==================== trigger_fanout
trigger_fanout, cells by drive strength:
The bar under the picture is 50 µm long.
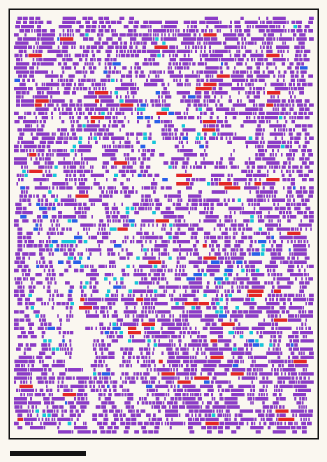
trigger_fanout, routed clock nets over the placement:
The bar under the picture is 50 µm long.
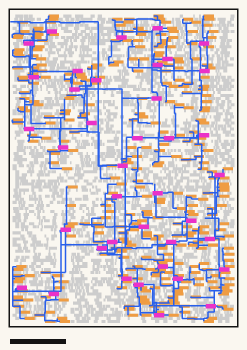
===== config.mk =====
export PLATFORM = sky130hd
export DESIGN_NAME = trigger_fanout
export DESIGN_NICKNAME = d
export VERILOG_FILES = /design/src/rtl/trigger_fanout.sv
export SDC_FILE = /design/constraint.sdc
export NUM_CORES = 2
export LEC_CHECK = 0
export CORE_ASPECT_RATIO = 1.4
export CORE_MARGIN = 2
export CORE_UTILIZATION = 50
export DETAILED_ROUTE_END_ITERATION = 6
export PLACE_DENSITY_LB_ADDON = 0.08
export SLEW_MARGIN = 20
export SYNTH_ARGS = -nofsm -noshare
export SYNTH_HDL_FRONTEND = slang
export SYNTH_SLANG_ARGS = --single-unit

===== constraint.sdc =====
create_clock -name clock -period 11.3 [get_ports clock]
set_input_delay 1.695 -clock clock [delete_from_list [all_inputs] [get_ports clock]]
set_output_delay 1.695 -clock clock [all_outputs]
set_load 0.1 [all_outputs]

===== src/rtl/trigger_fanout.sv =====
// rtl/trigger_fanout.sv - per-channel delayed trigger pulse generator with holdoff and statistics
module trigger_fanout #(
  parameter int N_CH   = 4,
  parameter int CNT_W  = 24,
  parameter int STAT_W = 16
) (
  input  logic                   clock,
  input  logic                   reset,
  input  logic                   trigger_in,
  input  logic                   arm,
  input  logic [N_CH*CNT_W-1:0]  delay_cfg,
  input  logic [N_CH*CNT_W-1:0]  width_cfg,
  input  logic [CNT_W-1:0]       holdoff_cfg,
  output logic [N_CH-1:0]        ch_out,
  output logic                   busy,
  output logic [STAT_W-1:0]      trig_count,
  output logic [STAT_W-1:0]      missed_count
);

  localparam int EW = CNT_W + 1;

  typedef enum logic [1:0] {IDLE, RUN, HOLDOFF} state_t;

  state_t                     state_q;
  logic                       trig_q;
  logic                       primed_q;
  logic [EW-1:0]              e_q;
  logic [EW-1:0]              m_q;
  logic [CNT_W-1:0]           h_q;
  logic [CNT_W-1:0]           hold_q;
  logic [N_CH-1:0][EW-1:0]    start_q;
  logic [N_CH-1:0][EW-1:0]    end_q;
  logic [N_CH-1:0]            ch_q;
  logic                       busy_q;
  logic [STAT_W-1:0]          trig_cnt_q;
  logic [STAT_W-1:0]          miss_cnt_q;

  logic                       trig_edge;
  logic [EW-1:0]              e_next;
  logic [EW-1:0]              cfg_max;
  logic [N_CH-1:0][EW-1:0]    cfg_start;
  logic [N_CH-1:0][EW-1:0]    cfg_end;
  logic [N_CH-1:0]            acc_pat;
  logic [N_CH-1:0]            run_pat;

  // primed_q keeps a level that is already high at reset release from looking like an edge
  assign trig_edge = trigger_in & ~trig_q & primed_q;
  assign e_next    = e_q + EW'(1);

  always_comb begin
    cfg_max   = '0;
    cfg_start = '0;
    cfg_end   = '0;
    acc_pat   = '0;
    run_pat   = '0;
    for (int i = 0; i < N_CH; i++) begin
      cfg_start[i] = EW'(delay_cfg[i*CNT_W +: CNT_W]);
      cfg_end[i]   = cfg_start[i] + EW'(width_cfg[i*CNT_W +: CNT_W]);
      acc_pat[i]   = (cfg_start[i] == '0) && (cfg_end[i] != '0);
      run_pat[i]   = (e_next > start_q[i]) && (e_next <= end_q[i]);
      if ((width_cfg[i*CNT_W +: CNT_W] != '0) && (cfg_end[i] > cfg_max))
        cfg_max = cfg_end[i];
    end
  end

  // e_q holds the burst-relative index of the cycle currently shown on ch_out
  always_ff @(posedge clock or posedge reset) begin
    if (reset) begin
      state_q    <= IDLE;
      trig_q     <= 1'b0;
      primed_q   <= 1'b0;
      e_q        <= '0;
      m_q        <= '0;
      h_q        <= '0;
      hold_q     <= '0;
      start_q    <= '0;
      end_q      <= '0;
      ch_q       <= '0;
      busy_q     <= 1'b0;
      trig_cnt_q <= '0;
      miss_cnt_q <= '0;
    end else begin
      trig_q   <= trigger_in;
      primed_q <= 1'b1;
      case (state_q)
        IDLE: begin
          if (trig_edge && arm) begin
            start_q <= cfg_start;
            end_q   <= cfg_end;
            m_q     <= cfg_max;
            hold_q  <= holdoff_cfg;
            e_q     <= EW'(1);
            ch_q    <= acc_pat;
            busy_q  <= 1'b1;
            state_q <= RUN;
            if (trig_cnt_q != '1)
              trig_cnt_q <= trig_cnt_q + STAT_W'(1);
          end
        end
        RUN: begin
          if (trig_edge && arm && (miss_cnt_q != '1))
            miss_cnt_q <= miss_cnt_q + STAT_W'(1);
          if (e_q >= m_q) begin
            ch_q <= '0;
            e_q  <= '0;
            if (hold_q == '0) begin
              state_q <= IDLE;
              busy_q  <= 1'b0;
            end else begin
              state_q <= HOLDOFF;
              h_q     <= CNT_W'(1);
            end
          end else begin
            e_q  <= e_next;
            ch_q <= run_pat;
          end
        end
        HOLDOFF: begin
          if (trig_edge && arm && (miss_cnt_q != '1))
            miss_cnt_q <= miss_cnt_q + STAT_W'(1);
          if (h_q >= hold_q) begin
            state_q <= IDLE;
            busy_q  <= 1'b0;
          end else begin
            h_q <= h_q + CNT_W'(1);
          end
        end
        default: begin
          state_q <= IDLE;
          busy_q  <= 1'b0;
          ch_q    <= '0;
        end
      endcase
    end
  end

  assign ch_out       = ch_q;
  assign busy         = busy_q;
  assign trig_count   = trig_cnt_q;
  assign missed_count = miss_cnt_q;

endmodule


==> impl_metrics.yaml <==
# yosys + openroad results
status:
  status: "complete, no violations"
drt:
  remaining_drc_errors: 0
  wl_per_cell_um: 23.7
synth:
  ys.warnings.count: 0
  numSynthFlops: 335
  ys_dominant_reg_cell: "dfrtp_1"
  synth_top_cell_by_area: "dfrtp_1"
final_timing:
  fmax_ghz: 0.0927
  period_needed_ns: 10.79
  max_slew_margin_pct: 23.9
grt:
  grt_util_met2_pct: 61.7
  antenna_found_initial: 1
  grt_pass1_wl_mm: 154
  grt.met3_usage_pct: 4.73
die:
  die.size.x_um: 202
  pin_count: 257
clocking:
  clockBufferDepth: 3
  cts_tree: "built"
cells_and_area:
  lay_top_cells: "ha_1 (421), nand2_1 (369), dfrtp_1 (335)"
  nets: 4193
worst_setup_path:
  path_buffers: 7
min_path:
  hold_path_class: "reg2reg"
power:
  p_per_area_mw_per_mm2: 206
## Picture notes: 'cells by drive strength' of trigger_fanout
- red: x6 and larger (cells 63; most used clkbuf_16)
- cyan: x3 and x4 (cells 119; most used buf_4)
- blue: x2 (cells 64; most used mux2_2)
- purple: x1 and smaller (cells 3333; most used ha_1)
design area: 0.0330 mm²
non-clock buffer count: 366
Final WS setup: 0.515 ns
P&R area growth vs syn: 19.9%

## Picture notes: 'routed clock nets over the placement' of trigger_fanout
- blue: clock wires (length 5120 µm)
- orange: flip-flops (count 335)
- magenta: clock-net drivers (count 39)
- flops lie: all over the die
clock network fraction of total power: 20.4%
Final Skew: 0.0305 ns
Clock group: 1390 µW

==> path summary, 6_finish.rpt <==
path	startpoint	end	slack (ns)	cells past startpoint
worst max-delay path	delay_cfg[0]	m_q[1]	0.51	43
worst min-delay path	end_q[85]	end_q[85]	0.48	1
max in group asynchronous	reset	end_q[87]	7.68	5
min in group asynchronous	reset	start_q[16]	1.57	2
worst min register to register	end_q[85]	end_q[85]	0.48	1
worst max register to register	e_q[0]	ch_out[2]	6.38	16
==> layout make-up <==
class                      count  share of cell area [%]
antenna                        3                  0.0228
clock buffer                  51                    3.37
clock inverter                21                   0.835
inverter                     321                    3.68
multi-input combinational   2485                    53.5
sequential                   335                    25.4
tap                          721                    2.73
timing repair buffer         366                    10.4
==> logic make-up (layout without fill, tap and decap cells) <==
family	after synthesis	count (layout)	synth area share, %
adder cells (fa/ha/maj)	425	425	19.4
XOR/XNOR	127	127	4.04
other	1	4	0.0136
AND/OR/NAND/NOR	946	946	16.8
multiplexers	31	31	1.20
flip-flops	335	335	30.5
AND-OR/OR-AND	955	955	22.3
buffers and inverters	414	759	5.78
==> report_power, final <==
group          internal [µW]  switching (µW)  total (µW)
Sequential              1660             211        1870
Clock                    818             567        1390
Combinational           1350            2190        3540

==================== lcd_frame_streamer_flat
lcd_frame_streamer_flat, sequential cells grouped by signal name:
The bar under the picture is 20 µm long. Other sequential cells in the stronger gray, the rest of the logic in the fainter gray.
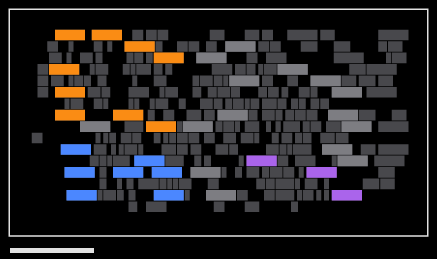
## src/rtl/lcd_frame_streamer_pkg.sv

```systemverilog
// Shared definitions for the PCD8544 frame streamer: FSM state encoding,
// controller opcodes and default geometry/timing parameters.
package lcd_frame_streamer_pkg;

    typedef enum logic [2:0] {
        ST_LRST  = 3'd0,  // holding the LCD reset pin low
        ST_INIT  = 3'd1,  // sending the init command list
        ST_IDLE  = 3'd2,  // waiting for frame_start
        ST_HOME0 = 3'd3,  // sending SET_Y
        ST_HOME1 = 3'd4,  // sending SET_X
        ST_FETCH = 3'd5,  // frame-buffer address presented, RAM read in flight
        ST_DATA  = 3'd6   // frame-buffer byte offered to the transmitter
    } state_t;

    // PCD8544 opcodes used by the init list and the home-cursor sequence.
    localparam logic [7:0] FUNC_EXT    = 8'h21;  // PD=0, V=0, H=1 (extended set)
    localparam logic [7:0] VOP         = 8'hB1;  // contrast
    localparam logic [7:0] TEMP        = 8'h04;  // temperature coefficient 0
    localparam logic [7:0] BIAS        = 8'h14;  // bias 1:48
    localparam logic [7:0] FUNC_BASIC  = 8'h20;  // back to the basic set
    localparam logic [7:0] DISP_NORMAL = 8'h0C;  // normal display mode
    localparam logic [7:0] SET_Y       = 8'h40;  // Y (bank) address 0
    localparam logic [7:0] SET_X       = 8'h80;  // X (column) address 0

    localparam int FB_BYTES_DEFAULT   = 504;  // 84 x 48 pixels / 8
    localparam int RST_CYCLES_DEFAULT = 100;
    localparam int INIT_LEN_DEFAULT   = 6;

endpackage

```

## src/rtl/lcd_frame_streamer_if.sv

```systemverilog
// Byte hand-off to the SPI transmitter plus the frame-buffer read port.
interface lcd_frame_streamer_if;

    logic       tx_valid;
    logic       tx_ready;
    logic [7:0] tx_data;
    logic       tx_dc;
    logic [8:0] fb_addr;
    logic [7:0] fb_data;

    // Streamer side: offers bytes and reads the frame buffer.
    modport master (
        output tx_valid, tx_data, tx_dc, fb_addr,
        input  tx_ready, fb_data
    );

    // Transmitter / RAM side.
    modport slave (
        input  tx_valid, tx_data, tx_dc, fb_addr,
        output tx_ready, fb_data
    );

endinterface

```

## src/rtl/lcd_frame_streamer_init_rom.sv

```systemverilog
// Fixed PCD8544 power-up command list, indexed combinationally.
module lcd_frame_streamer_init_rom
    import lcd_frame_streamer_pkg::*;
(
    input  logic [2:0] index,
    output logic [7:0] value
);

    // Index-to-opcode lookup; slots past the list read as 8'h00 (NOP).
    always_comb begin
        // NOTE: assign a default first so every path drives value and no latch is inferred.
        value = 8'h00;
        case (index)
            3'd0:    value = FUNC_EXT;
            3'd1:    value = VOP;
            3'd2:    value = TEMP;
            3'd3:    value = BIAS;
            3'd4:    value = FUNC_BASIC;
            3'd5:    value = DISP_NORMAL;
            default: value = 8'h00;
        endcase
    end

endmodule

```

## src/rtl/lcd_frame_streamer.sv

```systemverilog
// Upstream byte source for a PCD8544 SPI transmitter: pulses the LCD reset
// pin, sends the init list, then on each frame_start sends the home-cursor
// commands followed by the whole frame buffer.
module lcd_frame_streamer
    import lcd_frame_streamer_pkg::*;
#(
    parameter int FB_BYTES   = FB_BYTES_DEFAULT,
    parameter int RST_CYCLES = RST_CYCLES_DEFAULT,
    parameter int INIT_LEN   = INIT_LEN_DEFAULT
) (
    input  logic                 clock,
    input  logic                 Reset,
    input  logic                 frame_start,
    lcd_frame_streamer_if.master bus,
    output logic                 lcd_rst_n,
    output logic                 init_done,
    output logic                 busy,
    output logic                 frame_done
);

    localparam int               CNT_W     = $clog2(RST_CYCLES + 1);
    localparam logic [CNT_W-1:0] RST_LAST  = CNT_W'(RST_CYCLES - 1);
    localparam logic [2:0]       INIT_LAST = 3'(INIT_LEN - 1);
    localparam logic [8:0]       IDX_LAST  = 9'(FB_BYTES - 1);

    state_t           state, state_n;
    logic [CNT_W-1:0] rst_cnt, rst_cnt_n;
    logic [2:0]       init_idx, init_idx_n;
    logic [2:0]       rom_idx;
    logic [7:0]       rom_byte;
    logic [8:0]       idx, idx_n;
    logic [8:0]       addr_q, addr_n;
    logic [7:0]       cmd_q, cmd_n;
    logic             valid_q, valid_n;
    logic             dc_q, dc_n;
    logic             lcd_rst_n_q, lcd_rst_n_n;
    logic             init_done_q, init_done_n;
    logic             frame_done_q, frame_done_n;
    logic             xfer;

    assign xfer = valid_q && bus.tx_ready;

    // Entry 0 is loaded while leaving LRST; inside INIT the ROM looks one ahead.
    assign rom_idx = (state == ST_INIT) ? init_idx + 3'd1 : 3'd0;

    lcd_frame_streamer_init_rom u_rom (
        .index (rom_idx),
        .value (rom_byte)
    );

    // State and output registers; synchronous reset restarts the whole sequence.
    always_ff @(posedge clock) begin
        // NOTE: non-blocking assignments so every register samples pre-edge values.
        if (Reset) begin
            state        <= ST_LRST;
            rst_cnt      <= '0;
            init_idx     <= '0;
            idx          <= '0;
            addr_q       <= '0;
            cmd_q        <= 8'h00;
            valid_q      <= 1'b0;
            dc_q         <= 1'b0;
            lcd_rst_n_q  <= 1'b0;
            init_done_q  <= 1'b0;
            frame_done_q <= 1'b0;
        end else begin
            state        <= state_n;
            rst_cnt      <= rst_cnt_n;
            init_idx     <= init_idx_n;
            idx          <= idx_n;
            addr_q       <= addr_n;
            cmd_q        <= cmd_n;
            valid_q      <= valid_n;
            dc_q         <= dc_n;
            lcd_rst_n_q  <= lcd_rst_n_n;
            init_done_q  <= init_done_n;
            frame_done_q <= frame_done_n;
        end
    end

    // Next-state and next-output logic; everything holds unless a state moves it.
    always_comb begin
        state_n      = state;
        rst_cnt_n    = rst_cnt;
        init_idx_n   = init_idx;
        idx_n        = idx;
        addr_n       = addr_q;
        cmd_n        = cmd_q;
        valid_n      = valid_q;
        dc_n         = dc_q;
        lcd_rst_n_n  = lcd_rst_n_q;
        init_done_n  = init_done_q;
        frame_done_n = 1'b0;

        case (state)
            ST_LRST: begin
                if (rst_cnt == RST_LAST) begin
                    lcd_rst_n_n = 1'b1;
                    state_n     = ST_INIT;
                    valid_n     = 1'b1;
                    dc_n        = 1'b0;
                    cmd_n       = rom_byte;
                end else begin
                    rst_cnt_n = rst_cnt + CNT_W'(1);
                end
            end

            ST_INIT: begin
                if (xfer) begin
                    if (init_idx == INIT_LAST) begin
                        init_done_n = 1'b1;
                        valid_n     = 1'b0;
                        state_n     = ST_IDLE;
                    end else begin
                        init_idx_n = init_idx + 3'd1;
                        cmd_n      = rom_byte;
                    end
                end
            end

            ST_IDLE: begin
                // frame_done is still high in the first IDLE cycle; a request
                // coinciding with it belongs to the frame that just ended.
                if (frame_start && !frame_done_q) begin
                    state_n = ST_HOME0;
                    valid_n = 1'b1;
                    dc_n    = 1'b0;
                    cmd_n   = SET_Y;
                end
            end

            ST_HOME0: begin
                if (xfer) begin
                    state_n = ST_HOME1;
                    cmd_n   = SET_X;
                end
            end

            ST_HOME1: begin
                if (xfer) begin
                    state_n = ST_FETCH;
                    valid_n = 1'b0;
                    idx_n   = 9'd0;
                    addr_n  = 9'd0;
                end
            end

            ST_FETCH: begin
                state_n = ST_DATA;
                valid_n = 1'b1;
                dc_n    = 1'b1;
            end

            ST_DATA: begin
                if (xfer) begin
                    valid_n = 1'b0;
                    if (idx == IDX_LAST) begin
                        frame_done_n = 1'b1;
                        state_n      = ST_IDLE;
                    end else begin
                        idx_n   = idx + 9'd1;
                        addr_n  = idx + 9'd1;
                        state_n = ST_FETCH;
                    end
                end
            end

            default: state_n = ST_LRST;
        endcase
    end

    // In DATA the RAM's output register is the byte register: fb_addr is held
    // for the whole state, so its read data stays stable across stalls.
    assign bus.tx_data  = (state == ST_DATA) ? bus.fb_data : cmd_q;
    assign bus.tx_valid = valid_q;
    assign bus.tx_dc    = dc_q;
    assign bus.fb_addr  = addr_q;

    assign lcd_rst_n  = lcd_rst_n_q;
    assign init_done  = init_done_q;
    assign frame_done = frame_done_q;
    assign busy       = (state != ST_IDLE);

endmodule

```

## src/flat_wrapper.sv

```systemverilog
// flat-port wrapper written by rule: the top's interface ports become plain ports
module lcd_frame_streamer_flat import lcd_frame_streamer_pkg::*;
#(
    parameter int FB_BYTES   = FB_BYTES_DEFAULT,
    parameter int RST_CYCLES = RST_CYCLES_DEFAULT,
    parameter int INIT_LEN   = INIT_LEN_DEFAULT
)
  (clock, Reset, frame_start, lcd_rst_n, init_done, busy, frame_done, bus_tx_valid, bus_tx_data, bus_tx_dc, bus_fb_addr, bus_tx_ready, bus_fb_data);
  lcd_frame_streamer_if bus_i ();
  input  logic clock;
  input  logic Reset;
  input  logic frame_start;
  output logic lcd_rst_n;
  output logic init_done;
  output logic busy;
  output logic frame_done;
  output wire logic [$bits(bus_i.tx_valid)-1:0] bus_tx_valid;
  output wire logic [$bits(bus_i.tx_data)-1:0] bus_tx_data;
  output wire logic [$bits(bus_i.tx_dc)-1:0] bus_tx_dc;
  output wire logic [$bits(bus_i.fb_addr)-1:0] bus_fb_addr;
  input wire logic [$bits(bus_i.tx_ready)-1:0] bus_tx_ready;
  input wire logic [$bits(bus_i.fb_data)-1:0] bus_fb_data;
  assign bus_tx_valid = bus_i.tx_valid;
  assign bus_tx_data = bus_i.tx_data;
  assign bus_tx_dc = bus_i.tx_dc;
  assign bus_fb_addr = bus_i.fb_addr;
  assign bus_i.tx_ready = bus_tx_ready;
  assign bus_i.fb_data = bus_fb_data;
  lcd_frame_streamer #(.FB_BYTES(FB_BYTES), .RST_CYCLES(RST_CYCLES), .INIT_LEN(INIT_LEN)) u_core (.clock(clock), .Reset(Reset), .frame_start(frame_start), .bus(bus_i), .lcd_rst_n(lcd_rst_n), .init_done(init_done), .busy(busy), .frame_done(frame_done));
endmodule
```

## config.mk

```make
export PLATFORM = sky130hd
export DESIGN_NAME = lcd_frame_streamer_flat
export DESIGN_NICKNAME = d
export VERILOG_FILES = /design/src/rtl/lcd_frame_streamer_pkg.sv /design/src/rtl/lcd_frame_streamer_if.sv /design/src/rtl/lcd_frame_streamer_init_rom.sv /design/src/rtl/lcd_frame_streamer.sv /design/src/flat_wrapper.sv
export SDC_FILE = /design/constraint.sdc
export NUM_CORES = 1
export LEC_CHECK = 0
export ABC_CLOCK_PERIOD_IN_PS = 2700
export CORE_ASPECT_RATIO = 0.5
export CORE_MARGIN = 4
export CORE_UTILIZATION = 45
export CTS_CLUSTER_DIAMETER = 120
export DETAILED_ROUTE_END_ITERATION = 16
export HOLD_SLACK_MARGIN = 0.15
export PLACE_DENSITY = 0.7
export SKIP_CTS_REPAIR_TIMING = 1
export SLEW_MARGIN = 40
export SYNTH_ARGS = -nofsm -noshare
export SYNTH_HDL_FRONTEND = slang
export SYNTH_SLANG_ARGS = --single-unit
```

## constraint.sdc

```tcl
create_clock -name clock -period 2.7 [get_ports clock]
set_input_delay 0.54 -clock clock [delete_from_list [all_inputs] [get_ports clock]]
set_output_delay 0.54 -clock clock [all_outputs]
set_load 0.1 [all_outputs]
```

==> impl_metrics.yaml <==
# yosys + openroad results
status:
  status: "complete, no violations"
die:
  die.size.x_um: 99.1
  rows: 16
  coreArea_mm2: 0.00394
worst_setup_path:
  rr_worst_depth: 4
  timing.rr.end: "u_core.cmd_q[0]"
  path_cells: "nand3b_1 > buf_4 > mux2_2 > buf_12"
clocking:
  clockBufferDepth: 2
  insertion_delay_ns: 0.29
drt:
  num_vias: 1787
  vias_per_cell: 5.78
  first_pass_iters: 5
synth:
  fp_nets: 236
  edf_count: 0
cells_and_area:
  num_antenna_cells: 0
  final_cell_area_mm2: 0.00239
  utilization_pct: 60.6
  lay_top_cells: "dfxtp_1 (34), nor2_1 (21), buf_4 (21)"
  drive_gt1_share_pct: 19.2
  fillers: 354
grt:
  met1_usage_pct: 21.5
  gr-max-usage-layer: "met2"
  grt_pass1_vias: 1653
final_timing:
  setup_viol_count_final: 0
  rsz0062_at_grt: "false"
flow_run:
  warnings: 27
About 'sequential cells grouped by signal name' of lcd_frame_streamer_flat:
- blue: u_core.rst_cnt (sequential cells 7; where lower left)
- purple: u_core.init_idx (sequential cells 3)
- orange: u_core.idx (sequential cells 9)
sequential portion of the cell area: 28.5%
FF/Latch Area: 681 µm²

[synth_stat cells (all sizes together), types with 4 or more instances]
cell / count / area share [%]
a211oi: 4 / 1.6
a21oi: 14 / 3.8
a31oi: 5 / 1.7
buf: 4 / 1.9
clkbuf: 9 / 1.8
dfxtp: 34 / 36
ha: 4 / 2.7
inv: 7 / 1.4
mux2: 7 / 4.2
nand2: 16 / 3.2
nand3: 4 / 1.1
nand4: 5 / 1.7
nor2: 22 / 4.4
nor2b: 4 / 1.3
nor3: 7 / 1.9
nor4: 6 / 2.3
o21ai: 10 / 2.7
o31ai: 5 / 2.0
or3: 4 / 1.3
xnor2: 10 / 4.7
[registers in the layout, indices dropped and copies added, names as in the netlist]
register,flops
u_core.idx,9
u_core.cmd_q,7
u_core.rst_cnt,7
u_core.init_idx,3
u_core.state,3
u_core.bus.tx_dc,1
u_core.bus.tx_valid,1
u_core.frame_done,1
u_core.init_done,1
u_core.lcd_rst_n,1
[cell families after synthesis]
group / share of synthesized area, %
XOR/XNOR: 6.10
buffers and inverters: 5.09
AND-OR/OR-AND: 19.8
AND/OR/NAND/NOR: 24.0
multiplexers: 5.83
flip-flops: 36.5
adder cells (fa/ha/maj): 2.68

==================== byte_unstriping
byte_unstriping, routed clock nets over the placement:
The bar under the picture is 50 µm long.
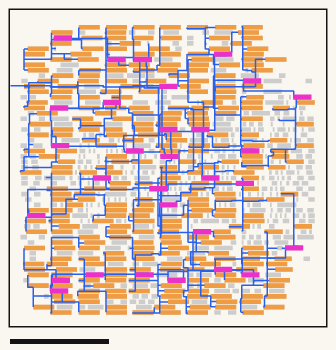
byte_unstriping, clock routing:
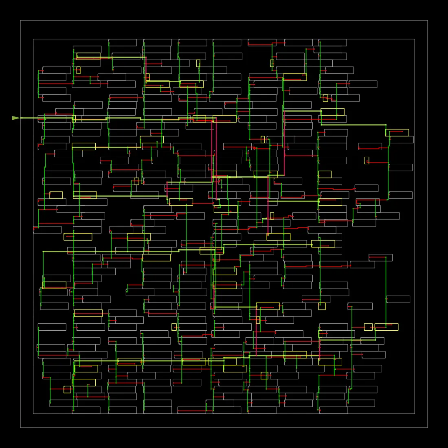
$ cat src/rtl/byte_unstriping.sv
// Two-lane byte unstriper: per-lane FIFOs absorb lane skew, and a two-state
// read FSM rebuilds the original word stream in lane 0 / lane 1 order.

module byte_unstriping_lane_fifo #(
    parameter int WIDTH = 32,
    parameter int DEPTH = 4,
    parameter int AW    = 2
) (
    input  logic             clk_2f,
    input  logic             reset,
    input  logic             push,
    input  logic [WIDTH-1:0] wr_data,
    input  logic             pop,
    output logic [WIDTH-1:0] head,
    output logic [AW:0]      count
);

    logic [WIDTH-1:0] mem [DEPTH];
    logic [AW-1:0]    wr_ptr;
    logic [AW-1:0]    rd_ptr;

    // NOTE: the storage array has no reset; only pointers and count define
    // what is valid, so clearing the data RAM would just cost flops.
    always_ff @(posedge clk_2f) begin
        if (push) begin
            mem[wr_ptr] <= wr_data;
        end
    end

    // NOTE: all sequential state uses non-blocking assignments so every
    // register samples pre-edge values regardless of block ordering.
    always_ff @(posedge clk_2f or negedge reset) begin
        if (!reset) begin
            wr_ptr <= '0;
            rd_ptr <= '0;
            count  <= '0;
        end else begin
            if (push) begin
                wr_ptr <= wr_ptr + 1'b1;
            end
            if (pop) begin
                rd_ptr <= rd_ptr + 1'b1;
            end
            case ({push, pop})
                2'b10:   count <= count + 1'b1;
                2'b01:   count <= count - 1'b1;
                default: count <= count;
            endcase
        end
    end

    // Registered storage read combinationally: a word written at edge k is
    // visible here only after k, so there is no fall-through path.
    assign head = mem[rd_ptr];

endmodule

module byte_unstriping #(
    parameter int WIDTH = 32,
    parameter int DEPTH = 4,
    parameter int AW    = 2
) (
    input  logic             clk_2f,
    input  logic             reset,
    input  logic [WIDTH-1:0] lane_0,
    input  logic             valid_in0,
    input  logic [WIDTH-1:0] lane_1,
    input  logic             valid_in1,
    output logic [WIDTH-1:0] data_out,
    output logic             valid_out,
    output logic             overflow_err
);

    typedef enum logic {
        EXP_L0 = 1'b0,
        EXP_L1 = 1'b1
    } sel_t;

    localparam logic [AW:0] FULL_COUNT = (AW+1)'(DEPTH);

    sel_t             sel;
    sel_t             next_sel;
    logic [WIDTH-1:0] head0;
    logic [WIDTH-1:0] head1;
    logic [AW:0]      count0;
    logic [AW:0]      count1;
    logic             pop0;
    logic             pop1;
    logic             push0;
    logic             push1;
    logic             drop0;
    logic             drop1;
    logic             out_load;
    logic [WIDTH-1:0] out_word;

    // A full lane still accepts a word when its head leaves in the same cycle.
    assign push0 = valid_in0 && ((count0 != FULL_COUNT) || pop0);
    assign push1 = valid_in1 && ((count1 != FULL_COUNT) || pop1);
    assign drop0 = valid_in0 && (count0 == FULL_COUNT) && !pop0;
    assign drop1 = valid_in1 && (count1 == FULL_COUNT) && !pop1;

    byte_unstriping_lane_fifo #(
        .WIDTH (WIDTH),
        .DEPTH (DEPTH),
        .AW    (AW)
    ) u_fifo0 (
        .clk_2f  (clk_2f),
        .reset   (reset),
        .push    (push0),
        .wr_data (lane_0),
        .pop     (pop0),
        .head    (head0),
        .count   (count0)
    );

    byte_unstriping_lane_fifo #(
        .WIDTH (WIDTH),
        .DEPTH (DEPTH),
        .AW    (AW)
    ) u_fifo1 (
        .clk_2f  (clk_2f),
        .reset   (reset),
        .push    (push1),
        .wr_data (lane_1),
        .pop     (pop1),
        .head    (head1),
        .count   (count1)
    );

    always_ff @(posedge clk_2f or negedge reset) begin
        if (!reset) begin
            sel <= EXP_L0;
        end else begin
            sel <= next_sel;
        end
    end

    // NOTE: every output of this block gets a default first, so no path
    // through the case statement can leave a value held and infer a latch.
    always_comb begin
        next_sel = sel;
        pop0     = 1'b0;
        pop1     = 1'b0;
        out_load = 1'b0;
        out_word = data_out;
        case (sel)
            EXP_L0: begin
                if (count0 != '0) begin
                    pop0     = 1'b1;
                    out_load = 1'b1;
                    out_word = head0;
                    next_sel = EXP_L1;
                end
            end
            EXP_L1: begin
                if (count1 != '0) begin
                    pop1     = 1'b1;
                    out_load = 1'b1;
                    out_word = head1;
                    next_sel = EXP_L0;
                end
            end
            default: next_sel = EXP_L0;
        endcase
    end

    // data_out holds its last word while the expected lane is empty.
    always_ff @(posedge clk_2f or negedge reset) begin
        if (!reset) begin
            data_out     <= '0;
            valid_out    <= 1'b0;
            overflow_err <= 1'b0;
        end else begin
            valid_out <= out_load;
            if (out_load) begin
                data_out <= out_word;
            end
            if (drop0 || drop1) begin
                overflow_err <= 1'b1;
            end
        end
    end

endmodule

$ cat config.mk
export PLATFORM = sky130hd
export DESIGN_NAME = byte_unstriping
export DESIGN_NICKNAME = d
export VERILOG_FILES = /design/src/rtl/byte_unstriping.sv
export SDC_FILE = /design/constraint.sdc
export NUM_CORES = 1
export LEC_CHECK = 0
export CAP_MARGIN = 10
export CELL_PAD_IN_SITES_DETAIL_PLACEMENT = 1
export CELL_PAD_IN_SITES_GLOBAL_PLACEMENT = 1
export CORE_MARGIN = 5
export CORE_UTILIZATION = 54
export DETAILED_ROUTE_END_ITERATION = 8
export GPL_TIMING_DRIVEN = 1
export PLACE_DENSITY = 0.94
export SYNTH_ARGS = -nofsm -noshare
export SYNTH_HDL_FRONTEND = slang
export SYNTH_SLANG_ARGS = --single-unit
export TNS_END_PERCENT = 50
$ cat constraint.sdc
create_clock -name clk_2f -period 5.1 [get_ports clk_2f]
set_clock_uncertainty 0.2 [all_clocks]
set_input_delay 0.765 -clock clk_2f [delete_from_list [all_inputs] [get_ports clk_2f]]
set_output_delay 0.765 -clock clk_2f [all_outputs]
set_load 0.05 [all_outputs]
==> impl_metrics.yaml <==
# yosys + openroad results
status:
  status: "complete, no violations"
synth:
  numSynthFlops: 305
  synth_cell_types: 31
  fp_nets: 717
  ys_cells: 637
  edf_count: 256
clocking:
  cts-root-buf: "clkbuf_16"
  htreeDepth: 1
die:
  die_h_um: 160
  pin_count: 102
final_timing:
  drv_slew: 0
drt:
  first_pass_iters: 5
  drtAntennaViolNets: 0
  met3RoutedLength_mm: 1.71
  num_vias: 6442
cells_and_area:
  syn_to_final_growth_pct: 18.8
  drive_gt1_share_pct: 14.0
worst_setup_path:
  path_delay_family: "simple AND/OR/NAND/NOR gates"
placed_design:
  gp_congestion: 0.779
About 'routed clock nets over the placement' of byte_unstriping:
- magenta: clock-net drivers (count 30)
- orange: flip-flops (count 305)
- blue: clock wires (length 3370 µm)
- flops lie: all over the die
- routed clock nets: 31
Worst-Skew Late Latency: 0.54 ns
clock network fraction of total power: 24.3%
Clock group: 2280 µW

About 'clock routing' of byte_unstriping:
CTS Buf Count: 30
clk_buf instances: 40
number of clock sinks: 305
Flop Count: 305

report_power, final:
group	internal [µW]	switching [µW]	leakage [µW]
clock	1360	917	0.000493
sequential	3390	482	0.00291
combinational	1260	1970	0.00164
layout make-up:
cell class | count | area [µm²] | area share [%]
Sequential cell | 305 | 8920 | 62.1
Multi-Input combinational cell | 281 | 2870 | 20.0
Timing Repair Buffer | 116 | 1150 | 8.01
Clock buffer | 40 | 840 | 5.85
Tap cell | 280 | 350 | 2.44
Clock inverter | 16 | 190 | 1.32
Inverter | 13 | 48.8 | 0.340
flip-flops by register name, summed over array words and instances, names as in the netlist:
signal,cells
u_fifo0.wr_ptr,2
sel,1
u_fifo1.wr_ptr,2
valid_out,1
u_fifo0.count,3
overflow_err,1
u_fifo1.count,3
u_fifo0.mem,128
u_fifo0.rd_ptr,2
u_fifo1.rd_ptr,2
u_fifo1.mem,128
data_out,32
through the flow:
stage / worst slack, ns / utilization (%)
3_5_place_dp: 2.05 / 60.5
6_report: 1.98 / 65.4
2_1_floorplan: 2.60 / -
4_1_cts: 2.02 / 65.2
5_1_grt: 1.79 / 65.4
3_3_place_gp: 2.26 / 60.5

==================== mult_datapath
mult_datapath, clock routing:
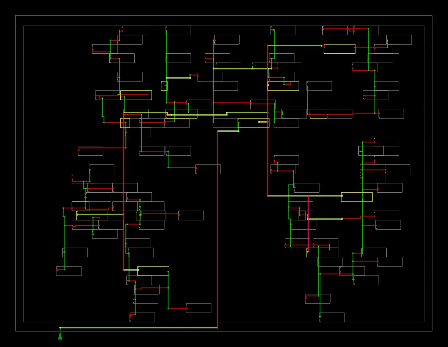
mult_datapath, cells by drive strength:
The bar under the picture is 20 µm long.
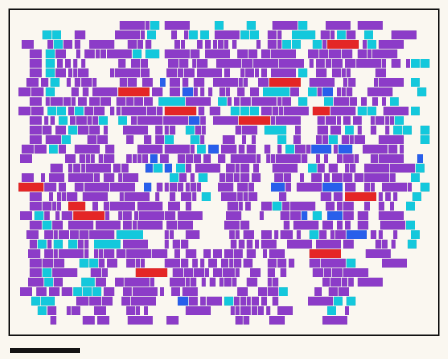
**src/rtl/mult_datapath.sv**
```systemverilog
// -----------------------------------------------------------------------------
// mult_datapath
//
// Sequential signed shift-add multiplier. Operands are converted to magnitudes
// at load time, multiplied unsigned one bit per enabled cycle, and the product
// is negated on the way out if the operand signs differed.
//
// Ports:
//   clk           rising-edge clock
//   rst           synchronous, active-high reset (highest priority)
//   l_s           load strobe: samples operands and starts an operation (IDLE only)
//   enable        step strobe: one shift-add step per high cycle in RUN
//   multiplicand  signed operand A, DW bits
//   multiplier    signed operand B, DW bits
//   product       signed result A*B, 2*DW bits, registered, held between results
//   busy          high while in RUN or DONE
//   done          one-cycle pulse when product is updated
// -----------------------------------------------------------------------------
module mult_datapath #(
  parameter int DW = 16
) (
  input  logic              clk,
  input  logic              rst,
  input  logic              l_s,
  input  logic              enable,
  input  logic [DW-1:0]     multiplicand,
  input  logic [DW-1:0]     multiplier,
  output logic [2*DW-1:0]   product,
  output logic              busy,
  output logic              done
);

  localparam int CW = (DW > 1) ? $clog2(DW) : 1;

  typedef enum logic [1:0] {IDLE, RUN, DONE} state_t;

  state_t          state, state_nx;
  logic [DW-1:0]   mcand_r;
  logic [2*DW:0]   p_r;
  logic            neg_r;
  logic [CW-1:0]   cnt;

  logic [DW-1:0]   mag_a, mag_b;
  logic [DW:0]     add_hi;
  logic [2*DW:0]   p_step;
  logic            last_step;

  // Two's-complement magnitude. The most negative value maps onto itself,
  // which read as unsigned is exactly 2^(DW-1), so no extra bit is needed.
  assign mag_a = multiplicand[DW-1] ? -multiplicand : multiplicand;
  assign mag_b = multiplier[DW-1]   ? -multiplier   : multiplier;

  assign last_step = (cnt == CW'(DW-1));

  // One shift-add step: conditional (DW+1)-bit add into the upper half,
  // carry kept, followed by a logical right shift of the whole register.
  always_comb begin
    // NOTE: every always_comb output gets a default first so no latch is inferred.
    add_hi = p_r[2*DW:DW] + {1'b0, mcand_r};
    p_step = p_r;
    if (p_r[0]) begin
      p_step = {add_hi, p_r[DW-1:0]};
    end
    p_step = p_step >> 1;
  end

  always_comb begin
    state_nx = state;
    unique case (state)
      IDLE:    if (l_s) state_nx = RUN;
      RUN:     if (enable && last_step) state_nx = DONE;
      DONE:    state_nx = IDLE;
      default: state_nx = IDLE;
    endcase
  end

  always_ff @(posedge clk) begin
    // NOTE: sequential state uses non-blocking assignments only, so every
    // register sees the pre-edge value of every other register.
    // NOTE: everything here, datapath included, is cleared by reset so that
    // a reset mid-operation leaves no stale partial result behind.
    if (rst) begin
      state   <= IDLE;
      mcand_r <= '0;
      p_r     <= '0;
      neg_r   <= 1'b0;
      cnt     <= '0;
      product <= '0;
      done    <= 1'b0;
    end else begin
      state <= state_nx;
      done  <= 1'b0;
      unique case (state)
        IDLE: begin
          if (l_s) begin
            mcand_r <= mag_a;
            p_r     <= {{(DW+1){1'b0}}, mag_b};
            neg_r   <= multiplicand[DW-1] ^ multiplier[DW-1];
            cnt     <= '0;
          end
        end
        RUN: begin
          if (enable) begin
            p_r <= p_step;
            cnt <= cnt + CW'(1);
          end
        end
        DONE: begin
          // A zero magnitude negates to zero, so neg_r needs no special case.
          product <= neg_r ? -p_r[2*DW-1:0] : p_r[2*DW-1:0];
          done    <= 1'b1;
        end
        default: ;
      endcase
    end
  end

  // busy follows the state, so it drops in the same cycle done rises.
  assign busy = (state != IDLE);

endmodule

```
**config.mk**
```make
export PLATFORM = sky130hd
export DESIGN_NAME = mult_datapath
export DESIGN_NICKNAME = d
export VERILOG_FILES = /design/src/rtl/mult_datapath.sv
export SDC_FILE = /design/constraint.sdc
export NUM_CORES = 1
export LEC_CHECK = 0
export CAP_MARGIN = 5
export CORE_ASPECT_RATIO = 0.75
export CORE_MARGIN = 2
export CORE_UTILIZATION = 51
export CTS_CLUSTER_DIAMETER = 120
export CTS_CLUSTER_SIZE = 10
export DETAILED_ROUTE_END_ITERATION = 7
export PLACE_DENSITY_LB_ADDON = 0.15
export SLEW_MARGIN = 20
export SYNTH_ARGS = -nofsm -noshare
export SYNTH_HDL_FRONTEND = slang
export SYNTH_SLANG_ARGS = --single-unit
```
**constraint.sdc**
```tcl
create_clock -name clk -period 2.5 [get_ports clk]
set_input_delay 0.75 -clock clk [delete_from_list [all_inputs] [get_ports clk]]
set_output_delay 0.75 -clock clk [all_outputs]
set_load 0.1 [all_outputs]
```
==> impl_metrics.yaml <==
# yosys + openroad results
status:
  status: "complete, no violations"
synth:
  top_cell_area_share_pct: 32.9
  synthCells: 661
  synth_top_cell_by_area: "dfxtp_1"
  ys.warnings.count: 0
  numSynthFlops: 88
worst_setup_path:
  crit_start: "multiplicand[9]"
  end_kind: "flip-flop"
  cp.depth: 7
  endpoint: "mcand_r[15]"
cells_and_area:
  num-nonclk-buffers: 134
  comb_cells: 513
  fillers: 901
final_timing:
  setup_viol_count_final: 0
  tns_ns: 0
  hold_violations: 0
power:
  combinationalPower_uw: 766
  p_seq_share_pct: 42.9
  p_clk_share_pct: 35.5
clocking:
  clock_sinks: 88
placed_design:
  gp_congestion: 0.878
die:
  coreArea_mm2: 0.0102
drt:
  num_vias: 5372
grt:
  grt_pass1_wl_mm: 24.7
  globalRouteOverflowTotal: 0
Notes on 'clock routing' of mult_datapath above:
Flop Count: 88
clk_buf instances: 12
CTS Buf Count: 9
Worst-Skew Late Latency: 0.35 ns
Clock group: 1260 µW

Notes on 'cells by drive strength' of mult_datapath above:
- cyan: x3 and x4 (cells 108; most used buf_4)
- red: x6 and larger (cells 12; most used clkbuf_16)
- blue: x2 (cells 18; most used a31o_2)
- purple: x1 and smaller (cells 631; most used dfxtp_1)
Final WS setup: 0.0276 ns
P&R area growth vs syn: 26.5%

-- registers in the layout, indices dropped and copies added (netlist names) --
name     cells
p_r         32
product     32
mcand_r     16
cnt          4
state        2
done         1
neg_r        1
-- cells by family (layout without fill, tap and decap cells) --
kind of cell,Yosys count,count (layout),share of synthesized area (%)
compound gates,206,206,26.1
xor+xnor,64,64,10.5
fa+ha+maj,21,21,5.04
buf+inv,60,168,4.88
flops,88,88,32.9
mux,7,7,1.35
simple gates,215,215,19.3
-- per-stage QoR --
stage | power, µW | hold WS [ns] | area, µm² | utilization (%) | instances
after global routing | 3690 | 0.484 | 6780 | 66.2 | 905
after global placement | 2250 | 0.439 | 6440 | 62.8 | 888
after detailed placement | 2270 | 0.445 | 6440 | 62.8 | 888
after floorplan | 2000 | 0.441 | 5360 | - | 661
after CTS | 3520 | 0.454 | 6720 | 65.6 | 903
final | 3540 | 0.450 | 6780 | 66.2 | 905
-- what timing repair did --
item | 4_1_cts | 5_1_grt
endpoints found under the setup margin | 1 | 11
pin swaps | 0 | 1
setup buffers | 0 | 2
gates resized | 2 | 10
gates cloned | 0 | 0
hold endpoints to repair | 0 | 0

==================== gf180mcu_ocd_ip_sram__sram512x8_ctrl
gf180mcu_ocd_ip_sram__sram512x8_ctrl, routed clock nets over the placement:
The bar under the picture is 20 µm long.
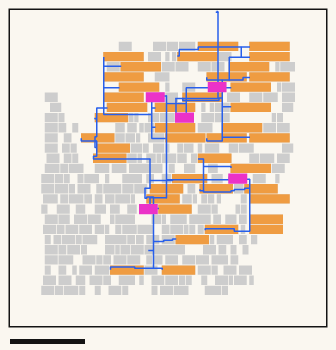
gf180mcu_ocd_ip_sram__sram512x8_ctrl, sequential cells grouped by signal name:
The bar under the picture is 20 µm long. Other sequential cells in the stronger gray, the rest of the logic in the fainter gray.
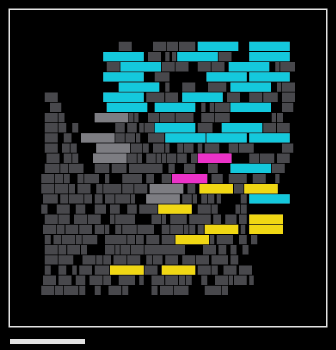
gf180mcu_ocd_ip_sram__sram512x8_ctrl, clock routing:
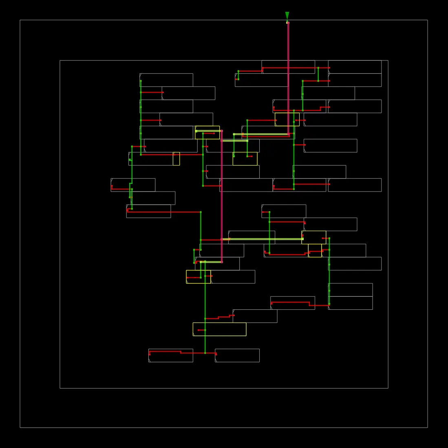
--- src/rtl/gf180mcu_ocd_ip_sram__sram512x8_ctrl.sv ---
// rtl/gf180mcu_ocd_ip_sram__sram512x8_ctrl.sv - 512x8 SRAM macro requester with init sweep and 3-entry response FIFO
//
// Purpose: turns a valid/ready request stream into CEN/GWEN/WEN/A/D pin
// activity on a single-port 512x8 bit-maskable SRAM macro and returns read
// data, in order, through a 3-entry response FIFO. After reset the whole
// array is optionally written with INIT_VALUE before requests are accepted.
//
// Ports:
//   CLK, RESETN           clock (shared with the macro), async active-low reset
//   req_valid/req_ready   request handshake
//   req_we                1 = write, 0 = read
//   req_addr, req_wdata   word address and write data
//   req_wmask             active-high per-bit write enable
//   rsp_valid/rsp_ready   response handshake, rsp_rdata = FIFO head
//   init_done             high while in RUN
//   sram_cen/gwen/wen/a/d macro inputs (active-low controls)
//   sram_q                macro read data, valid the cycle after a read

`timescale 1ns/1ps

module gf180mcu_ocd_ip_sram__sram512x8_ctrl #(
    parameter bit         INIT_EN    = 1'b1,
    parameter logic [7:0] INIT_VALUE = 8'h00
) (
    input  logic       CLK,
    input  logic       RESETN,
    input  logic       req_valid,
    output logic       req_ready,
    input  logic       req_we,
    input  logic [8:0] req_addr,
    input  logic [7:0] req_wdata,
    input  logic [7:0] req_wmask,
    output logic       rsp_valid,
    input  logic       rsp_ready,
    output logic [7:0] rsp_rdata,
    output logic       init_done,
    output logic       sram_cen,
    output logic       sram_gwen,
    output logic [7:0] sram_wen,
    output logic [8:0] sram_a,
    output logic [7:0] sram_d,
    input  logic [7:0] sram_q
);

    typedef enum logic {
        ST_INIT = 1'b0,
        ST_RUN  = 1'b1
    } state_t;

    localparam state_t RESET_STATE = INIT_EN ? ST_INIT : ST_RUN;

    state_t     state;
    state_t     state_nxt;
    logic [8:0] addr_cnt;
    logic [8:0] addr_cnt_nxt;

    // One read may be between macro sample and FIFO push at any time.
    logic       inflight;

    logic [7:0] fifo_mem [3];
    logic [1:0] wr_ptr;
    logic [1:0] rd_ptr;
    logic [1:0] fifo_count;

    logic [2:0] credits_used;
    logic       fire;
    logic       rd_fire;
    logic       push;
    logic       pop;

    function automatic logic [1:0] ptr_inc(input logic [1:0] p);
        return (p == 2'd2) ? 2'd0 : p + 2'd1;
    endfunction

    // Credits cover both queued entries and the read whose data is still
    // on sram_q, so the FIFO can never overflow. Depends on registered
    // state only; rsp_ready does not reach req_ready.
    assign credits_used = {1'b0, fifo_count} + {2'b00, inflight};
    assign req_ready    = RESETN && (state == ST_RUN) && (credits_used < 3'd3);
    assign fire         = req_valid && req_ready;
    assign rd_fire      = fire && !req_we;

    assign push      = inflight;
    assign rsp_valid = (fifo_count != 2'd0);
    assign pop       = rsp_valid && rsp_ready;
    assign rsp_rdata = rsp_valid ? fifo_mem[rd_ptr] : 8'h00;

    assign init_done = (state == ST_RUN);

    always_comb begin
        state_nxt    = state;
        addr_cnt_nxt = addr_cnt;
        case (state)
            ST_INIT: begin
                addr_cnt_nxt = addr_cnt + 9'd1;
                if (addr_cnt == 9'd511) begin
                    state_nxt = ST_RUN;
                end
            end
            ST_RUN: begin
                addr_cnt_nxt = 9'd0;
            end
            default: begin
                state_nxt = RESET_STATE;
            end
        endcase
    end

    // Macro pins. Gated by RESETN so reset idles the macro without waiting
    // for a clock edge (the INIT state would otherwise drive a write).
    always_comb begin
        sram_cen  = 1'b1;
        sram_gwen = 1'b1;
        sram_wen  = 8'hFF;
        sram_a    = 9'd0;
        sram_d    = 8'h00;
        if (RESETN) begin
            if (state == ST_INIT) begin
                sram_cen  = 1'b0;
                sram_gwen = 1'b0;
                sram_wen  = 8'h00;
                sram_a    = addr_cnt;
                sram_d    = INIT_VALUE;
            end else if (fire) begin
                sram_cen  = 1'b0;
                sram_gwen = ~req_we;
                sram_wen  = ~req_wmask;
                sram_a    = req_addr;
                sram_d    = req_wdata;
            end
        end
    end

    always_ff @(posedge CLK or negedge RESETN) begin
        if (!RESETN) begin
            state      <= RESET_STATE;
            addr_cnt   <= 9'd0;
            inflight   <= 1'b0;
            wr_ptr     <= 2'd0;
            rd_ptr     <= 2'd0;
            fifo_count <= 2'd0;
        end else begin
            state    <= state_nxt;
            addr_cnt <= addr_cnt_nxt;
            inflight <= rd_fire;
            if (push) begin
                wr_ptr <= ptr_inc(wr_ptr);
            end
            if (pop) begin
                rd_ptr <= ptr_inc(rd_ptr);
            end
            case ({push, pop})
                2'b10:   fifo_count <= fifo_count + 2'd1;
                2'b01:   fifo_count <= fifo_count - 2'd1;
                default: fifo_count <= fifo_count;
            endcase
        end
    end

    // Storage needs no reset: contents are only visible behind rsp_valid.
    always_ff @(posedge CLK) begin
        if (push) begin
            fifo_mem[wr_ptr] <= sram_q;
        end
    end

endmodule

--- config.mk ---
export PLATFORM = sky130hd
export DESIGN_NAME = gf180mcu_ocd_ip_sram__sram512x8_ctrl
export DESIGN_NICKNAME = d
export VERILOG_FILES = /design/src/rtl/gf180mcu_ocd_ip_sram__sram512x8_ctrl.sv
export SDC_FILE = /design/constraint.sdc
export NUM_CORES = 1
export LEC_CHECK = 0
export CAP_MARGIN = 20
export CORE_MARGIN = 8
export CORE_UTILIZATION = 45
export CTS_CLUSTER_DIAMETER = 80
export DETAILED_ROUTE_END_ITERATION = 8
export PLACE_DENSITY = 0.8
export RECOVER_POWER = 100
export SLEW_MARGIN = 10
export SYNTH_ARGS = -nofsm -noshare
export SYNTH_HDL_FRONTEND = slang
export SYNTH_SLANG_ARGS = --single-unit
--- constraint.sdc ---
create_clock -name CLK -period 2.15 [get_ports CLK]
set_input_delay 0.43 -clock CLK [delete_from_list [all_inputs] [get_ports CLK]]
set_output_delay 0.43 -clock CLK [all_outputs]
set_load 0.005 [all_outputs]
==> impl_metrics.yaml <==
# yosys + openroad results
cells_and_area:
  num_antenna_cells: 0
  comb_area_mm2: 0.00101
  nets: 336
  clk_share_pct: 3.35
clocking:
  clk_pin_slew_ns: 0.08
  cts_resized: 157
drt:
  drtAntennaViolNets: 0
  routed_wl_mm: 5.36
final_timing:
  worst_slack_ns: -0.222
  setup_viol_count_final: 26
status:
  status: "finished, violations left"
  violations: "negative setup slack"
synth:
  yosysMostFrequentCell: "edfxtp_1"
  synthCells: 183
  ys_chip_area_mm2: 0.00211
  ys_cells: 183
  netlist_area_mm2: 0.00211
power:
  peakVddDrop_mv: 0.288
worst_setup_path:
  r2r_slack_ns: 0.22
  path_class: "reg2out"
  timing.rr.end: "fifo_count[1]"
grt:
  grt_max_degree: 14
Notes on 'routed clock nets over the placement' of gf180mcu_ocd_ip_sram__sram512x8_ctrl above:
- orange: flip-flops (count 41)
- magenta: clock-net drivers (count 5)
- blue: clock wires (length 435 µm)
- routed clock nets: 6
Clock group: 599 µW
Final Skew: 0.00673 ns
clock network fraction of total power: 25.8%

Notes on 'sequential cells grouped by signal name' of gf180mcu_ocd_ip_sram__sram512x8_ctrl above:
- cyan: fifo_mem (sequential cells 24)
- magenta: rd_ptr (sequential cells 2)
- yellow: addr_cnt (sequential cells 9)
Seq. pwr: 899 µW
fin util: 71.0%
sequential portion of the cell area: 34.9%
FF/Latch Area: 0.00115 mm²

Notes on 'clock routing' of gf180mcu_ocd_ip_sram__sram512x8_ctrl above:
clk_buf instances: 5
Flop Count: 41
Worst-Skew Late Latency: 0.29 ns

## layer usage
layer  share of wire [%]  track usage, %  vias up
met5                   0               0        -
met4                 1.4            4.69        0
met3                 5.5            4.49        8
met2                  52            26.5       48
met1                  42            17.5      849
li1                    -               -      866
## cells by family after synthesis
family          Yosys count  synth area share, %
flops                    41                 54.2
mux                      22                 10.9
compound gates           16                 5.50
buf+inv                  13                 3.31
simple gates             80                 20.7
fa+ha+maj                 5                 2.96
xor+xnor                  6                 2.49
## power by group through the flow
stage	sequential, µW	clock (µW)	combinational (µW)
after floorplan	915	0	372
after global placement	937	0	737
after detailed placement	937	0	753
after CTS	898	612	820
after global routing	902	642	905
final	899	599	826
## through the flow
| stage | util (%) | hold slack (ns) | TNS, ns |
|---|---|---|---|
| 2_1_floorplan | - | 0.134 | 0 |
| 3_3_place_gp | 65.6 | 0.478 | -7.86 |
| 3_5_place_dp | 65.6 | 0.471 | -8.50 |
| 4_1_cts | 69.7 | 0.482 | -3.99 |
| 5_1_grt | 71.0 | 0.530 | -5.66 |
| 6_report | 71.0 | 0.486 | -4.00 |

==================== shift_sequencer
shift_sequencer, zoomed window:
Window x 27 to 57, y 0 to 30 µm. Cells in gray, sequential cells in the stronger gray; small squares are vias.
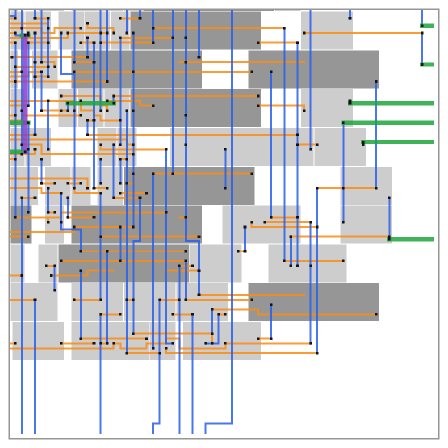
$ cat src/rtl/shift_sequencer_pkg.sv
// Shared encodings and default sizing for the shift sequencer and its shadow register.
package shift_sequencer_pkg;

  localparam int WIDTH_DEF = 8;
  localparam int CNT_W_DEF = 4;

  typedef enum logic [1:0] {
    ST_IDLE  = 2'd0,
    ST_LOAD  = 2'd1,
    ST_SHIFT = 2'd2,
    ST_DONE  = 2'd3
  } state_e;

endpackage

$ cat src/rtl/shift_sequencer_shadow.sv
// Shadow copy of the downstream right shifter/rotator; mirrors its contents bit for bit.
module shift_shadow
  import shift_sequencer_pkg::*;
#(
  parameter int WIDTH = WIDTH_DEF
) (
  input  logic             clk,
  input  logic             reset,
  input  logic             load,
  input  logic             shift_en,
  input  logic             rot,
  input  logic [WIDTH-1:0] load_val,
  output logic [WIDTH-1:0] q
);

  logic [WIDTH-1:0] shadow_r;

  // Parallel load wins over shift, matching the shifter's load_n priority
  always_ff @(posedge clk or posedge reset) begin
    if (reset) begin
      shadow_r <= {WIDTH{1'b0}};
    end else if (load) begin
      shadow_r <= load_val;
    end else if (shift_en) begin
      shadow_r <= {(rot ? shadow_r[0] : 1'b0), shadow_r[WIDTH-1:1]};
    end
  end

  assign q = shadow_r;

endmodule

$ cat src/rtl/shift_sequencer.sv
// Control stage for the 8-bit right shifter: accepts a request, loads the shifter,
// steps it the requested number of cycles and reports the shadowed result.
module shift_sequencer
  import shift_sequencer_pkg::*;
#(
  parameter int WIDTH = WIDTH_DEF,
  parameter int CNT_W = CNT_W_DEF
) (
  input  logic             clk,
  input  logic             reset,
  input  logic             req_valid,
  output logic             req_ready,
  input  logic [WIDTH-1:0] req_data,
  input  logic [CNT_W-1:0] req_amount,
  input  logic             req_rot,
  output logic             load_n,
  output logic             shiftright,
  output logic             asr,
  output logic [WIDTH-1:0] load_val,
  output logic             busy,
  output logic             done,
  output logic [WIDTH-1:0] result
);

  localparam logic [CNT_W-1:0] CNT_ZERO = {CNT_W{1'b0}};
  localparam logic [CNT_W-1:0] CNT_ONE  = {{(CNT_W-1){1'b0}}, 1'b1};

  state_e           state_r;
  state_e           state_s;
  logic [CNT_W-1:0] cnt_r;
  logic [CNT_W-1:0] amt_r;
  logic [WIDTH-1:0] data_r;
  logic             rot_r;
  logic             accept_s;

  assign accept_s = (state_r == ST_IDLE) && req_valid;

  // Next-state decode
  always_comb begin
    state_s = state_r;
    case (state_r)
      ST_IDLE: begin
        if (req_valid) state_s = ST_LOAD;
        else           state_s = ST_IDLE;
      end
      ST_LOAD: begin
        if (amt_r == CNT_ZERO) state_s = ST_DONE;
        else                   state_s = ST_SHIFT;
      end
      ST_SHIFT: begin
        if (cnt_r == CNT_ONE) state_s = ST_DONE;
        else                  state_s = ST_SHIFT;
      end
      ST_DONE: state_s = ST_IDLE;
      default: state_s = ST_IDLE;
    endcase
  end

  // State, request capture and shift counter
  always_ff @(posedge clk or posedge reset) begin
    if (reset) begin
      state_r <= ST_IDLE;
      cnt_r   <= CNT_ZERO;
      amt_r   <= CNT_ZERO;
      data_r  <= {WIDTH{1'b0}};
      rot_r   <= 1'b0;
    end else begin
      state_r <= state_s;
      if (accept_s) begin
        data_r <= req_data;
        amt_r  <= req_amount;
        rot_r  <= req_rot;
      end
      if (state_r == ST_LOAD) begin
        cnt_r <= amt_r;
      end else if (state_r == ST_SHIFT) begin
        cnt_r <= cnt_r - CNT_ONE;
      end
    end
  end

  shift_shadow #(.WIDTH(WIDTH)) u_shadow (
    .clk      (clk),
    .reset    (reset),
    .load     (state_r == ST_LOAD),
    .shift_en (state_r == ST_SHIFT),
    .rot      (rot_r),
    .load_val (data_r),
    .q        (result)
  );

  // Controls are pure decodes of registered state; asr/load_val come from the capture regs
  assign req_ready  = (state_r == ST_IDLE);
  assign load_n     = (state_r != ST_LOAD);
  assign shiftright = (state_r == ST_SHIFT);
  assign busy       = (state_r == ST_LOAD) || (state_r == ST_SHIFT);
  assign done       = (state_r == ST_DONE);
  assign asr        = rot_r;
  assign load_val   = data_r;

endmodule

$ cat config.mk
export PLATFORM = sky130hd
export DESIGN_NAME = shift_sequencer
export DESIGN_NICKNAME = d
export VERILOG_FILES = /design/src/rtl/shift_sequencer_pkg.sv /design/src/rtl/shift_sequencer_shadow.sv /design/src/rtl/shift_sequencer.sv
export SDC_FILE = /design/constraint.sdc
export NUM_CORES = 1
export LEC_CHECK = 0
export ABC_AREA = 1
export CAP_MARGIN = 20
export CORE_MARGIN = 3
export CORE_UTILIZATION = 49
export CTS_CLUSTER_DIAMETER = 50
export DETAILED_ROUTE_END_ITERATION = 6
export GPL_ROUTABILITY_DRIVEN = 0
export HOLD_SLACK_MARGIN = 0.15
export PLACE_DENSITY = 0.83
export SLEW_MARGIN = 10
export SYNTH_ARGS = -nofsm -noshare
export SYNTH_HDL_FRONTEND = slang
export SYNTH_SLANG_ARGS = --single-unit
$ cat constraint.sdc
create_clock -name clk -period 3.47 [get_ports clk]
set_input_delay 0.5205 -clock clk [delete_from_list [all_inputs] [get_ports clk]]
set_output_delay 0.5205 -clock clk [all_outputs]
set_load 0.01 [all_outputs]
==> impl_metrics.yaml <==
# yosys + openroad results
cells_and_area:
  syn_to_final_growth_pct: 33.6
  comb_share_pct: 30.1
  buf_share_pct: 23.4
  num-nonclk-buffers: 38
final_timing:
  setup_viol_count_final: 0
  drv_slew: 0
  finalClockSkew_ns: 0.00782
  worst_pin_slew_ns: 0.458
min_path:
  hold_path_class: "in2async"
flow_run:
  maxCapViolCount: 0
clocking:
  cts_buffers: 3
  clk_pin_slew_ns: 0.15
worst_setup_path:
  endpoint: "load_n"
  path_delay_family: "buffers and inverters"
grt:
  globalRouteOverflowTotal: 0
  grt_pass1_vias: 1031
status:
  status: "complete, no violations"
drt:
  vias_per_cell: 5.30
synth:
  synth_top_cell_by_area: "dfrtp_1"
placed_design:
  dp.cells: 186
## Picture notes: 'zoomed window' of shift_sequencer
- orange: M1
- purple: M4
- green: M3
- blue: M2
- sequential cells in the window: 8
- netlist names of flops here include: load_val (3), u_shadow.q (3)
- most frequent: clkdlybuf4s50_1 (12), dfrtp_1 (8), o21ai_0 (6)
- cells with their middle in the window: 44

==> registers in the layout, indices dropped and copies added, names as in the netlist <==
name / count
amt_r: 4
load_val: 8
u_shadow.q: 8
asr: 1
state_r: 2
cnt_r: 4
==> per-layer routing <==
metal,part of all wire (%),GRT usage (%),vias to the layer above
met2,51,31.6,36
met4,1.8,8.28,0
met5,0,0,-
met1,43,23.4,483
li1,-,-,487
met3,4.0,2.94,7
==> report_power, final <==
part	leakage [µW]	internal, µW	switching, µW	total (µW)
registers	0.000324	477	123	600
logic	0.000452	456	451	908
clock network	0.0000139	44.2	96.6	141
total	0.000789	978	671	1650
==> kinds of logic after synthesis <==
kind of cell / after synthesis / share of synthesized area (%)
and+or+nand+nor: 37 / 12.2
AOI/OAI and AO/OA: 27 / 10.8
DFF: 27 / 53.1
buffers and inverters: 18 / 6.69
muxes: 11 / 11.2
adders and majority gates: 6 / 5.91
==> stage by stage <==
stage	area [µm²]	util, %	total power [µW]
after floorplan	1270	-	1120
after global placement	1640	70.1	1450
after detailed placement	1640	70.1	1500
after CTS	1670	71.4	1640
after global routing	1700	72.6	1780
final	1700	72.6	1650

==================== pupil_centroid
pupil_centroid, routed clock nets over the placement:
The bar under the picture is 50 µm long.
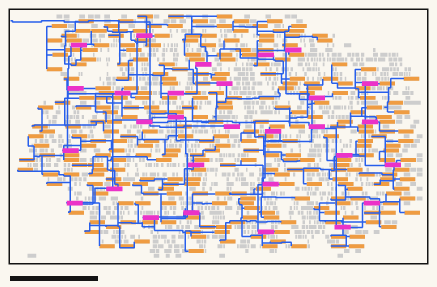
==> config.mk <==
export PLATFORM = sky130hd
export DESIGN_NAME = pupil_centroid
export DESIGN_NICKNAME = d
export VERILOG_FILES = /design/src/rtl/pupil_centroid.sv
export SDC_FILE = /design/constraint.sdc
export NUM_CORES = 1
export LEC_CHECK = 0
export ABC_CLOCK_PERIOD_IN_PS = 8300
export CORE_ASPECT_RATIO = 0.6
export CORE_MARGIN = 2
export CORE_UTILIZATION = 45
export DETAILED_ROUTE_END_ITERATION = 6
export PLACE_DENSITY = 0.62
export SYNTH_ARGS = -nofsm -noshare
export SYNTH_HDL_FRONTEND = slang
export SYNTH_SLANG_ARGS = --single-unit
==> constraint.sdc <==
create_clock -name clk -period 8.3 [get_ports clk]
set_input_delay 1.245 -clock clk [delete_from_list [all_inputs] [get_ports clk]]
set_output_delay 1.245 -clock clk [all_outputs]
set_load 0.02 [all_outputs]
==> src/rtl/pupil_centroid.sv <==
// pupil_centroid -- centroid of the dark (target) pixels in a binarized video
// stream. Each frame's pixel count and coordinate sums are accumulated on the
// fly. At the next frame boundary these values are handed to a serial restoring
// divider, which produces center_x and center_y.
//
// Ports:
//   clk, rst_n          clock, asynchronous active-low reset
//   bin_vsync           frame sync; its rising edge is the frame boundary (FB)
//   bin_hsync           line sync, high during the active line
//   bin_data_valid      pixel qualifier
//   bin_data_in         binarized pixel (8'h00 / 8'hFF)
//   result_valid        one-cycle pulse when new results are presented
//   target_found        count >= MIN_PIX for the reported frame
//   center_x/center_y   floor(sum / count), 0 when no target was found
//   pixel_count         target pixel count of the reported frame
//   overrun             one-cycle pulse when a frame result had to be dropped
module pupil_centroid #(
    parameter int          IMG_W   = 640,
    parameter int          IMG_H   = 480,
    parameter int          XW      = 10,
    parameter int          YW      = 10,
    parameter int          CW      = 20,
    parameter int          SW      = 30,
    parameter logic [7:0]  FG_VAL  = 8'h00,
    parameter int          MIN_PIX = 16
) (
    input  logic          clk,
    input  logic          rst_n,
    input  logic          bin_vsync,
    input  logic          bin_hsync,
    input  logic          bin_data_valid,
    input  logic [7:0]    bin_data_in,
    output logic          result_valid,
    output logic          target_found,
    output logic [XW-1:0] center_x,
    output logic [YW-1:0] center_y,
    output logic [CW-1:0] pixel_count,
    output logic          overrun
);

    localparam int IW = $clog2(SW + 1);

    typedef enum logic [1:0] {IDLE, DIV_X, DIV_Y, DONE} state_t;

    // ---------------- front end: sync edges, coordinates, accumulators ----
    logic          vs_q, hs_q, line_seen;
    logic [XW-1:0] x;
    logic [YW-1:0] y;
    logic [CW-1:0] count;
    logic [SW-1:0] sum_x, sum_y;

    logic fb, hs_fall, qual;
    assign fb      = bin_vsync & ~vs_q;
    assign hs_fall = ~bin_hsync & hs_q;
    // The extra leading zero keeps the bound compare valid when IMG_W/IMG_H
    // equal 2**XW / 2**YW.
    assign qual = bin_data_valid && (bin_data_in == FG_VAL) &&
                  ({1'b0, x} < (XW+1)'(IMG_W)) && ({1'b0, y} < (YW+1)'(IMG_H));

    always_ff @(posedge clk or negedge rst_n) begin
        if (!rst_n) begin
            vs_q      <= 1'b0;
            hs_q      <= 1'b0;
            line_seen <= 1'b0;
            x         <= '0;
            y         <= '0;
            count     <= '0;
            sum_x     <= '0;
            sum_y     <= '0;
        end else begin
            vs_q <= bin_vsync;
            hs_q <= bin_hsync;

            if (fb || hs_fall)
                x <= '0;
            else if (bin_data_valid)
                x <= x + 1'b1;

            // Blank lines (no valid pixels) do not advance y.
            if (fb) begin
                y         <= '0;
                line_seen <= 1'b0;
            end else if (hs_fall) begin
                if (line_seen) y <= y + 1'b1;
                line_seen <= 1'b0;
            end else if (bin_data_valid) begin
                line_seen <= 1'b1;
            end

            // A qualifying pixel in the FB cycle opens the new frame's totals.
            if (fb) begin
                count <= qual ? CW'(1) : '0;
                sum_x <= qual ? SW'(x) : '0;
                sum_y <= qual ? SW'(y) : '0;
            end else if (qual) begin
                count <= count + 1'b1;
                sum_x <= sum_x + SW'(x);
                sum_y <= sum_y + SW'(y);
            end
        end
    end

    // ---------------- restoring divider step -----------------------------
    // The dividend register shifts its MSB into the remainder and takes the
    // new quotient bit at its LSB. After SW steps it therefore holds the
    // quotient.
    logic [CW-1:0] div_rem, divisor;
    logic [SW-1:0] div_dvd, snap_sum_y;
    logic [CW:0]   rem_sh, diff;
    logic          q_bit;
    logic [CW-1:0] rem_nxt;
    logic [SW-1:0] q_nxt;

    assign rem_sh  = {div_rem, div_dvd[SW-1]};
    assign diff    = rem_sh - {1'b0, divisor};
    assign q_bit   = ~diff[CW];                 // no borrow -> rem_sh >= divisor
    assign rem_nxt = q_bit ? diff[CW-1:0] : rem_sh[CW-1:0];
    assign q_nxt   = {div_dvd[SW-2:0], q_bit};

    // ---------------- control FSM with registered outputs ----------------
    state_t        state;
    logic [IW-1:0] it;
    logic          frame_active, found_r;
    logic [CW-1:0] count_r;
    logic [XW-1:0] qx;
    logic [YW-1:0] qy;

    always_ff @(posedge clk or negedge rst_n) begin
        if (!rst_n) begin
            state        <= IDLE;
            it           <= '0;
            frame_active <= 1'b0;
            found_r      <= 1'b0;
            count_r      <= '0;
            qx           <= '0;
            qy           <= '0;
            div_rem      <= '0;
            divisor      <= '0;
            div_dvd      <= '0;
            snap_sum_y   <= '0;
            result_valid <= 1'b0;
            target_found <= 1'b0;
            center_x     <= '0;
            center_y     <= '0;
            pixel_count  <= '0;
            overrun      <= 1'b0;
        end else begin
            result_valid <= 1'b0;
            overrun      <= 1'b0;
            if (fb) frame_active <= 1'b1;

            // A busy divider keeps its job; the new frame's totals are lost.
            if (fb && frame_active && state != IDLE) overrun <= 1'b1;

            case (state)
                IDLE: begin
                    if (fb && frame_active) begin
                        count_r <= count;
                        if (count >= CW'(MIN_PIX)) begin
                            found_r    <= 1'b1;
                            divisor    <= count;
                            div_dvd    <= sum_x;
                            snap_sum_y <= sum_y;
                            div_rem    <= '0;
                            it         <= '0;
                            state      <= DIV_X;
                        end else begin
                            found_r <= 1'b0;
                            qx      <= '0;
                            qy      <= '0;
                            state   <= DONE;
                        end
                    end
                end
                DIV_X: begin
                    div_rem <= rem_nxt;
                    div_dvd <= q_nxt;
                    it      <= it + 1'b1;
                    if (it == IW'(SW - 1)) begin
                        qx      <= q_nxt[XW-1:0];
                        div_rem <= '0;
                        div_dvd <= snap_sum_y;
                        it      <= '0;
                        state   <= DIV_Y;
                    end
                end
                DIV_Y: begin
                    div_rem <= rem_nxt;
                    div_dvd <= q_nxt;
                    it      <= it + 1'b1;
                    if (it == IW'(SW - 1)) begin
                        qy    <= q_nxt[YW-1:0];
                        state <= DONE;
                    end
                end
                DONE: begin
                    result_valid <= 1'b1;
                    target_found <= found_r;
                    center_x     <= qx;
                    center_y     <= qy;
                    pixel_count  <= count_r;
                    state        <= IDLE;
                end
                default: state <= IDLE;
            endcase
        end
    end

endmodule

==> impl_metrics.yaml <==
# yosys + openroad results
status:
  status: "complete, no violations"
worst_setup_path:
  required_ns: 8.71
  critPathLaunchType: "flip-flop"
  timing.rr.end: "div_rem[2]"
final_timing:
  whs_ns: 0.474
  worst_pin_slew_ns: 1.33
  min_period_over_period_pct: 45.2
  setup_viol_count_final: 0
clocking:
  cts-root-buf: "clkbuf_16"
  cts_resized: 0
synth:
  area_leaders: "dfrtp_1 (50%), nand2_1 (6.0%), o21ai_0 (5.6%), mux2_2 (5.5%), ha_1 (4.3%)"
  synthCells: 1515
  simple_gate_share_pct: 15.5
  synth_top_cell_by_area: "dfrtp_1"
  top_logic_kind: "simple AND/OR/NAND/NOR gates"
min_path:
  whs_path_depth: 2
  hp-start: "count_r[16]"
die:
  coreArea_mm2: 0.0322
placed_design:
  gp_congestion: 0.832
  dp.cells: 1928
  place_ws_ns: 4.23
drt:
  drtAntennaViolNets: 0
About 'routed clock nets over the placement' of pupil_centroid:
- orange: flip-flops (count 295)
- magenta: clock-net drivers (count 29)
- blue: clock wires (length 3860 µm)
- flops lie: all over the die
- routed clock nets: 30
Worst-Skew Late Latency: 0.57 ns
Final Skew: 0.0231 ns
Clock group: 1370 µW

worst register-to-register path, delay by kind of cell (launching register included):
kind            cells  cell delay, ns
simple gates        2            0.32
fa+ha+maj           2            0.61
flops               1            0.38
compound gates      7            1.41
xor+xnor            1            0.82
buf+inv             1            0.06
per-layer routing:
layer  wire length [µm]  global-route usage [%]
met1              18600                    34.3
met2              13200                    27.0
met3               1910                    3.38
met4                489                    3.70
met5                  0                       0
final cells by class:
class / count / area (µm²)
fillers: 2905 / 15700
flip-flops and latches: 295 / 7380
multi-input cells: 1087 / 6770
clock buffers: 38 / 800
repair buffers: 68 / 666
well taps: 424 / 531
inverters: 54 / 203
clock inverters: 13 / 173
report_power, final:
part	switching, µW	internal, µW
registers	6.56	1440
clock network	569	800
logic	47.0	14.5
kinds of logic after synthesis:
| logic type | Yosys count |
|---|---|
| simple gates | 506 |
| xor+xnor | 85 |
| flops | 295 |
| compound gates | 367 |
| buf+inv | 133 |
| mux | 76 |
| fa+ha+maj | 53 |

==================== mul_qn_pipe
## config.mk

```make
export PLATFORM = sky130hd
export DESIGN_NAME = mul_qn_pipe
export DESIGN_NICKNAME = d
export VERILOG_FILES = /design/src/rtl/fxp_pkg.sv /design/src/rtl/fxp_round_sat.sv /design/src/rtl/mul_qn_pipe.sv
export SDC_FILE = /design/constraint.sdc
export NUM_CORES = 2
export LEC_CHECK = 0
export CORE_MARGIN = 2
export CORE_UTILIZATION = 61
export DETAILED_ROUTE_END_ITERATION = 10
export PLACE_DENSITY = 0.8
export SLEW_MARGIN = 10
export SYNTH_ARGS = -nofsm -noshare
export SYNTH_HDL_FRONTEND = slang
export SYNTH_SLANG_ARGS = --single-unit
```

## constraint.sdc

```tcl
create_clock -name clk -period 10.35 [get_ports clk]
set_clock_uncertainty 0.05 [all_clocks]
set_input_delay 1.035 -clock clk [delete_from_list [all_inputs] [get_ports clk]]
set_output_delay 1.035 -clock clk [all_outputs]
set_load 0.005 [all_outputs]
```

## src/rtl/fxp_pkg.sv

```systemverilog
// Shared fixed-point constants for the Horner evaluation datapath.
// Rounding-mode codes and the Q16 default geometry.
package fxp_pkg;

    localparam int unsigned RND_TRUNC = 0;
    localparam int unsigned RND_HAFZ  = 1;
    localparam int unsigned RND_EVEN  = 2;

    localparam int unsigned Q16_W    = 32;
    localparam int unsigned Q16_FRAC = 16;

endpackage

```

## src/rtl/fxp_round_sat.sv

```systemverilog
// Rescales a 2W-bit fixed-point product down to W bits with selectable rounding,
// then either clamps or wraps, reporting overflow in both cases.
module fxp_round_sat
    import fxp_pkg::*;
#(
    parameter int unsigned W        = Q16_W,
    parameter int unsigned FRAC     = Q16_FRAC,
    parameter int unsigned RND_MODE = RND_HAFZ,
    parameter int unsigned SAT      = 1
) (
    input  logic [2*W-1:0] i_prod,
    output logic [W-1:0]   o_y,
    output logic           o_ovf
);

    localparam int unsigned   XW      = 2 * W + 1;
    localparam logic [XW-1:0] HALF    = XW'(1) << (FRAC - 1);
    localparam logic [XW-1:0] HALF_M1 = HALF - XW'(1);
    localparam logic [W-1:0]  Y_MAX   = {1'b0, {(W - 1){1'b1}}};
    localparam logic [W-1:0]  Y_MIN   = {1'b1, {(W - 1){1'b0}}};

    logic [XW-1:0] w_ext;
    logic [XW-1:0] w_bias;
    logic [XW-1:0] w_sum;
    logic [XW-1:0] w_r;
    logic [W+1:0]  w_hi;

    always_comb begin
        // One extra bit of headroom so the rounding add can never overflow.
        w_ext  = {i_prod[2*W-1], i_prod};
        w_bias = '0;
        case (RND_MODE)
            RND_HAFZ: w_bias = i_prod[2*W-1] ? HALF_M1 : HALF;
            RND_EVEN: w_bias = HALF_M1 + XW'(i_prod[FRAC]);
            default:  w_bias = '0;
        endcase
        w_sum = w_ext + w_bias;
        w_r   = $signed(w_sum) >>> FRAC;
        // In range only when every bit from W-1 upward matches the sign.
        w_hi  = w_r[XW-1:W-1];
        o_ovf = !((&w_hi) || !(|w_hi));
        if (o_ovf && (SAT != 0)) begin
            o_y = w_r[XW-1] ? Y_MIN : Y_MAX;
        end else begin
            o_y = w_r[W-1:0];
        end
    end

endmodule

```

## src/rtl/mul_qn_pipe.sv

```systemverilog
// Two-stage pipelined signed Qm.FRAC multiplier with valid/ready flow control,
// a pass-through sideband tag and a sticky overflow flag.
module mul_qn_pipe
    import fxp_pkg::*;
#(
    parameter int unsigned W        = Q16_W,
    parameter int unsigned FRAC     = Q16_FRAC,
    parameter int unsigned RND_MODE = RND_HAFZ,
    parameter int unsigned SAT      = 1,
    parameter int unsigned TAG_W    = 4
) (
    input  logic             clk,
    input  logic             rst,
    input  logic             in_valid,
    output logic             in_ready,
    input  logic [W-1:0]     in_a,
    input  logic [W-1:0]     in_b,
    input  logic [TAG_W-1:0] in_tag,
    output logic             out_valid,
    input  logic             out_ready,
    output logic [W-1:0]     out_y,
    output logic [TAG_W-1:0] out_tag,
    output logic             out_ovf,
    output logic             ovf_sticky,
    input  logic             clr_ovf
);

    logic             w_en;
    logic [2*W-1:0]   w_a_ext;
    logic [2*W-1:0]   w_b_ext;
    logic [2*W-1:0]   w_prod;
    logic [W-1:0]     w_y;
    logic             w_ovf;

    logic             r_v1;
    logic [2*W-1:0]   r_p;
    logic [TAG_W-1:0] r_tag1;
    logic             r_v2;
    logic [W-1:0]     r_y;
    logic             r_ovf;
    logic [TAG_W-1:0] r_tag2;
    logic             r_sticky;

    // Whole pipe advances together; an empty stage stays empty while stalled.
    assign w_en     = !r_v2 || out_ready;
    assign in_ready = w_en;

    // Sign-extended operands make the low 2W bits of the product the signed result.
    assign w_a_ext = {{W{in_a[W-1]}}, in_a};
    assign w_b_ext = {{W{in_b[W-1]}}, in_b};
    assign w_prod  = w_a_ext * w_b_ext;

    fxp_round_sat #(
        .W        (W),
        .FRAC     (FRAC),
        .RND_MODE (RND_MODE),
        .SAT      (SAT)
    ) u_round_sat (
        .i_prod (r_p),
        .o_y    (w_y),
        .o_ovf  (w_ovf)
    );

    always_ff @(posedge clk) begin
        if (rst) begin
            r_v1 <= 1'b0;
            r_v2 <= 1'b0;
        end else if (w_en) begin
            r_v1 <= in_valid;
            r_v2 <= r_v1;
        end
    end

    always_ff @(posedge clk) begin
        if (w_en) begin
            r_p    <= w_prod;
            r_tag1 <= in_tag;
            r_y    <= w_y;
            r_ovf  <= w_ovf;
            r_tag2 <= r_tag1;
        end
    end

    // A set from a transferring overflow beats a simultaneous clear.
    always_ff @(posedge clk) begin
        if (rst) begin
            r_sticky <= 1'b0;
        end else if (r_v2 && out_ready && r_ovf) begin
            r_sticky <= 1'b1;
        end else if (clr_ovf) begin
            r_sticky <= 1'b0;
        end
    end

    assign out_valid  = r_v2;
    assign out_y      = r_y;
    assign out_tag    = r_tag2;
    assign out_ovf    = r_ovf;
    assign ovf_sticky = r_sticky;

endmodule

```

mul_qn_pipe, routed clock nets over the placement:
The bar under the picture is 100 µm long.
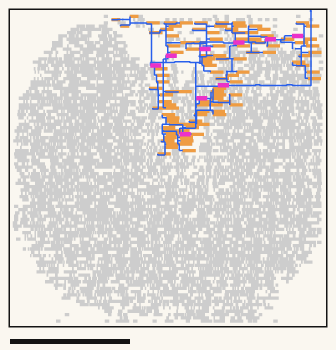
- blue: clock wires (length 1350 µm)
- magenta: clock-net drivers (count 9)
- orange: flip-flops (count 108)
- routed clock nets: 10
Worst-Skew Late Latency: 0.36 ns

mul_qn_pipe, zoomed window:
Window x 182 to 212, y 51 to 81 µm. Cells in gray, sequential cells in the stronger gray; small squares are vias.
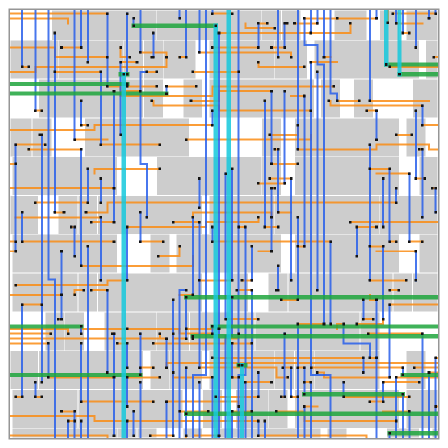
- orange: M1
- green: M3
- blue: M2
- cyan: M4
- cells with their middle in the window: 69
- most frequent: inv_1 (29), fa_1 (22), ha_1 (8)
- sequential cells in the window: 0

==> impl_metrics.yaml <==
# yosys + openroad results
status:
  status: "complete, no violations"
drt:
  wl_per_cell_um: 19.4
  first_pass_iters: 6
  drtAntennaViolNets: 0
worst_setup_path:
  cp.depth: 27
  cp_max_fo: 18
  path_class: "in2reg"
cells_and_area:
  clk_share_pct: 0.738
  buf_share_pct: 4.09
  final_cell_area_mm2: 0.0431
  final_common_cell: "fa_1"
synth:
  edf_count: 105
  synth_top_cell_by_area: "fa_1"
  ys_dominant_reg_cell: "edfxtp_1"
min_path:
  min_to: "out_tag[1]"
grt:
  grt_max_degree: 72
  grt.total_usage_pct: 30.4
clocking:
  cts_resized: 0
  clockBufferDepth: 2
die:
  rows: 94
placed_design:
  port_buffers: 112
final_timing:
  worst_slack_ns: 0.930
  period_needed_ns: 9.42
  hold_violations: 0
  rsz0062_at_grt: "false"
## kinds of logic after synthesis
kind of cell	count (synthesis)	synth area share, %
AND/OR/NAND/NOR	1247	15.4
flip-flops	108	7.90
XOR/XNOR	102	2.20
adder cells (fa/ha/maj)	1281	59.4
multiplexers	4	0.0984
AND-OR/OR-AND	239	3.81
buffers and inverters	1208	11.2
## per-layer routing
metal / wire length [µm] / global-route usage [%] / vias up / part of all wire, %
li1: - / - / 12136 / -
met3: 7410 / 4.79 / 273 / 7.5
met5: 13 / 0 / - / 0.013
met2: 49300 / 51.9 / 1237 / 50
met1: 37800 / 39.6 / 14616 / 38
met4: 3920 / 10.7 / 2 / 4.0
## synthesized netlist by cell type (13+ instances only)
cell      number
fa_1        1082
inv_1       1000
nand2_1      543
and2_1       514
clkbuf_1     202
ha_1         199
edfxtp_1     105
a21oi_1       96
nor2_1        63
xnor2_1       62
xor2_1        40
a21o_1        35
nand3_1       28
o21ai_0       27
nand2b_1      21
and3_1        16
nor3_1        15
nand4_1       13
o21bai_1      13

==================== resp_router
resp_router, sequential cells grouped by signal name:
The bar under the picture is 20 µm long. Other sequential cells in the stronger gray, the rest of the logic in the fainter gray.
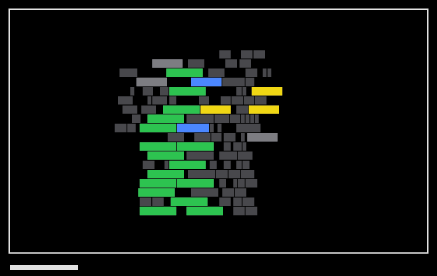
resp_router, cells by drive strength:
The bar under the picture is 20 µm long.
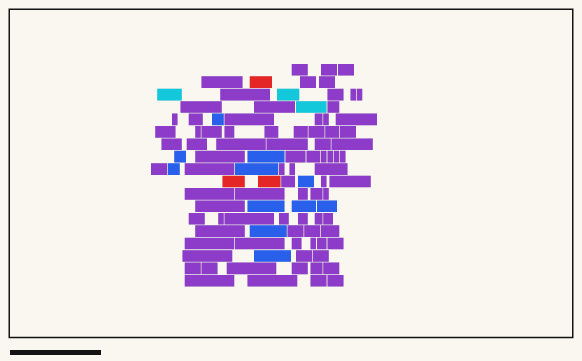
resp_router, routed clock nets over the placement:
The bar under the picture is 20 µm long.
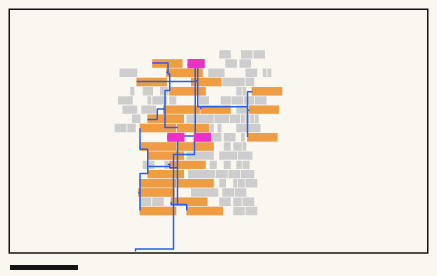
File: config.mk
export PLATFORM = sky130hd
export DESIGN_NAME = resp_router
export DESIGN_NICKNAME = d
export VERILOG_FILES = /design/src/rtl/resp_router_pkg.sv /design/src/rtl/resp_router_ord_fifo.sv /design/src/rtl/resp_router.sv
export SDC_FILE = /design/constraint.sdc
export NUM_CORES = 1
export LEC_CHECK = 0
export CAP_MARGIN = 20
export CORE_ASPECT_RATIO = 0.5
export CORE_MARGIN = 10
export CORE_UTILIZATION = 31
export DETAILED_ROUTE_END_ITERATION = 8
export PLACE_DENSITY = 0.81
export SKIP_CTS_REPAIR_TIMING = 1
export SYNTH_ARGS = -nofsm -noshare
export SYNTH_HDL_FRONTEND = slang
export SYNTH_HIERARCHICAL = 1
export SYNTH_SLANG_ARGS = --single-unit
File: constraint.sdc
create_clock -name clk -period 3.3 [get_ports clk]
set_input_delay 0.33 -clock clk [delete_from_list [all_inputs] [get_ports clk]]
set_output_delay 0.33 -clock clk [all_outputs]
set_load 0.01 [all_outputs]
File: src/rtl/resp_router_pkg.sv
// resp_router_pkg: shared constants and helpers for the response router.
//   N_PORTS_DEF / DATA_W_DEF / DEPTH_DEF : default parameter values
//   onehot_to_idx                        : one-hot vector -> bit index
package resp_router_pkg;

    localparam int N_PORTS_DEF = 4;
    localparam int DATA_W_DEF  = 64;
    localparam int DEPTH_DEF   = 4;

    // ORs together the indices of all set bits. For a one-hot input this
    // is exactly the index of the set bit; for anything else the result
    // is meaningless (and the caller treats it as undefined).
    function automatic int unsigned onehot_to_idx(input logic [31:0] oh);
        int unsigned idx;
        idx = 0;
        for (int unsigned i = 0; i < 32; i++) begin
            if (oh[i]) idx = idx | i;
        end
        return idx;
    endfunction

endpackage

File: src/rtl/resp_router_ord_fifo.sv
// ord_fifo: in-order register-array FIFO holding one-hot grant tags.
// Ports:
//   clk, rst          clock, asynchronous active-high reset
//   push, wdata       write request and data (ignored while full)
//   pop               read advance (ignored while empty)
//   rdata             entry at the read pointer (head)
//   full, empty       occupancy flags derived from the registered count
//   count             number of stored entries
module ord_fifo #(
    parameter int WIDTH = 4,
    parameter int DEPTH = 4
) (
    input  logic                     clk,
    input  logic                     rst,
    input  logic                     push,
    input  logic [WIDTH-1:0]         wdata,
    input  logic                     pop,
    output logic [WIDTH-1:0]         rdata,
    output logic                     full,
    output logic                     empty,
    output logic [$clog2(DEPTH):0]   count
);
    localparam int PTR_W = $clog2(DEPTH);
    localparam int CNT_W = PTR_W + 1;

    logic [WIDTH-1:0] mem [DEPTH];
    logic [PTR_W-1:0] wr_ptr;
    logic [PTR_W-1:0] rd_ptr;
    logic             do_push;
    logic             do_pop;

    assign full    = (count == CNT_W'(DEPTH));
    assign empty   = (count == '0);
    assign do_push = push & ~full;
    assign do_pop  = pop & ~empty;
    assign rdata   = mem[rd_ptr];

    // Storage is not reset: an entry is only observed after it is written.
    always_ff @(posedge clk) begin
        if (do_push) mem[wr_ptr] <= wdata;
    end

    // DEPTH is a power of two, so the pointers wrap on their own.
    always_ff @(posedge clk or posedge rst) begin
        if (rst) begin
            wr_ptr <= '0;
            rd_ptr <= '0;
            count  <= '0;
        end else begin
            if (do_push) wr_ptr <= wr_ptr + 1'b1;
            if (do_pop)  rd_ptr <= rd_ptr + 1'b1;
            case ({do_push, do_pop})
                2'b10:   count <= count + 1'b1;
                2'b01:   count <= count - 1'b1;
                default: count <= count;
            endcase
        end
    end

endmodule

File: src/rtl/resp_router.sv
// resp_router: steers responses from one shared downstream port back to
// the requester that issued the matching request, using an in-order FIFO
// of one-hot grant tags captured when requests fire.
// Ports:
//   clk, rst                clock, asynchronous active-high reset
//   req_fire, req_grant     request accepted downstream + its one-hot grant
//   ord_full, outstanding   tag FIFO full flag and occupancy
//   resp_valid/ready/data   shared downstream response channel
//   port_valid/ready/data   per-requester response channels (data shared)
//   err_orphan              sticky: response seen with nothing outstanding
// Build option RESP_ROUTER_BURST_EN adds resp_last/port_last; the head tag
// is then retired only on the last beat of a burst.
module resp_router
    import resp_router_pkg::*;
#(
    parameter int N_PORTS = N_PORTS_DEF,
    parameter int DATA_W  = DATA_W_DEF,
    parameter int DEPTH   = DEPTH_DEF
) (
    input  logic                     clk,
    input  logic                     rst,
    input  logic                     req_fire,
    input  logic [N_PORTS-1:0]       req_grant,
    output logic                     ord_full,
    output logic [$clog2(DEPTH):0]   outstanding,
    input  logic                     resp_valid,
    output logic                     resp_ready,
    input  logic [DATA_W-1:0]        resp_data,
`ifdef RESP_ROUTER_BURST_EN
    input  logic                     resp_last,
    output logic [N_PORTS-1:0]       port_last,
`endif
    output logic [N_PORTS-1:0]       port_valid,
    input  logic [N_PORTS-1:0]       port_ready,
    output logic [DATA_W-1:0]        port_data,
    output logic                     err_orphan
);
    localparam int IDX_W = (N_PORTS > 1) ? $clog2(N_PORTS) : 1;

    logic [N_PORTS-1:0] head;
    logic [IDX_W-1:0]   head_idx;
    logic               empty;
    logic               beat;
    logic               pop;

    ord_fifo #(
        .WIDTH (N_PORTS),
        .DEPTH (DEPTH)
    ) u_ord_fifo (
        .clk   (clk),
        .rst   (rst),
        .push  (req_fire),
        .wdata (req_grant),
        .pop   (pop),
        .rdata (head),
        .full  (ord_full),
        .empty (empty),
        .count (outstanding)
    );

    assign head_idx   = IDX_W'(onehot_to_idx(32'(head)));
    assign port_valid = {N_PORTS{resp_valid & ~empty}} & head;
    // |head keeps a (never expected) all-zero tag from reading port_ready[0].
    assign resp_ready = ~empty & (|head) & port_ready[head_idx];
    assign port_data  = resp_data;
    assign beat       = resp_valid & resp_ready;

`ifdef RESP_ROUTER_BURST_EN
    assign port_last  = {N_PORTS{resp_last}} & head;
    assign pop        = beat & resp_last;
`else
    assign pop        = beat;
`endif

    // A push landing in an empty FIFO in the same cycle means the response
    // belongs to it and is merely early; only flag a truly unmatched one.
    always_ff @(posedge clk or posedge rst) begin
        if (rst) begin
            err_orphan <= 1'b0;
        end else if (resp_valid & empty & ~req_fire) begin
            err_orphan <= 1'b1;
        end
    end

endmodule

==> impl_metrics.yaml <==
# yosys + openroad results
power:
  p_comb_share_pct: 46.7
  p_sw_share_pct: 34.5
  power_leader: "combinational logic"
  total_power_uw: 1280
  peakVddDrop_mv: 0.216
cells_and_area:
  drive_gt1_share_pct: 16.7
drt:
  first_pass_iters: 4
  wirelength_met1_um: 707
  drtAntennaViolNets: 0
  top_layer_used: "met4"
  wl_per_cell_um: 23.1
status:
  status: "complete, no violations"
grt:
  grt.total_usage_pct: 8.13
  grt_util_met2_pct: 15.5
  grt_pass1_vias: 802
flow_run:
  maxCapViolCount: 0
  warnings: 29
worst_setup_path:
  rr_worst_depth: 11
  cp_max_fo: 6
  worstPathArrival_ns: 3.30
synth:
  area_leaders: "buf_4 (29%), edfxtp_1 (29%), dfrtp_1 (12%), mux4_2 (5.5%), ha_1 (3.8%)"
  fp_nets: 224
clocking:
  clockBufferDepth: 2
  clock_sinks: 24
min_path:
  hold_path_class: "in2async"
final_timing:
  rsz0062_at_grt: "false"
Notes on 'sequential cells grouped by signal name' of resp_router above:
- green: u_ord_fifo/mem (sequential cells 16)
- yellow: u_ord_fifo/count (sequential cells 3)
- blue: u_ord_fifo/rd_ptr (sequential cells 2)
- not colored: 3
fin util: 30.0%
FF/Latch Area: 682 µm²
sequential portion of the cell area: 45.2%
Seq. pwr: 512 µW

Notes on 'cells by drive strength' of resp_router above:
- blue: x2 (cells 11; most used mux4_2)
- red: x6 and larger (cells 3; most used clkbuf_8)
- cyan: x3 and x4 (cells 3)
- purple: x1 and smaller (cells 85; most used clkdlybuf4s50_1)
Final WS setup: 0.190 ns
P&R area growth vs syn: -8.57%
non-clock buffer count: 21

Notes on 'routed clock nets over the placement' of resp_router above:
- orange: flip-flops (count 24)
- blue: clock wires (length 253 µm)
- magenta: clock-net drivers (count 3)
- routed clock nets: 4
Clock group: 168 µW
Final Skew: 0.00520 ns
clock network fraction of total power: 13.2%
Worst-Skew Late Latency: 0.26 ns

## critical path, stage by stage (launching register included)
cell       delay (ns)
dfrtp_2          0.46
mux4_2           0.58
nor3b_1          0.24
o21ai_0          0.16
a2111oi_2        0.33
o31a_2           0.23
ha_1             0.18
inv_1            0.06
fa_1             0.37
xor2_1           0.15
nor2_1           0.12
xor2_1           0.16
## logic make-up after synthesis
logic type      after synthesis  synth area share, %
compound gates                6                 3.49
xor+xnor                      6                 3.19
fa+ha+maj                     6                 5.01
buf+inv                      74                 31.5
flops                        24                 41.3
mux                           7                 7.66
simple gates                 19                 7.89
## cell type report
class                      count  area (µm²)
clock buffer                   4        45.0
multi-input combinational     44         449
timing repair buffer          21         210
sequential                    24         682
tap                           70        87.6
inverter                       9        33.8
fill                         484        3510
## worst max-delay path by stage
stage,to,cells after the start
2_1_floorplan,u_ord_fifo/count[2],12
4_1_cts,u_ord_fifo/count[2],11
5_1_grt,u_ord_fifo/count[2],11
3_5_place_dp,u_ord_fifo/count[2],11
3_3_place_gp,u_ord_fifo/count[2],11
6_report,u_ord_fifo/count[2],11

==================== minterm_gate_unit
minterm_gate_unit, routed clock nets over the placement:
The bar under the picture is 20 µm long.
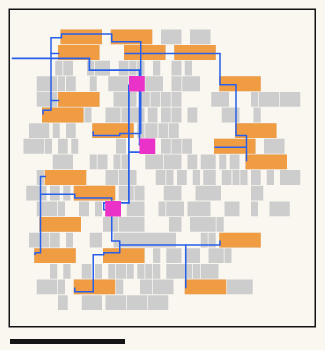
minterm_gate_unit, zoomed window:
Window x 23 to 53, y 0 to 30 µm. Cells in gray, sequential cells in the stronger gray; small squares are vias.
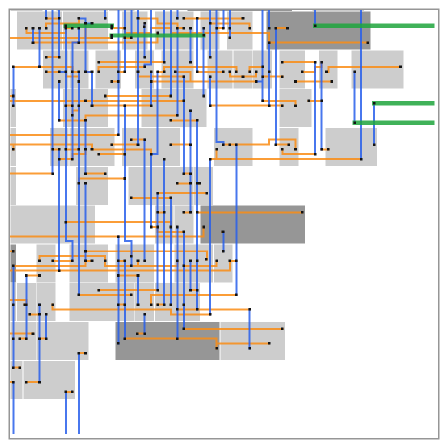
==> config.mk <==
export PLATFORM = sky130hd
export DESIGN_NAME = minterm_gate_unit
export DESIGN_NICKNAME = d
export VERILOG_FILES = /design/src/rtl/minterm_gate_unit.sv
export SDC_FILE = /design/constraint.sdc
export NUM_CORES = 1
export LEC_CHECK = 0
export CAP_MARGIN = 0
export CORE_AREA = 2 2 51 53
export CTS_BUF_LIST = sky130_fd_sc_hd__clkbuf_4
export CTS_CLUSTER_DIAMETER = 200
export DETAILED_ROUTE_END_ITERATION = 8
export DIE_AREA = 0 0 53 55
export PLACE_DENSITY = 0.73
export SETUP_SLACK_MARGIN = 0.4
export SLEW_MARGIN = 20
export SYNTH_ARGS = -nofsm -noshare
export SYNTH_HDL_FRONTEND = slang
export SYNTH_SLANG_ARGS = --single-unit
==> constraint.sdc <==
create_clock -name clk -period 3.75 [get_ports clk]
set_clock_uncertainty 0.1 [all_clocks]
set_input_delay 0.75 -clock clk [delete_from_list [all_inputs] [get_ports clk]]
set_output_delay 0.75 -clock clk [all_outputs]
set_load 0.005 [all_outputs]
==> src/rtl/minterm_gate_unit.sv <==
// minterm_gate_unit: bit-serial evaluator of a run-time selected 2-input
// Boolean function (4-bit truth table) over WIDTH-bit operands, LSB first,
// with valid/ready handshakes on both sides.
// Optional feature macro: MINTERM_GATE_COUNT_EN adds a population count
// output `ones` tracking the number of 1 bits in the result.
module minterm_gate_unit #(
    parameter int unsigned WIDTH = 4
) (
    input  logic             clk,
    input  logic             reset,
    input  logic             in_valid,
    output logic             in_ready,
    input  logic [WIDTH-1:0] a,
    input  logic [WIDTH-1:0] b,
    input  logic [3:0]       tt,
    output logic             out_valid,
    input  logic             out_ready,
    output logic [WIDTH-1:0] s,
`ifdef MINTERM_GATE_COUNT_EN
    output logic [$clog2(WIDTH+1)-1:0] ones,
`endif
    output logic             busy
);

    localparam int unsigned IDX_W = (WIDTH > 1) ? $clog2(WIDTH) : 1;
`ifdef MINTERM_GATE_COUNT_EN
    localparam int unsigned CNT_W = $clog2(WIDTH + 1);
`endif

    typedef enum logic [1:0] {
        ST_IDLE = 2'd0,
        ST_EVAL = 2'd1,
        ST_DONE = 2'd2
    } state_t;

    state_t             state_q, state_d;
    logic [WIDTH-1:0]   a_q, a_d;
    logic [WIDTH-1:0]   b_q, b_d;
    logic [3:0]         tt_q, tt_d;
    logic [WIDTH-1:0]   s_q, s_d;
    logic [IDX_W-1:0]   idx_q, idx_d;
`ifdef MINTERM_GATE_COUNT_EN
    logic [CNT_W-1:0]   ones_q, ones_d;
`endif

    logic               a_bit;
    logic               b_bit;
    logic               cur_bit;

    // Select the operand bits at the current index and look up the result bit.
    always_comb begin
        a_bit = 1'b0;
        b_bit = 1'b0;
        for (int unsigned i = 0; i < WIDTH; i++) begin
            if (idx_q == IDX_W'(i)) begin
                a_bit = a_q[i];
                b_bit = b_q[i];
            end
        end
        cur_bit = tt_q[{a_bit, b_bit}];
    end

    // Next-state and datapath update.
    always_comb begin
        state_d = state_q;
        a_d     = a_q;
        b_d     = b_q;
        tt_d    = tt_q;
        s_d     = s_q;
        idx_d   = idx_q;
`ifdef MINTERM_GATE_COUNT_EN
        ones_d  = ones_q;
`endif
        case (state_q)
            ST_IDLE: begin
                if (in_valid) begin
                    a_d     = a;
                    b_d     = b;
                    tt_d    = tt;
                    s_d     = '0;
                    idx_d   = '0;
`ifdef MINTERM_GATE_COUNT_EN
                    ones_d  = '0;
`endif
                    state_d = ST_EVAL;
                end
            end
            ST_EVAL: begin
                for (int unsigned i = 0; i < WIDTH; i++) begin
                    if (idx_q == IDX_W'(i)) begin
                        s_d[i] = cur_bit;
                    end
                end
`ifdef MINTERM_GATE_COUNT_EN
                if (cur_bit) begin
                    ones_d = ones_q + CNT_W'(1);
                end
`endif
                // Index saturates at the last bit; no wrap-around.
                if (idx_q == IDX_W'(WIDTH - 1)) begin
                    state_d = ST_DONE;
                end else begin
                    idx_d = idx_q + IDX_W'(1);
                end
            end
            ST_DONE: begin
                if (out_ready) begin
                    state_d = ST_IDLE;
                end
            end
            default: begin
                state_d = ST_IDLE;
            end
        endcase
    end

    // State and datapath registers with synchronous reset.
    always_ff @(posedge clk) begin
        if (reset) begin
            state_q <= ST_IDLE;
            a_q     <= '0;
            b_q     <= '0;
            tt_q    <= '0;
            s_q     <= '0;
            idx_q   <= '0;
`ifdef MINTERM_GATE_COUNT_EN
            ones_q  <= '0;
`endif
        end else begin
            state_q <= state_d;
            a_q     <= a_d;
            b_q     <= b_d;
            tt_q    <= tt_d;
            s_q     <= s_d;
            idx_q   <= idx_d;
`ifdef MINTERM_GATE_COUNT_EN
            ones_q  <= ones_d;
`endif
        end
    end

    // in_ready also drops immediately while reset is held.
    assign in_ready  = (state_q == ST_IDLE) && !reset;
    assign out_valid = (state_q == ST_DONE);
    assign busy      = (state_q != ST_IDLE);
    assign s         = s_q;
`ifdef MINTERM_GATE_COUNT_EN
    assign ones      = ones_q;
`endif

endmodule

==> impl_metrics.yaml <==
# yosys + openroad results
worst_setup_path:
  cp_max_fo: 2
  critPathLaunchType: "primary input"
status:
  status: "complete, no violations"
cells_and_area:
  largestClassByArea: "multi-input combinational cells"
  syn_to_final_growth_pct: 26.7
  clk_share_pct: 3.85
  comb_share_pct: 45.2
drt:
  first_iter_violations: 26
  vias_per_cell: 5.37
min_path:
  min_to: "tt_q[2]"
  whs_path_depth: 2
synth:
  numSynthFlops: 20
  ys_cells: 144
  synth_cell_types: 27
  edf_count: 0
final_timing:
  min_period_over_period_pct: 71.3
  drv_slew: 0
clocking:
  clock_sinks: 20
## Picture notes: 'routed clock nets over the placement' of minterm_gate_unit
- blue: clock wires (length 257 µm)
- magenta: clock-net drivers (count 3)
- orange: flip-flops (count 20)
- routed clock nets: 4
clock network fraction of total power: 36.9%
Worst-Skew Late Latency: 0.31 ns
Clock group: 178 µW

## Picture notes: 'zoomed window' of minterm_gate_unit
- green: M3
- orange: M1
- blue: M2
- most frequent: nor2_1 (8), a21oi_1 (6)
- cells with their middle in the window: 49
- sequential cells in the window: 3
- netlist names of flops here include: idx_q (2), state_q (1)

==> routing by layer <==
layer  vias up  track usage, %  wire length, µm
met5         -               0                0
met3         5            3.49              101
li1        537               -                -
met1       475            22.6             1040
met4         0            8.55               33
met2        24            32.5             1170
==> power breakdown <==
group          switching [µW]  total [µW]  internal (µW)
clock network            69.9         178            108
logic                    36.2        72.9           36.8
registers                8.79         231            223
total                     115         482            367
==> kinds of logic after synthesis <==
logic type	count (synthesis)	share of synthesized area [%]
and+or+nand+nor	58	25.9
AOI/OAI and AO/OA	46	25.8
DFF	20	37.1
buffers and inverters	15	5.57
adders and majority gates	4	4.64
muxes	1	1.04
==> stage by stage <==
step	area, µm²	hold WS (ns)	power [µW]	util [%]	instances
CTS	1370	0.361	487	57.8	194
finish	1370	0.363	482	57.8	194
floorplan	1080	0.333	278	-	144
global placement	1310	0.344	307	55.6	190
detailed placement	1310	0.344	309	55.6	190
global route	1370	0.383	508	57.8	194
==> critical path: stages <==
cell,delay [ns]
clkdlybuf4s50_1,0.46
nor2_1,0.12
clkdlybuf4s50_1,0.50
==> registers in the layout, indices dropped and copies added (netlist names) <==
name     count
a_q          4
b_q          4
idx_q        2
s            4
state_q      2
tt_q         4

==================== alu_cmd_sequencer
alu_cmd_sequencer, sequential cells grouped by signal name:
The bar under the picture is 20 µm long. Other sequential cells in the stronger gray, the rest of the logic in the fainter gray.
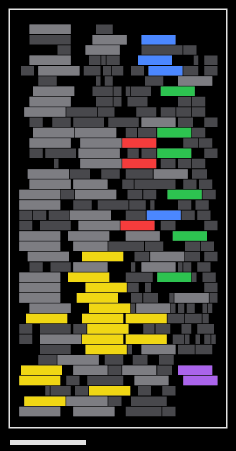
alu_cmd_sequencer, clock routing:
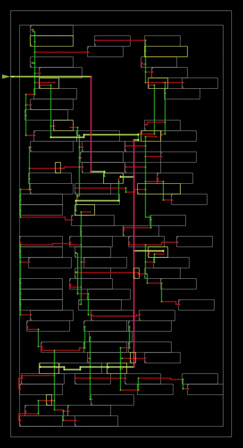
`src/rtl/alu_cmd_sequencer.sv`:
```
// Command FIFO plus issue/capture/hold sequencer feeding a 4-bit combinational ALU.
// Define ALU_STATUS_FLAGS_EN to add registered res_zero/res_neg status outputs.
module alu_cmd_sequencer #(
    parameter int DEPTH = 4,
    parameter int PTR_W = 2
) (
    input  logic       clk,
    input  logic       rst,
    input  logic       cmd_valid,
    output logic       cmd_ready,
    input  logic [3:0] cmd_a,
    input  logic [3:0] cmd_b,
    input  logic [3:0] cmd_op,
    output logic [3:0] alu_a,
    output logic [3:0] alu_b,
    output logic [3:0] alu_s,
    input  logic [5:0] alu_y,
    output logic       res_valid,
    input  logic       res_ready,
    output logic [5:0] res_y,
    output logic [3:0] res_op,
`ifdef ALU_STATUS_FLAGS_EN
    output logic       res_zero,
    output logic       res_neg,
`endif
    output logic       busy
);

    typedef enum logic [1:0] {IDLE, ISSUE, CAPTURE, HOLD} state_t;

    localparam logic [PTR_W:0] FULL_COUNT = (PTR_W+1)'(DEPTH);

    state_t           state;
    logic [3:0]       mem_a  [DEPTH];
    logic [3:0]       mem_b  [DEPTH];
    logic [3:0]       mem_op [DEPTH];
    logic [PTR_W-1:0] wr_ptr;
    logic [PTR_W-1:0] rd_ptr;
    logic [PTR_W:0]   count;
    logic             empty;
    logic             push;
    logic             pop;

    assign empty     = (count == {(PTR_W+1){1'b0}});
    assign cmd_ready = (count != FULL_COUNT);
    assign push      = cmd_valid && cmd_ready;
    assign busy      = (state != IDLE) || !empty;

    // Pop decision: only IDLE and the HOLD handshake edge take the next command.
    always_comb begin
        pop = 1'b0;
        case (state)
            IDLE: begin
                if (!empty) pop = 1'b1;
                else        pop = 1'b0;
            end
            HOLD: begin
                if (res_ready && !empty) pop = 1'b1;
                else                     pop = 1'b0;
            end
            default: pop = 1'b0;
        endcase
    end

    // FIFO storage write; contents need no reset since count gates every read.
    always_ff @(posedge clk) begin
        if (push) begin
            mem_a[wr_ptr]  <= cmd_a;
            mem_b[wr_ptr]  <= cmd_b;
            mem_op[wr_ptr] <= cmd_op;
        end
    end

    // FIFO pointers and occupancy; pointers wrap naturally at PTR_W bits.
    always_ff @(posedge clk or posedge rst) begin
        if (rst) begin
            wr_ptr <= {PTR_W{1'b0}};
            rd_ptr <= {PTR_W{1'b0}};
            count  <= {(PTR_W+1){1'b0}};
        end else begin
            if (push) wr_ptr <= wr_ptr + {{(PTR_W-1){1'b0}}, 1'b1};
            if (pop)  rd_ptr <= rd_ptr + {{(PTR_W-1){1'b0}}, 1'b1};
            case ({push, pop})
                2'b10:   count <= count + {{PTR_W{1'b0}}, 1'b1};
                2'b01:   count <= count - {{PTR_W{1'b0}}, 1'b1};
                default: count <= count;
            endcase
        end
    end

    // Sequencer FSM with registered ALU drive and result outputs.
    always_ff @(posedge clk or posedge rst) begin
        if (rst) begin
            state     <= IDLE;
            alu_a     <= 4'd0;
            alu_b     <= 4'd0;
            alu_s     <= 4'd0;
            res_valid <= 1'b0;
            res_y     <= 6'd0;
            res_op    <= 4'd0;
`ifdef ALU_STATUS_FLAGS_EN
            res_zero  <= 1'b0;
            res_neg   <= 1'b0;
`endif
        end else begin
            case (state)
                IDLE: begin
                    if (pop) begin
                        alu_a <= mem_a[rd_ptr];
                        alu_b <= mem_b[rd_ptr];
                        alu_s <= mem_op[rd_ptr];
                        state <= ISSUE;
                    end else begin
                        state <= IDLE;
                    end
                end
                ISSUE: state <= CAPTURE;
                CAPTURE: begin
                    // alu_s still carries the opcode of the command being captured
                    res_y     <= alu_y;
                    res_op    <= alu_s;
                    res_valid <= 1'b1;
`ifdef ALU_STATUS_FLAGS_EN
                    res_zero  <= (alu_y == 6'd0);
                    res_neg   <= alu_s[3] ? 1'b0 : alu_y[5];
`endif
                    state     <= HOLD;
                end
                HOLD: begin
                    if (res_ready) begin
                        res_valid <= 1'b0;
                        if (pop) begin
                            alu_a <= mem_a[rd_ptr];
                            alu_b <= mem_b[rd_ptr];
                            alu_s <= mem_op[rd_ptr];
                            state <= ISSUE;
                        end else begin
                            state <= IDLE;
                        end
                    end else begin
                        state <= HOLD;
                    end
                end
                default: state <= IDLE;
            endcase
        end
    end

endmodule

```
`config.mk`:
```
export PLATFORM = sky130hd
export DESIGN_NAME = alu_cmd_sequencer
export DESIGN_NICKNAME = d
export VERILOG_FILES = /design/src/rtl/alu_cmd_sequencer.sv
export SDC_FILE = /design/constraint.sdc
export NUM_CORES = 1
export LEC_CHECK = 0
export CORE_ASPECT_RATIO = 2
export CORE_MARGIN = 2
export CORE_UTILIZATION = 58
export DETAILED_ROUTE_END_ITERATION = 6
export GPL_ROUTABILITY_DRIVEN = 0
export GPL_TIMING_DRIVEN = 0
export HOLD_SLACK_MARGIN = 0.05
export MAX_ROUTING_LAYER = met4
export PLACE_DENSITY = 0.83
export SLEW_MARGIN = 20
export SYNTH_ARGS = -nofsm -noshare
export SYNTH_HDL_FRONTEND = slang
export SYNTH_SLANG_ARGS = --single-unit
export TNS_END_PERCENT = 100
```
`constraint.sdc`:
```
create_clock -name clk -period 4.6 [get_ports clk]
set_input_delay 0.92 -clock clk [delete_from_list [all_inputs] [get_ports clk]]
set_output_delay 0.92 -clock clk [all_outputs]
set_load 0.1 [all_outputs]
```
==> impl_metrics.yaml <==
# yosys + openroad results
final_timing:
  period_needed_ns: 3.24
grt:
  gr-max-usage-layer: "met2"
drt:
  drtAntennaViolNets: 0
synth:
  ys_cells: 168
  yosysMostFrequentCell: "edfxtp_1"
  async_flop_share_pct: 40.0
  fp_nets: 200
cells_and_area:
  drive_gt1_share_pct: 22.6
worst_setup_path:
  rr_worst_depth: 6
  r2r_slack_ns: 2.30
  endpoint: "busy"
die:
  coreArea_mm2: 0.00542
min_path:
  whs_path_depth: 1
status:
  status: "complete, no violations"
Notes on 'sequential cells grouped by signal name' of alu_cmd_sequencer above:
- yellow: mem_b (sequential cells 16)
- red: count (sequential cells 3)
- blue: alu_s (sequential cells 4)
- purple: state (sequential cells 2)
- green: res_y (sequential cells 6)
fin util: 74.0%
FF/Latch Area: 0.00224 mm²
sequential portion of the cell area: 55.9%

Notes on 'clock routing' of alu_cmd_sequencer above:
Flop Count: 80
CTS Buf Count: 9
Final Skew: 0.0103 ns

final cells by class:
type,count,share of cell area [%]
Sequential cell,80,55.9
Multi-Input combinational cell,76,23.1
Timing Repair Buffer,46,11.5
Clock buffer,13,3.46
Clock inverter,3,2.25
Tap cell,60,1.87
Buffer,5,1.25
Inverter,7,0.655
cells by family after synthesis:
logic type	after synthesis	share of synthesized area, %
xor gates and xnor gates	6	1.62
muxes	36	18.2
AOI/OAI and AO/OA	7	1.54
adders and majority gates	10	4.08
buffers and inverters	12	2.35
and+or+nand+nor	17	3.20
DFF	80	69.1
cell usage in the layout, fill, tap and decap left out, types with 3 or more instances in the layout:
| master | netlist | layout |
|---|---|---|
| mux4_1 | 4 | 4 |
| clkbuf_8 | 0 | 9 |
| dfrtp_1 | 32 | 32 |
| mux2_2 | 15 | 15 |
| edfxtp_1 | 48 | 48 |
| bufinv_16 | 0 | 3 |
| nand2_1 | 4 | 4 |
| mux2_4 | 9 | 9 |
| mux4_2 | 8 | 8 |
| clkbuf_1 | 1 | 5 |
| inv_1 | 7 | 6 |
| clkdlybuf4s50_1 | 0 | 46 |
| xor2_1 | 3 | 3 |
| and3_1 | 4 | 4 |
| xnor2_1 | 3 | 3 |
| ha_1 | 9 | 9 |

==================== rr_arbiter_n_flat
[config.mk]
export PLATFORM = sky130hd
export DESIGN_NAME = rr_arbiter_n_flat
export DESIGN_NICKNAME = d
export VERILOG_FILES = /design/src/rtl/rr_arbiter_n_pkg.sv /design/src/rtl/rr_arbiter_n_if.sv /design/src/rtl/rr_arbiter_n_pick.sv /design/src/rtl/rr_arbiter_n.sv /design/src/flat_wrapper.sv
export SDC_FILE = /design/constraint.sdc
export NUM_CORES = 1
export LEC_CHECK = 0
export CORE_ASPECT_RATIO = 2
export CORE_UTILIZATION = 38
export DETAILED_ROUTE_END_ITERATION = 16
export PLACE_DENSITY = 0.88
export SLEW_MARGIN = 20
export SYNTH_ARGS = -nofsm -noshare
export SYNTH_HDL_FRONTEND = slang
export SYNTH_SLANG_ARGS = --single-unit
[constraint.sdc]
create_clock -name clk -period 9.03 [get_ports clk]
set_input_delay 2.709 -clock clk [delete_from_list [all_inputs] [get_ports clk]]
set_output_delay 2.709 -clock clk [all_outputs]
set_load 0.03 [all_outputs]
[src/rtl/rr_arbiter_n_pkg.sv]
// Shared types and helpers for the N-input round-robin / fixed-priority arbiter.
//   arb_mode_e : run-time arbitration mode (fixed priority or round-robin)
//   out_state_e: output register occupancy
//   next_idx   : wrapping increment used to advance the round-robin pointer
package arb_pkg;

  typedef enum logic {
    ARB_FIXED = 1'b0,
    ARB_RR    = 1'b1
  } arb_mode_e;

  typedef enum logic {
    OUT_EMPTY = 1'b0,
    OUT_FULL  = 1'b1
  } out_state_e;

  // Increment idx, wrapping from n-1 back to 0.
  function automatic int next_idx(input int idx, input int n);
    return (idx == n - 1) ? 0 : idx + 1;
  endfunction

endpackage

[src/rtl/rr_arbiter_n_if.sv]
// Bundle of the arbiter's handshake/bus signals.
//   mode_rr   : 1 = round-robin, 0 = fixed priority
//   in_valid  : per-input request
//   in_data   : packed input data, input i at [i*WIDTH +: WIDTH]
//   in_ready  : per-input accept (at most one set)
//   out_valid : output register holds a word
//   out_data  : registered winning data
//   out_idx   : registered winning input index
//   out_ready : downstream accept
// master = environment side (sources + sink), slave = arbiter side.
interface rr_arbiter_n_if #(
  parameter int NUM_IN = 4,
  parameter int WIDTH  = 32
);
  localparam int IDX_W = $clog2(NUM_IN);

  logic                    mode_rr;
  logic [NUM_IN-1:0]       in_valid;
  logic [NUM_IN*WIDTH-1:0] in_data;
  logic [NUM_IN-1:0]       in_ready;
  logic                    out_valid;
  logic [WIDTH-1:0]        out_data;
  logic [IDX_W-1:0]        out_idx;
  logic                    out_ready;

  modport master (
    output mode_rr, in_valid, in_data, out_ready,
    input  in_ready, out_valid, out_data, out_idx
  );

  modport slave (
    input  mode_rr, in_valid, in_data, out_ready,
    output in_ready, out_valid, out_data, out_idx
  );

endinterface

[src/rtl/rr_arbiter_n_pick.sv]
// Combinational rotating priority picker.
//   req_i   : request vector
//   start_i : index where the ascending search begins (0 = plain priority)
//   grant_o : one-hot winner
//   idx_o   : encoded winner index
//   any_o   : at least one request present
// Requests at or above start_i are placed in the low half of a double-width
// vector and the unmasked copy in the high half; the lowest set bit of that
// vector is the first requester found searching upward from start_i with wrap.
module rr_priority_pick #(
  parameter int NUM_IN = 4,
  parameter int IDX_W  = $clog2(NUM_IN)
) (
  input  logic [NUM_IN-1:0] req_i,
  input  logic [IDX_W-1:0]  start_i,
  output logic [NUM_IN-1:0] grant_o,
  output logic [IDX_W-1:0]  idx_o,
  output logic              any_o
);
  localparam int DBL_W = $clog2(2 * NUM_IN);

  logic [NUM_IN-1:0]   masked_req;
  logic [2*NUM_IN-1:0] dbl_req;
  logic [DBL_W-1:0]    hit_pos;

  for (genvar gi = 0; gi < NUM_IN; gi++) begin : g_mask
    assign masked_req[gi] = req_i[gi] & (IDX_W'(gi) >= start_i);
  end

  assign dbl_req = {req_i, masked_req};

  // Scan downward so the lowest set bit is the last one written.
  always_comb begin
    hit_pos = '0;
    any_o   = 1'b0;
    for (int i = 2 * NUM_IN - 1; i >= 0; i--) begin
      if (dbl_req[i]) begin
        hit_pos = DBL_W'(i);
        any_o   = 1'b1;
      end
    end
  end

  always_comb begin
    if (hit_pos >= DBL_W'(NUM_IN)) begin
      idx_o = IDX_W'(hit_pos - DBL_W'(NUM_IN));
    end else begin
      idx_o = IDX_W'(hit_pos);
    end
    grant_o = '0;
    if (any_o) begin
      grant_o[idx_o] = 1'b1;
    end
  end

endmodule

[src/rtl/rr_arbiter_n.sv]
// N-input valid/ready arbiter merging NUM_IN channels into one registered
// output channel tagged with the winning input index.
//   clk, rst : clock, synchronous active-high reset
//   bus      : slave side of rr_arbiter_n_if (mode_rr, in_valid, in_data,
//              in_ready, out_valid, out_data, out_idx, out_ready)
// Modes: fixed priority (lowest index wins) or round-robin where one input
// may win up to MAX_BURST consecutive grants before the pointer moves past it.
module rr_arbiter_n #(
  parameter int NUM_IN    = 4,
  parameter int WIDTH     = 32,
  parameter int MAX_BURST = 1
) (
  input  logic          clk,
  input  logic          rst,
  rr_arbiter_n_if.slave bus
);
  import arb_pkg::*;

  localparam int IDX_W = $clog2(NUM_IN);
  localparam int CNT_W = $clog2(MAX_BURST + 1);

  out_state_e        state_q, state_d;
  logic [WIDTH-1:0]  out_data_q, out_data_d;
  logic [IDX_W-1:0]  out_idx_q, out_idx_d;
  logic [IDX_W-1:0]  rr_ptr_q, rr_ptr_d;
  logic [CNT_W-1:0]  burst_cnt_q, burst_cnt_d;
  logic [IDX_W-1:0]  last_w_q, last_w_d;

  arb_mode_e         mode;
  logic [IDX_W-1:0]  start_ptr;
  logic [NUM_IN-1:0] pick_grant;
  logic [IDX_W-1:0]  pick_idx;
  logic              pick_any;
  logic              can_load;
  logic              grant_en;
  logic [CNT_W-1:0]  cnt_next;

  assign mode      = arb_mode_e'(bus.mode_rr);
  // Fixed priority is the same search anchored at input 0.
  assign start_ptr = (mode == ARB_RR) ? rr_ptr_q : '0;

  rr_priority_pick #(
    .NUM_IN (NUM_IN),
    .IDX_W  (IDX_W)
  ) u_pick (
    .req_i   (bus.in_valid),
    .start_i (start_ptr),
    .grant_o (pick_grant),
    .idx_o   (pick_idx),
    .any_o   (pick_any)
  );

  assign can_load = (state_q == OUT_EMPTY) || bus.out_ready;
  // No transfer may be accepted while reset is asserted.
  assign grant_en = can_load && pick_any && !rst;

  assign bus.in_ready  = grant_en ? pick_grant : '0;
  assign bus.out_valid = (state_q == OUT_FULL);
  assign bus.out_data  = out_data_q;
  assign bus.out_idx   = out_idx_q;

  // Continue a burst only if the same input wins again mid-burst.
  assign cnt_next = ((pick_idx == last_w_q) && (burst_cnt_q != '0))
                    ? burst_cnt_q + CNT_W'(1) : CNT_W'(1);

  always_comb begin
    state_d     = state_q;
    out_data_d  = out_data_q;
    out_idx_d   = out_idx_q;
    rr_ptr_d    = rr_ptr_q;
    burst_cnt_d = burst_cnt_q;
    last_w_d    = last_w_q;

    if (grant_en) begin
      state_d    = OUT_FULL;
      out_data_d = bus.in_data[int'(pick_idx) * WIDTH +: WIDTH];
      out_idx_d  = pick_idx;
      if (mode == ARB_RR) begin
        last_w_d = pick_idx;
        if (cnt_next == CNT_W'(MAX_BURST)) begin
          rr_ptr_d    = IDX_W'(next_idx(int'(pick_idx), NUM_IN));
          burst_cnt_d = '0;
        end else begin
          rr_ptr_d    = pick_idx;
          burst_cnt_d = cnt_next;
        end
      end
    end else if ((state_q == OUT_FULL) && bus.out_ready) begin
      state_d = OUT_EMPTY;
    end
  end

  always_ff @(posedge clk) begin
    if (rst) begin
      state_q     <= OUT_EMPTY;
      out_data_q  <= '0;
      out_idx_q   <= '0;
      rr_ptr_q    <= '0;
      burst_cnt_q <= '0;
      last_w_q    <= '0;
    end else begin
      state_q     <= state_d;
      out_data_q  <= out_data_d;
      out_idx_q   <= out_idx_d;
      rr_ptr_q    <= rr_ptr_d;
      burst_cnt_q <= burst_cnt_d;
      last_w_q    <= last_w_d;
    end
  end

endmodule

[src/flat_wrapper.sv]
// flat-port wrapper written by rule: the top's interface ports become plain ports
module rr_arbiter_n_flat import arb_pkg::*;
#(
  parameter int NUM_IN    = 4,
  parameter int WIDTH     = 32,
  parameter int MAX_BURST = 1
)
  (clk, rst, bus_mode_rr, bus_in_valid, bus_in_data, bus_out_ready, bus_in_ready, bus_out_valid, bus_out_data, bus_out_idx);
  rr_arbiter_n_if #(.NUM_IN(NUM_IN), .WIDTH(WIDTH)) bus_i ();
  input  logic clk;
  input  logic rst;
  input wire logic [$bits(bus_i.mode_rr)-1:0] bus_mode_rr;
  input wire logic [$bits(bus_i.in_valid)-1:0] bus_in_valid;
  input wire logic [$bits(bus_i.in_data)-1:0] bus_in_data;
  input wire logic [$bits(bus_i.out_ready)-1:0] bus_out_ready;
  output wire logic [$bits(bus_i.in_ready)-1:0] bus_in_ready;
  output wire logic [$bits(bus_i.out_valid)-1:0] bus_out_valid;
  output wire logic [$bits(bus_i.out_data)-1:0] bus_out_data;
  output wire logic [$bits(bus_i.out_idx)-1:0] bus_out_idx;
  assign bus_i.mode_rr = bus_mode_rr;
  assign bus_i.in_valid = bus_in_valid;
  assign bus_i.in_data = bus_in_data;
  assign bus_i.out_ready = bus_out_ready;
  assign bus_in_ready = bus_i.in_ready;
  assign bus_out_valid = bus_i.out_valid;
  assign bus_out_data = bus_i.out_data;
  assign bus_out_idx = bus_i.out_idx;
  rr_arbiter_n #(.NUM_IN(NUM_IN), .WIDTH(WIDTH), .MAX_BURST(MAX_BURST)) u_core (.clk(clk), .rst(rst), .bus(bus_i));
endmodule
rr_arbiter_n_flat, sequential cells grouped by signal name:
The bar under the picture is 20 µm long. Other sequential cells in the stronger gray, the rest of the logic in the fainter gray.
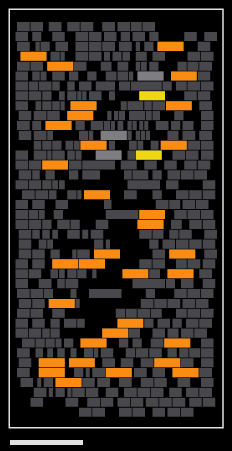
- orange: u_core.bus.out_data (sequential cells 32)
- yellow: u_core.bus.out_idx (sequential cells 2)
sequential portion of the cell area: 17.2%
FF/Latch Area: 741 µm²
fin util: 71.3%
Seq. pwr: 192 µW

==> impl_metrics.yaml <==
# yosys + openroad results
power:
  leakage_uw: 0.00182
  peakVddDrop_mv: 0.101
  p_per_area_mw_per_mm2: 136
cells_and_area:
  comb_cells: 206
  syn_to_final_growth_pct: 78.7
  fillers: 482
  comb_share_pct: 35.5
  comb_area_mm2: 0.00153
die:
  rows: 40
  die.size.x_um: 58.4
flow_run:
  maxCapViolCount: 0
final_timing:
  rsz0062_at_grt: "false"
drt:
  top_layer_used: "met4"
  remaining_drc_errors: 0
  num_vias: 2730
worst_setup_path:
  cpMaxStageDelayCell: "clkdlybuf4s50_1"
  end_kind: "primary output"
  worstPathArrival_ns: 5.46
clocking:
  htreeDepth: 2
  cts_setup_buffers: 0
  clock_sinks: 37
synth:
  ys_sh_aoi_pct: 28.8
  area_leaders: "dfxtp_1 (31%), mux2i_1 (19%), a221oi_1 (5.4%), a21boi_0 (5.3%), o211ai_1 (5.3%)"
status:
  status: "complete, no violations"
-- registers in the layout, indices dropped and copies added (netlist names) --
name,count
u_core.bus.out_data,32
u_core.bus.out_idx,2
u_core.rr_ptr_q,2
u_core.bus.out_valid,1
-- layer usage --
layer / GRT usage [%] / up-vias
met2: 47.4 / 145
li1: - / 1335
met3: 4.39 / 13
met4: 7.78 / 0
met1: 23.2 / 1237
met5: 0 / -
-- critical path, delay by kind of cell --
family	cells	cell delay (ns)
adder cells (fa/ha/maj)	1	0.36
AND-OR/OR-AND	2	0.34
buffers and inverters	3	1.51
AND/OR/NAND/NOR	2	0.54
-- power groups by stage --
stage                     sequential (µW)  combinational, µW  clock, µW
after detailed placement              196                227          0
after global placement                195                222          0
after global routing                  195                240        179
final                                 192                225        169
after CTS                             192                227        174
after floorplan                       229               82.9          0
-- worst max path at each step --
stage / endpoint / startpoint / slack [ns]
after floorplan: bus_in_ready[1] / bus_mode_rr / 2.24
after global placement: bus_in_ready[0] / bus_mode_rr / 0.97
after detailed placement: bus_in_ready[0] / bus_mode_rr / 0.86
after CTS: bus_in_ready[0] / bus_mode_rr / 0.86
after global routing: bus_in_ready[0] / bus_mode_rr / 0.73
final: bus_in_ready[0] / bus_mode_rr / 0.86


==> gallery <==
Sequential cells grouped by signal name.
(a)
The bar under the picture is 20 µm long. Other sequential cells in the stronger gray, the rest of the logic in the fainter gray.
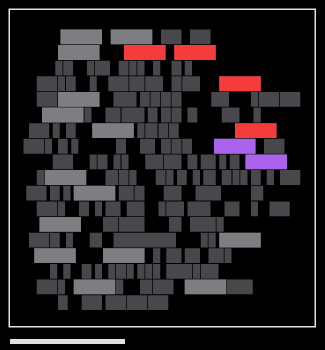
(b)
The bar under the picture is 50 µm long. Other sequential cells in the stronger gray, the rest of the logic in the fainter gray.
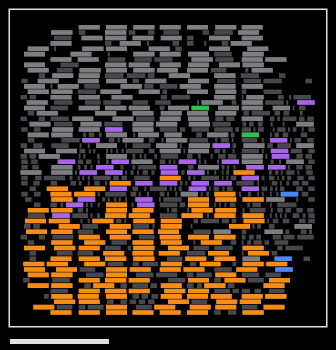
(c)
The bar under the picture is 100 µm long. Other sequential cells in the stronger gray, the rest of the logic in the fainter gray.
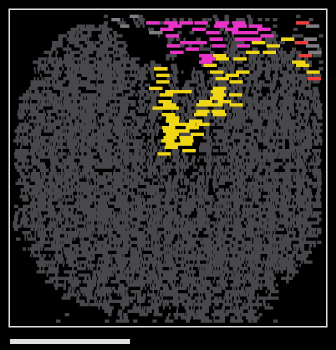
(d)
The bar under the picture is 50 µm long. Other sequential cells in the stronger gray, the rest of the logic in the fainter gray.
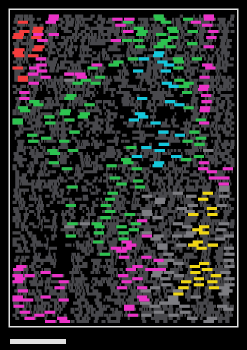
(e)
The bar under the picture is 20 µm long. Other sequential cells in the stronger gray, the rest of the logic in the fainter gray.
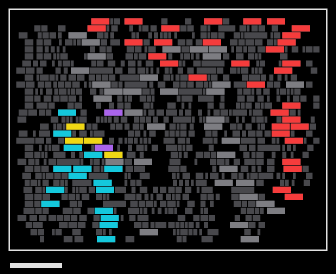
(f)
The bar under the picture is 20 µm long. Other sequential cells in the stronger gray, the rest of the logic in the fainter gray.
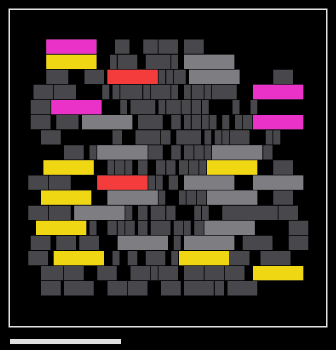
(d): trigger_fanout
(f): shift_sequencer
(c): mul_qn_pipe
(e): mult_datapath
(a): minterm_gate_unit
(b): byte_unstriping
The one with the largest die is (c).
The one with the most cells is (c).


==> layout pictures side by side <==
Zoomed window.
image #1
Window x 48 to 78, y 6 to 36 µm. Cells in gray, sequential cells in the stronger gray; small squares are vias.
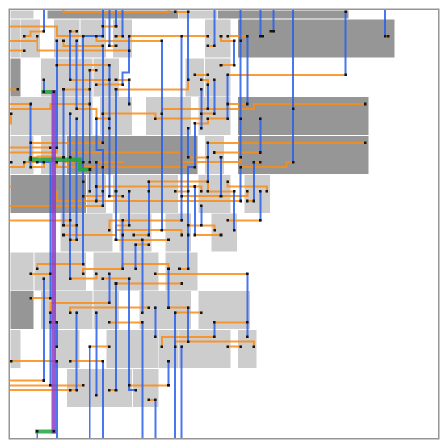
image #2
Window x 59 to 89, y 0 to 30 µm. Cells in gray, sequential cells in the stronger gray; small squares are vias.
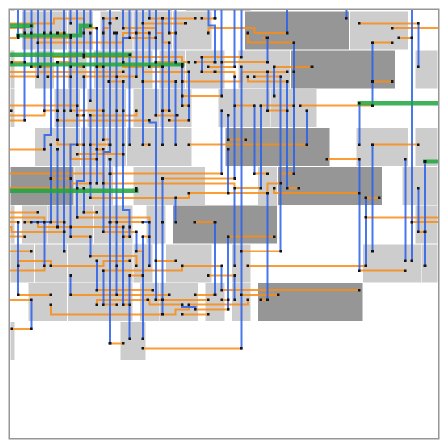
image #3
Window x 28 to 58, y 14 to 44 µm. Cells in gray, sequential cells in the stronger gray; small squares are vias.
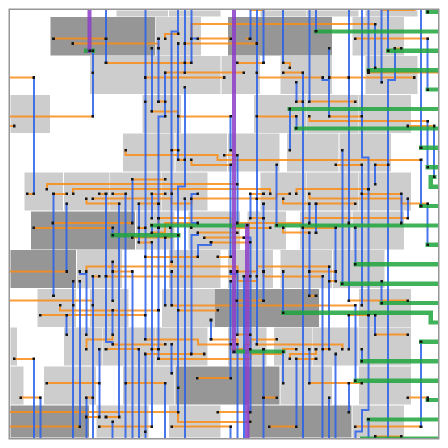
image #4
Window x 163 to 193, y 21 to 51 µm. Cells in gray, sequential cells in the stronger gray; small squares are vias.
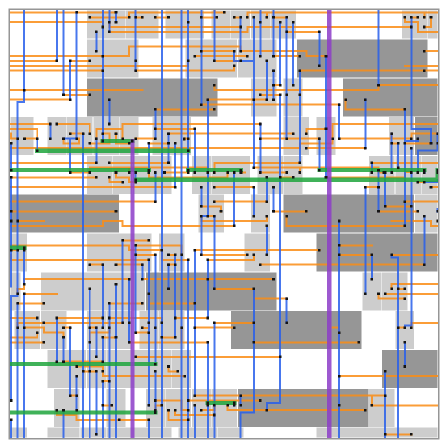
image #5
Window x 77 to 107, y 8 to 38 µm. Cells in gray, sequential cells in the stronger gray; small squares are vias.
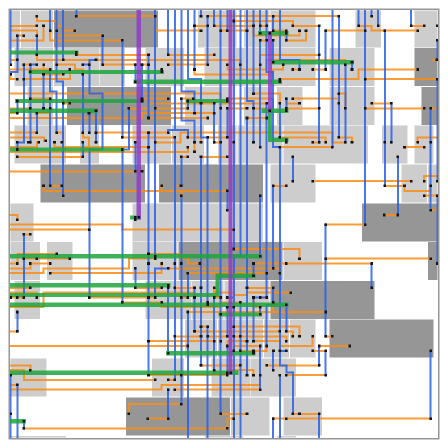
image #6
Window x 105 to 135, y 25 to 55 µm. Cells in gray, sequential cells in the stronger gray; small squares are vias.
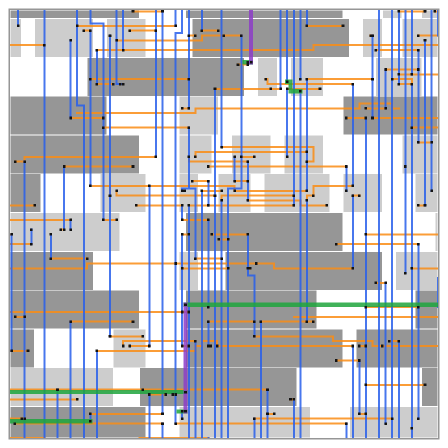
- lcd_frame_streamer_flat = image #2
- gf180mcu_ocd_ip_sram__sram512x8_ctrl = image #1
- byte_unstriping = image #6
- rr_arbiter_n_flat = image #3
- pupil_centroid = image #4
- mult_datapath = image #5

Key to image #1:
- purple: M4
- blue: M2
- green: M3
- orange: M1
- netlist names of flops here include: addr_cnt (4), fifo_mem (1)
- sequential cells in the window: 5
- cells with their middle in the window: 43

Power is estimated from default activity; no workload was simulated.
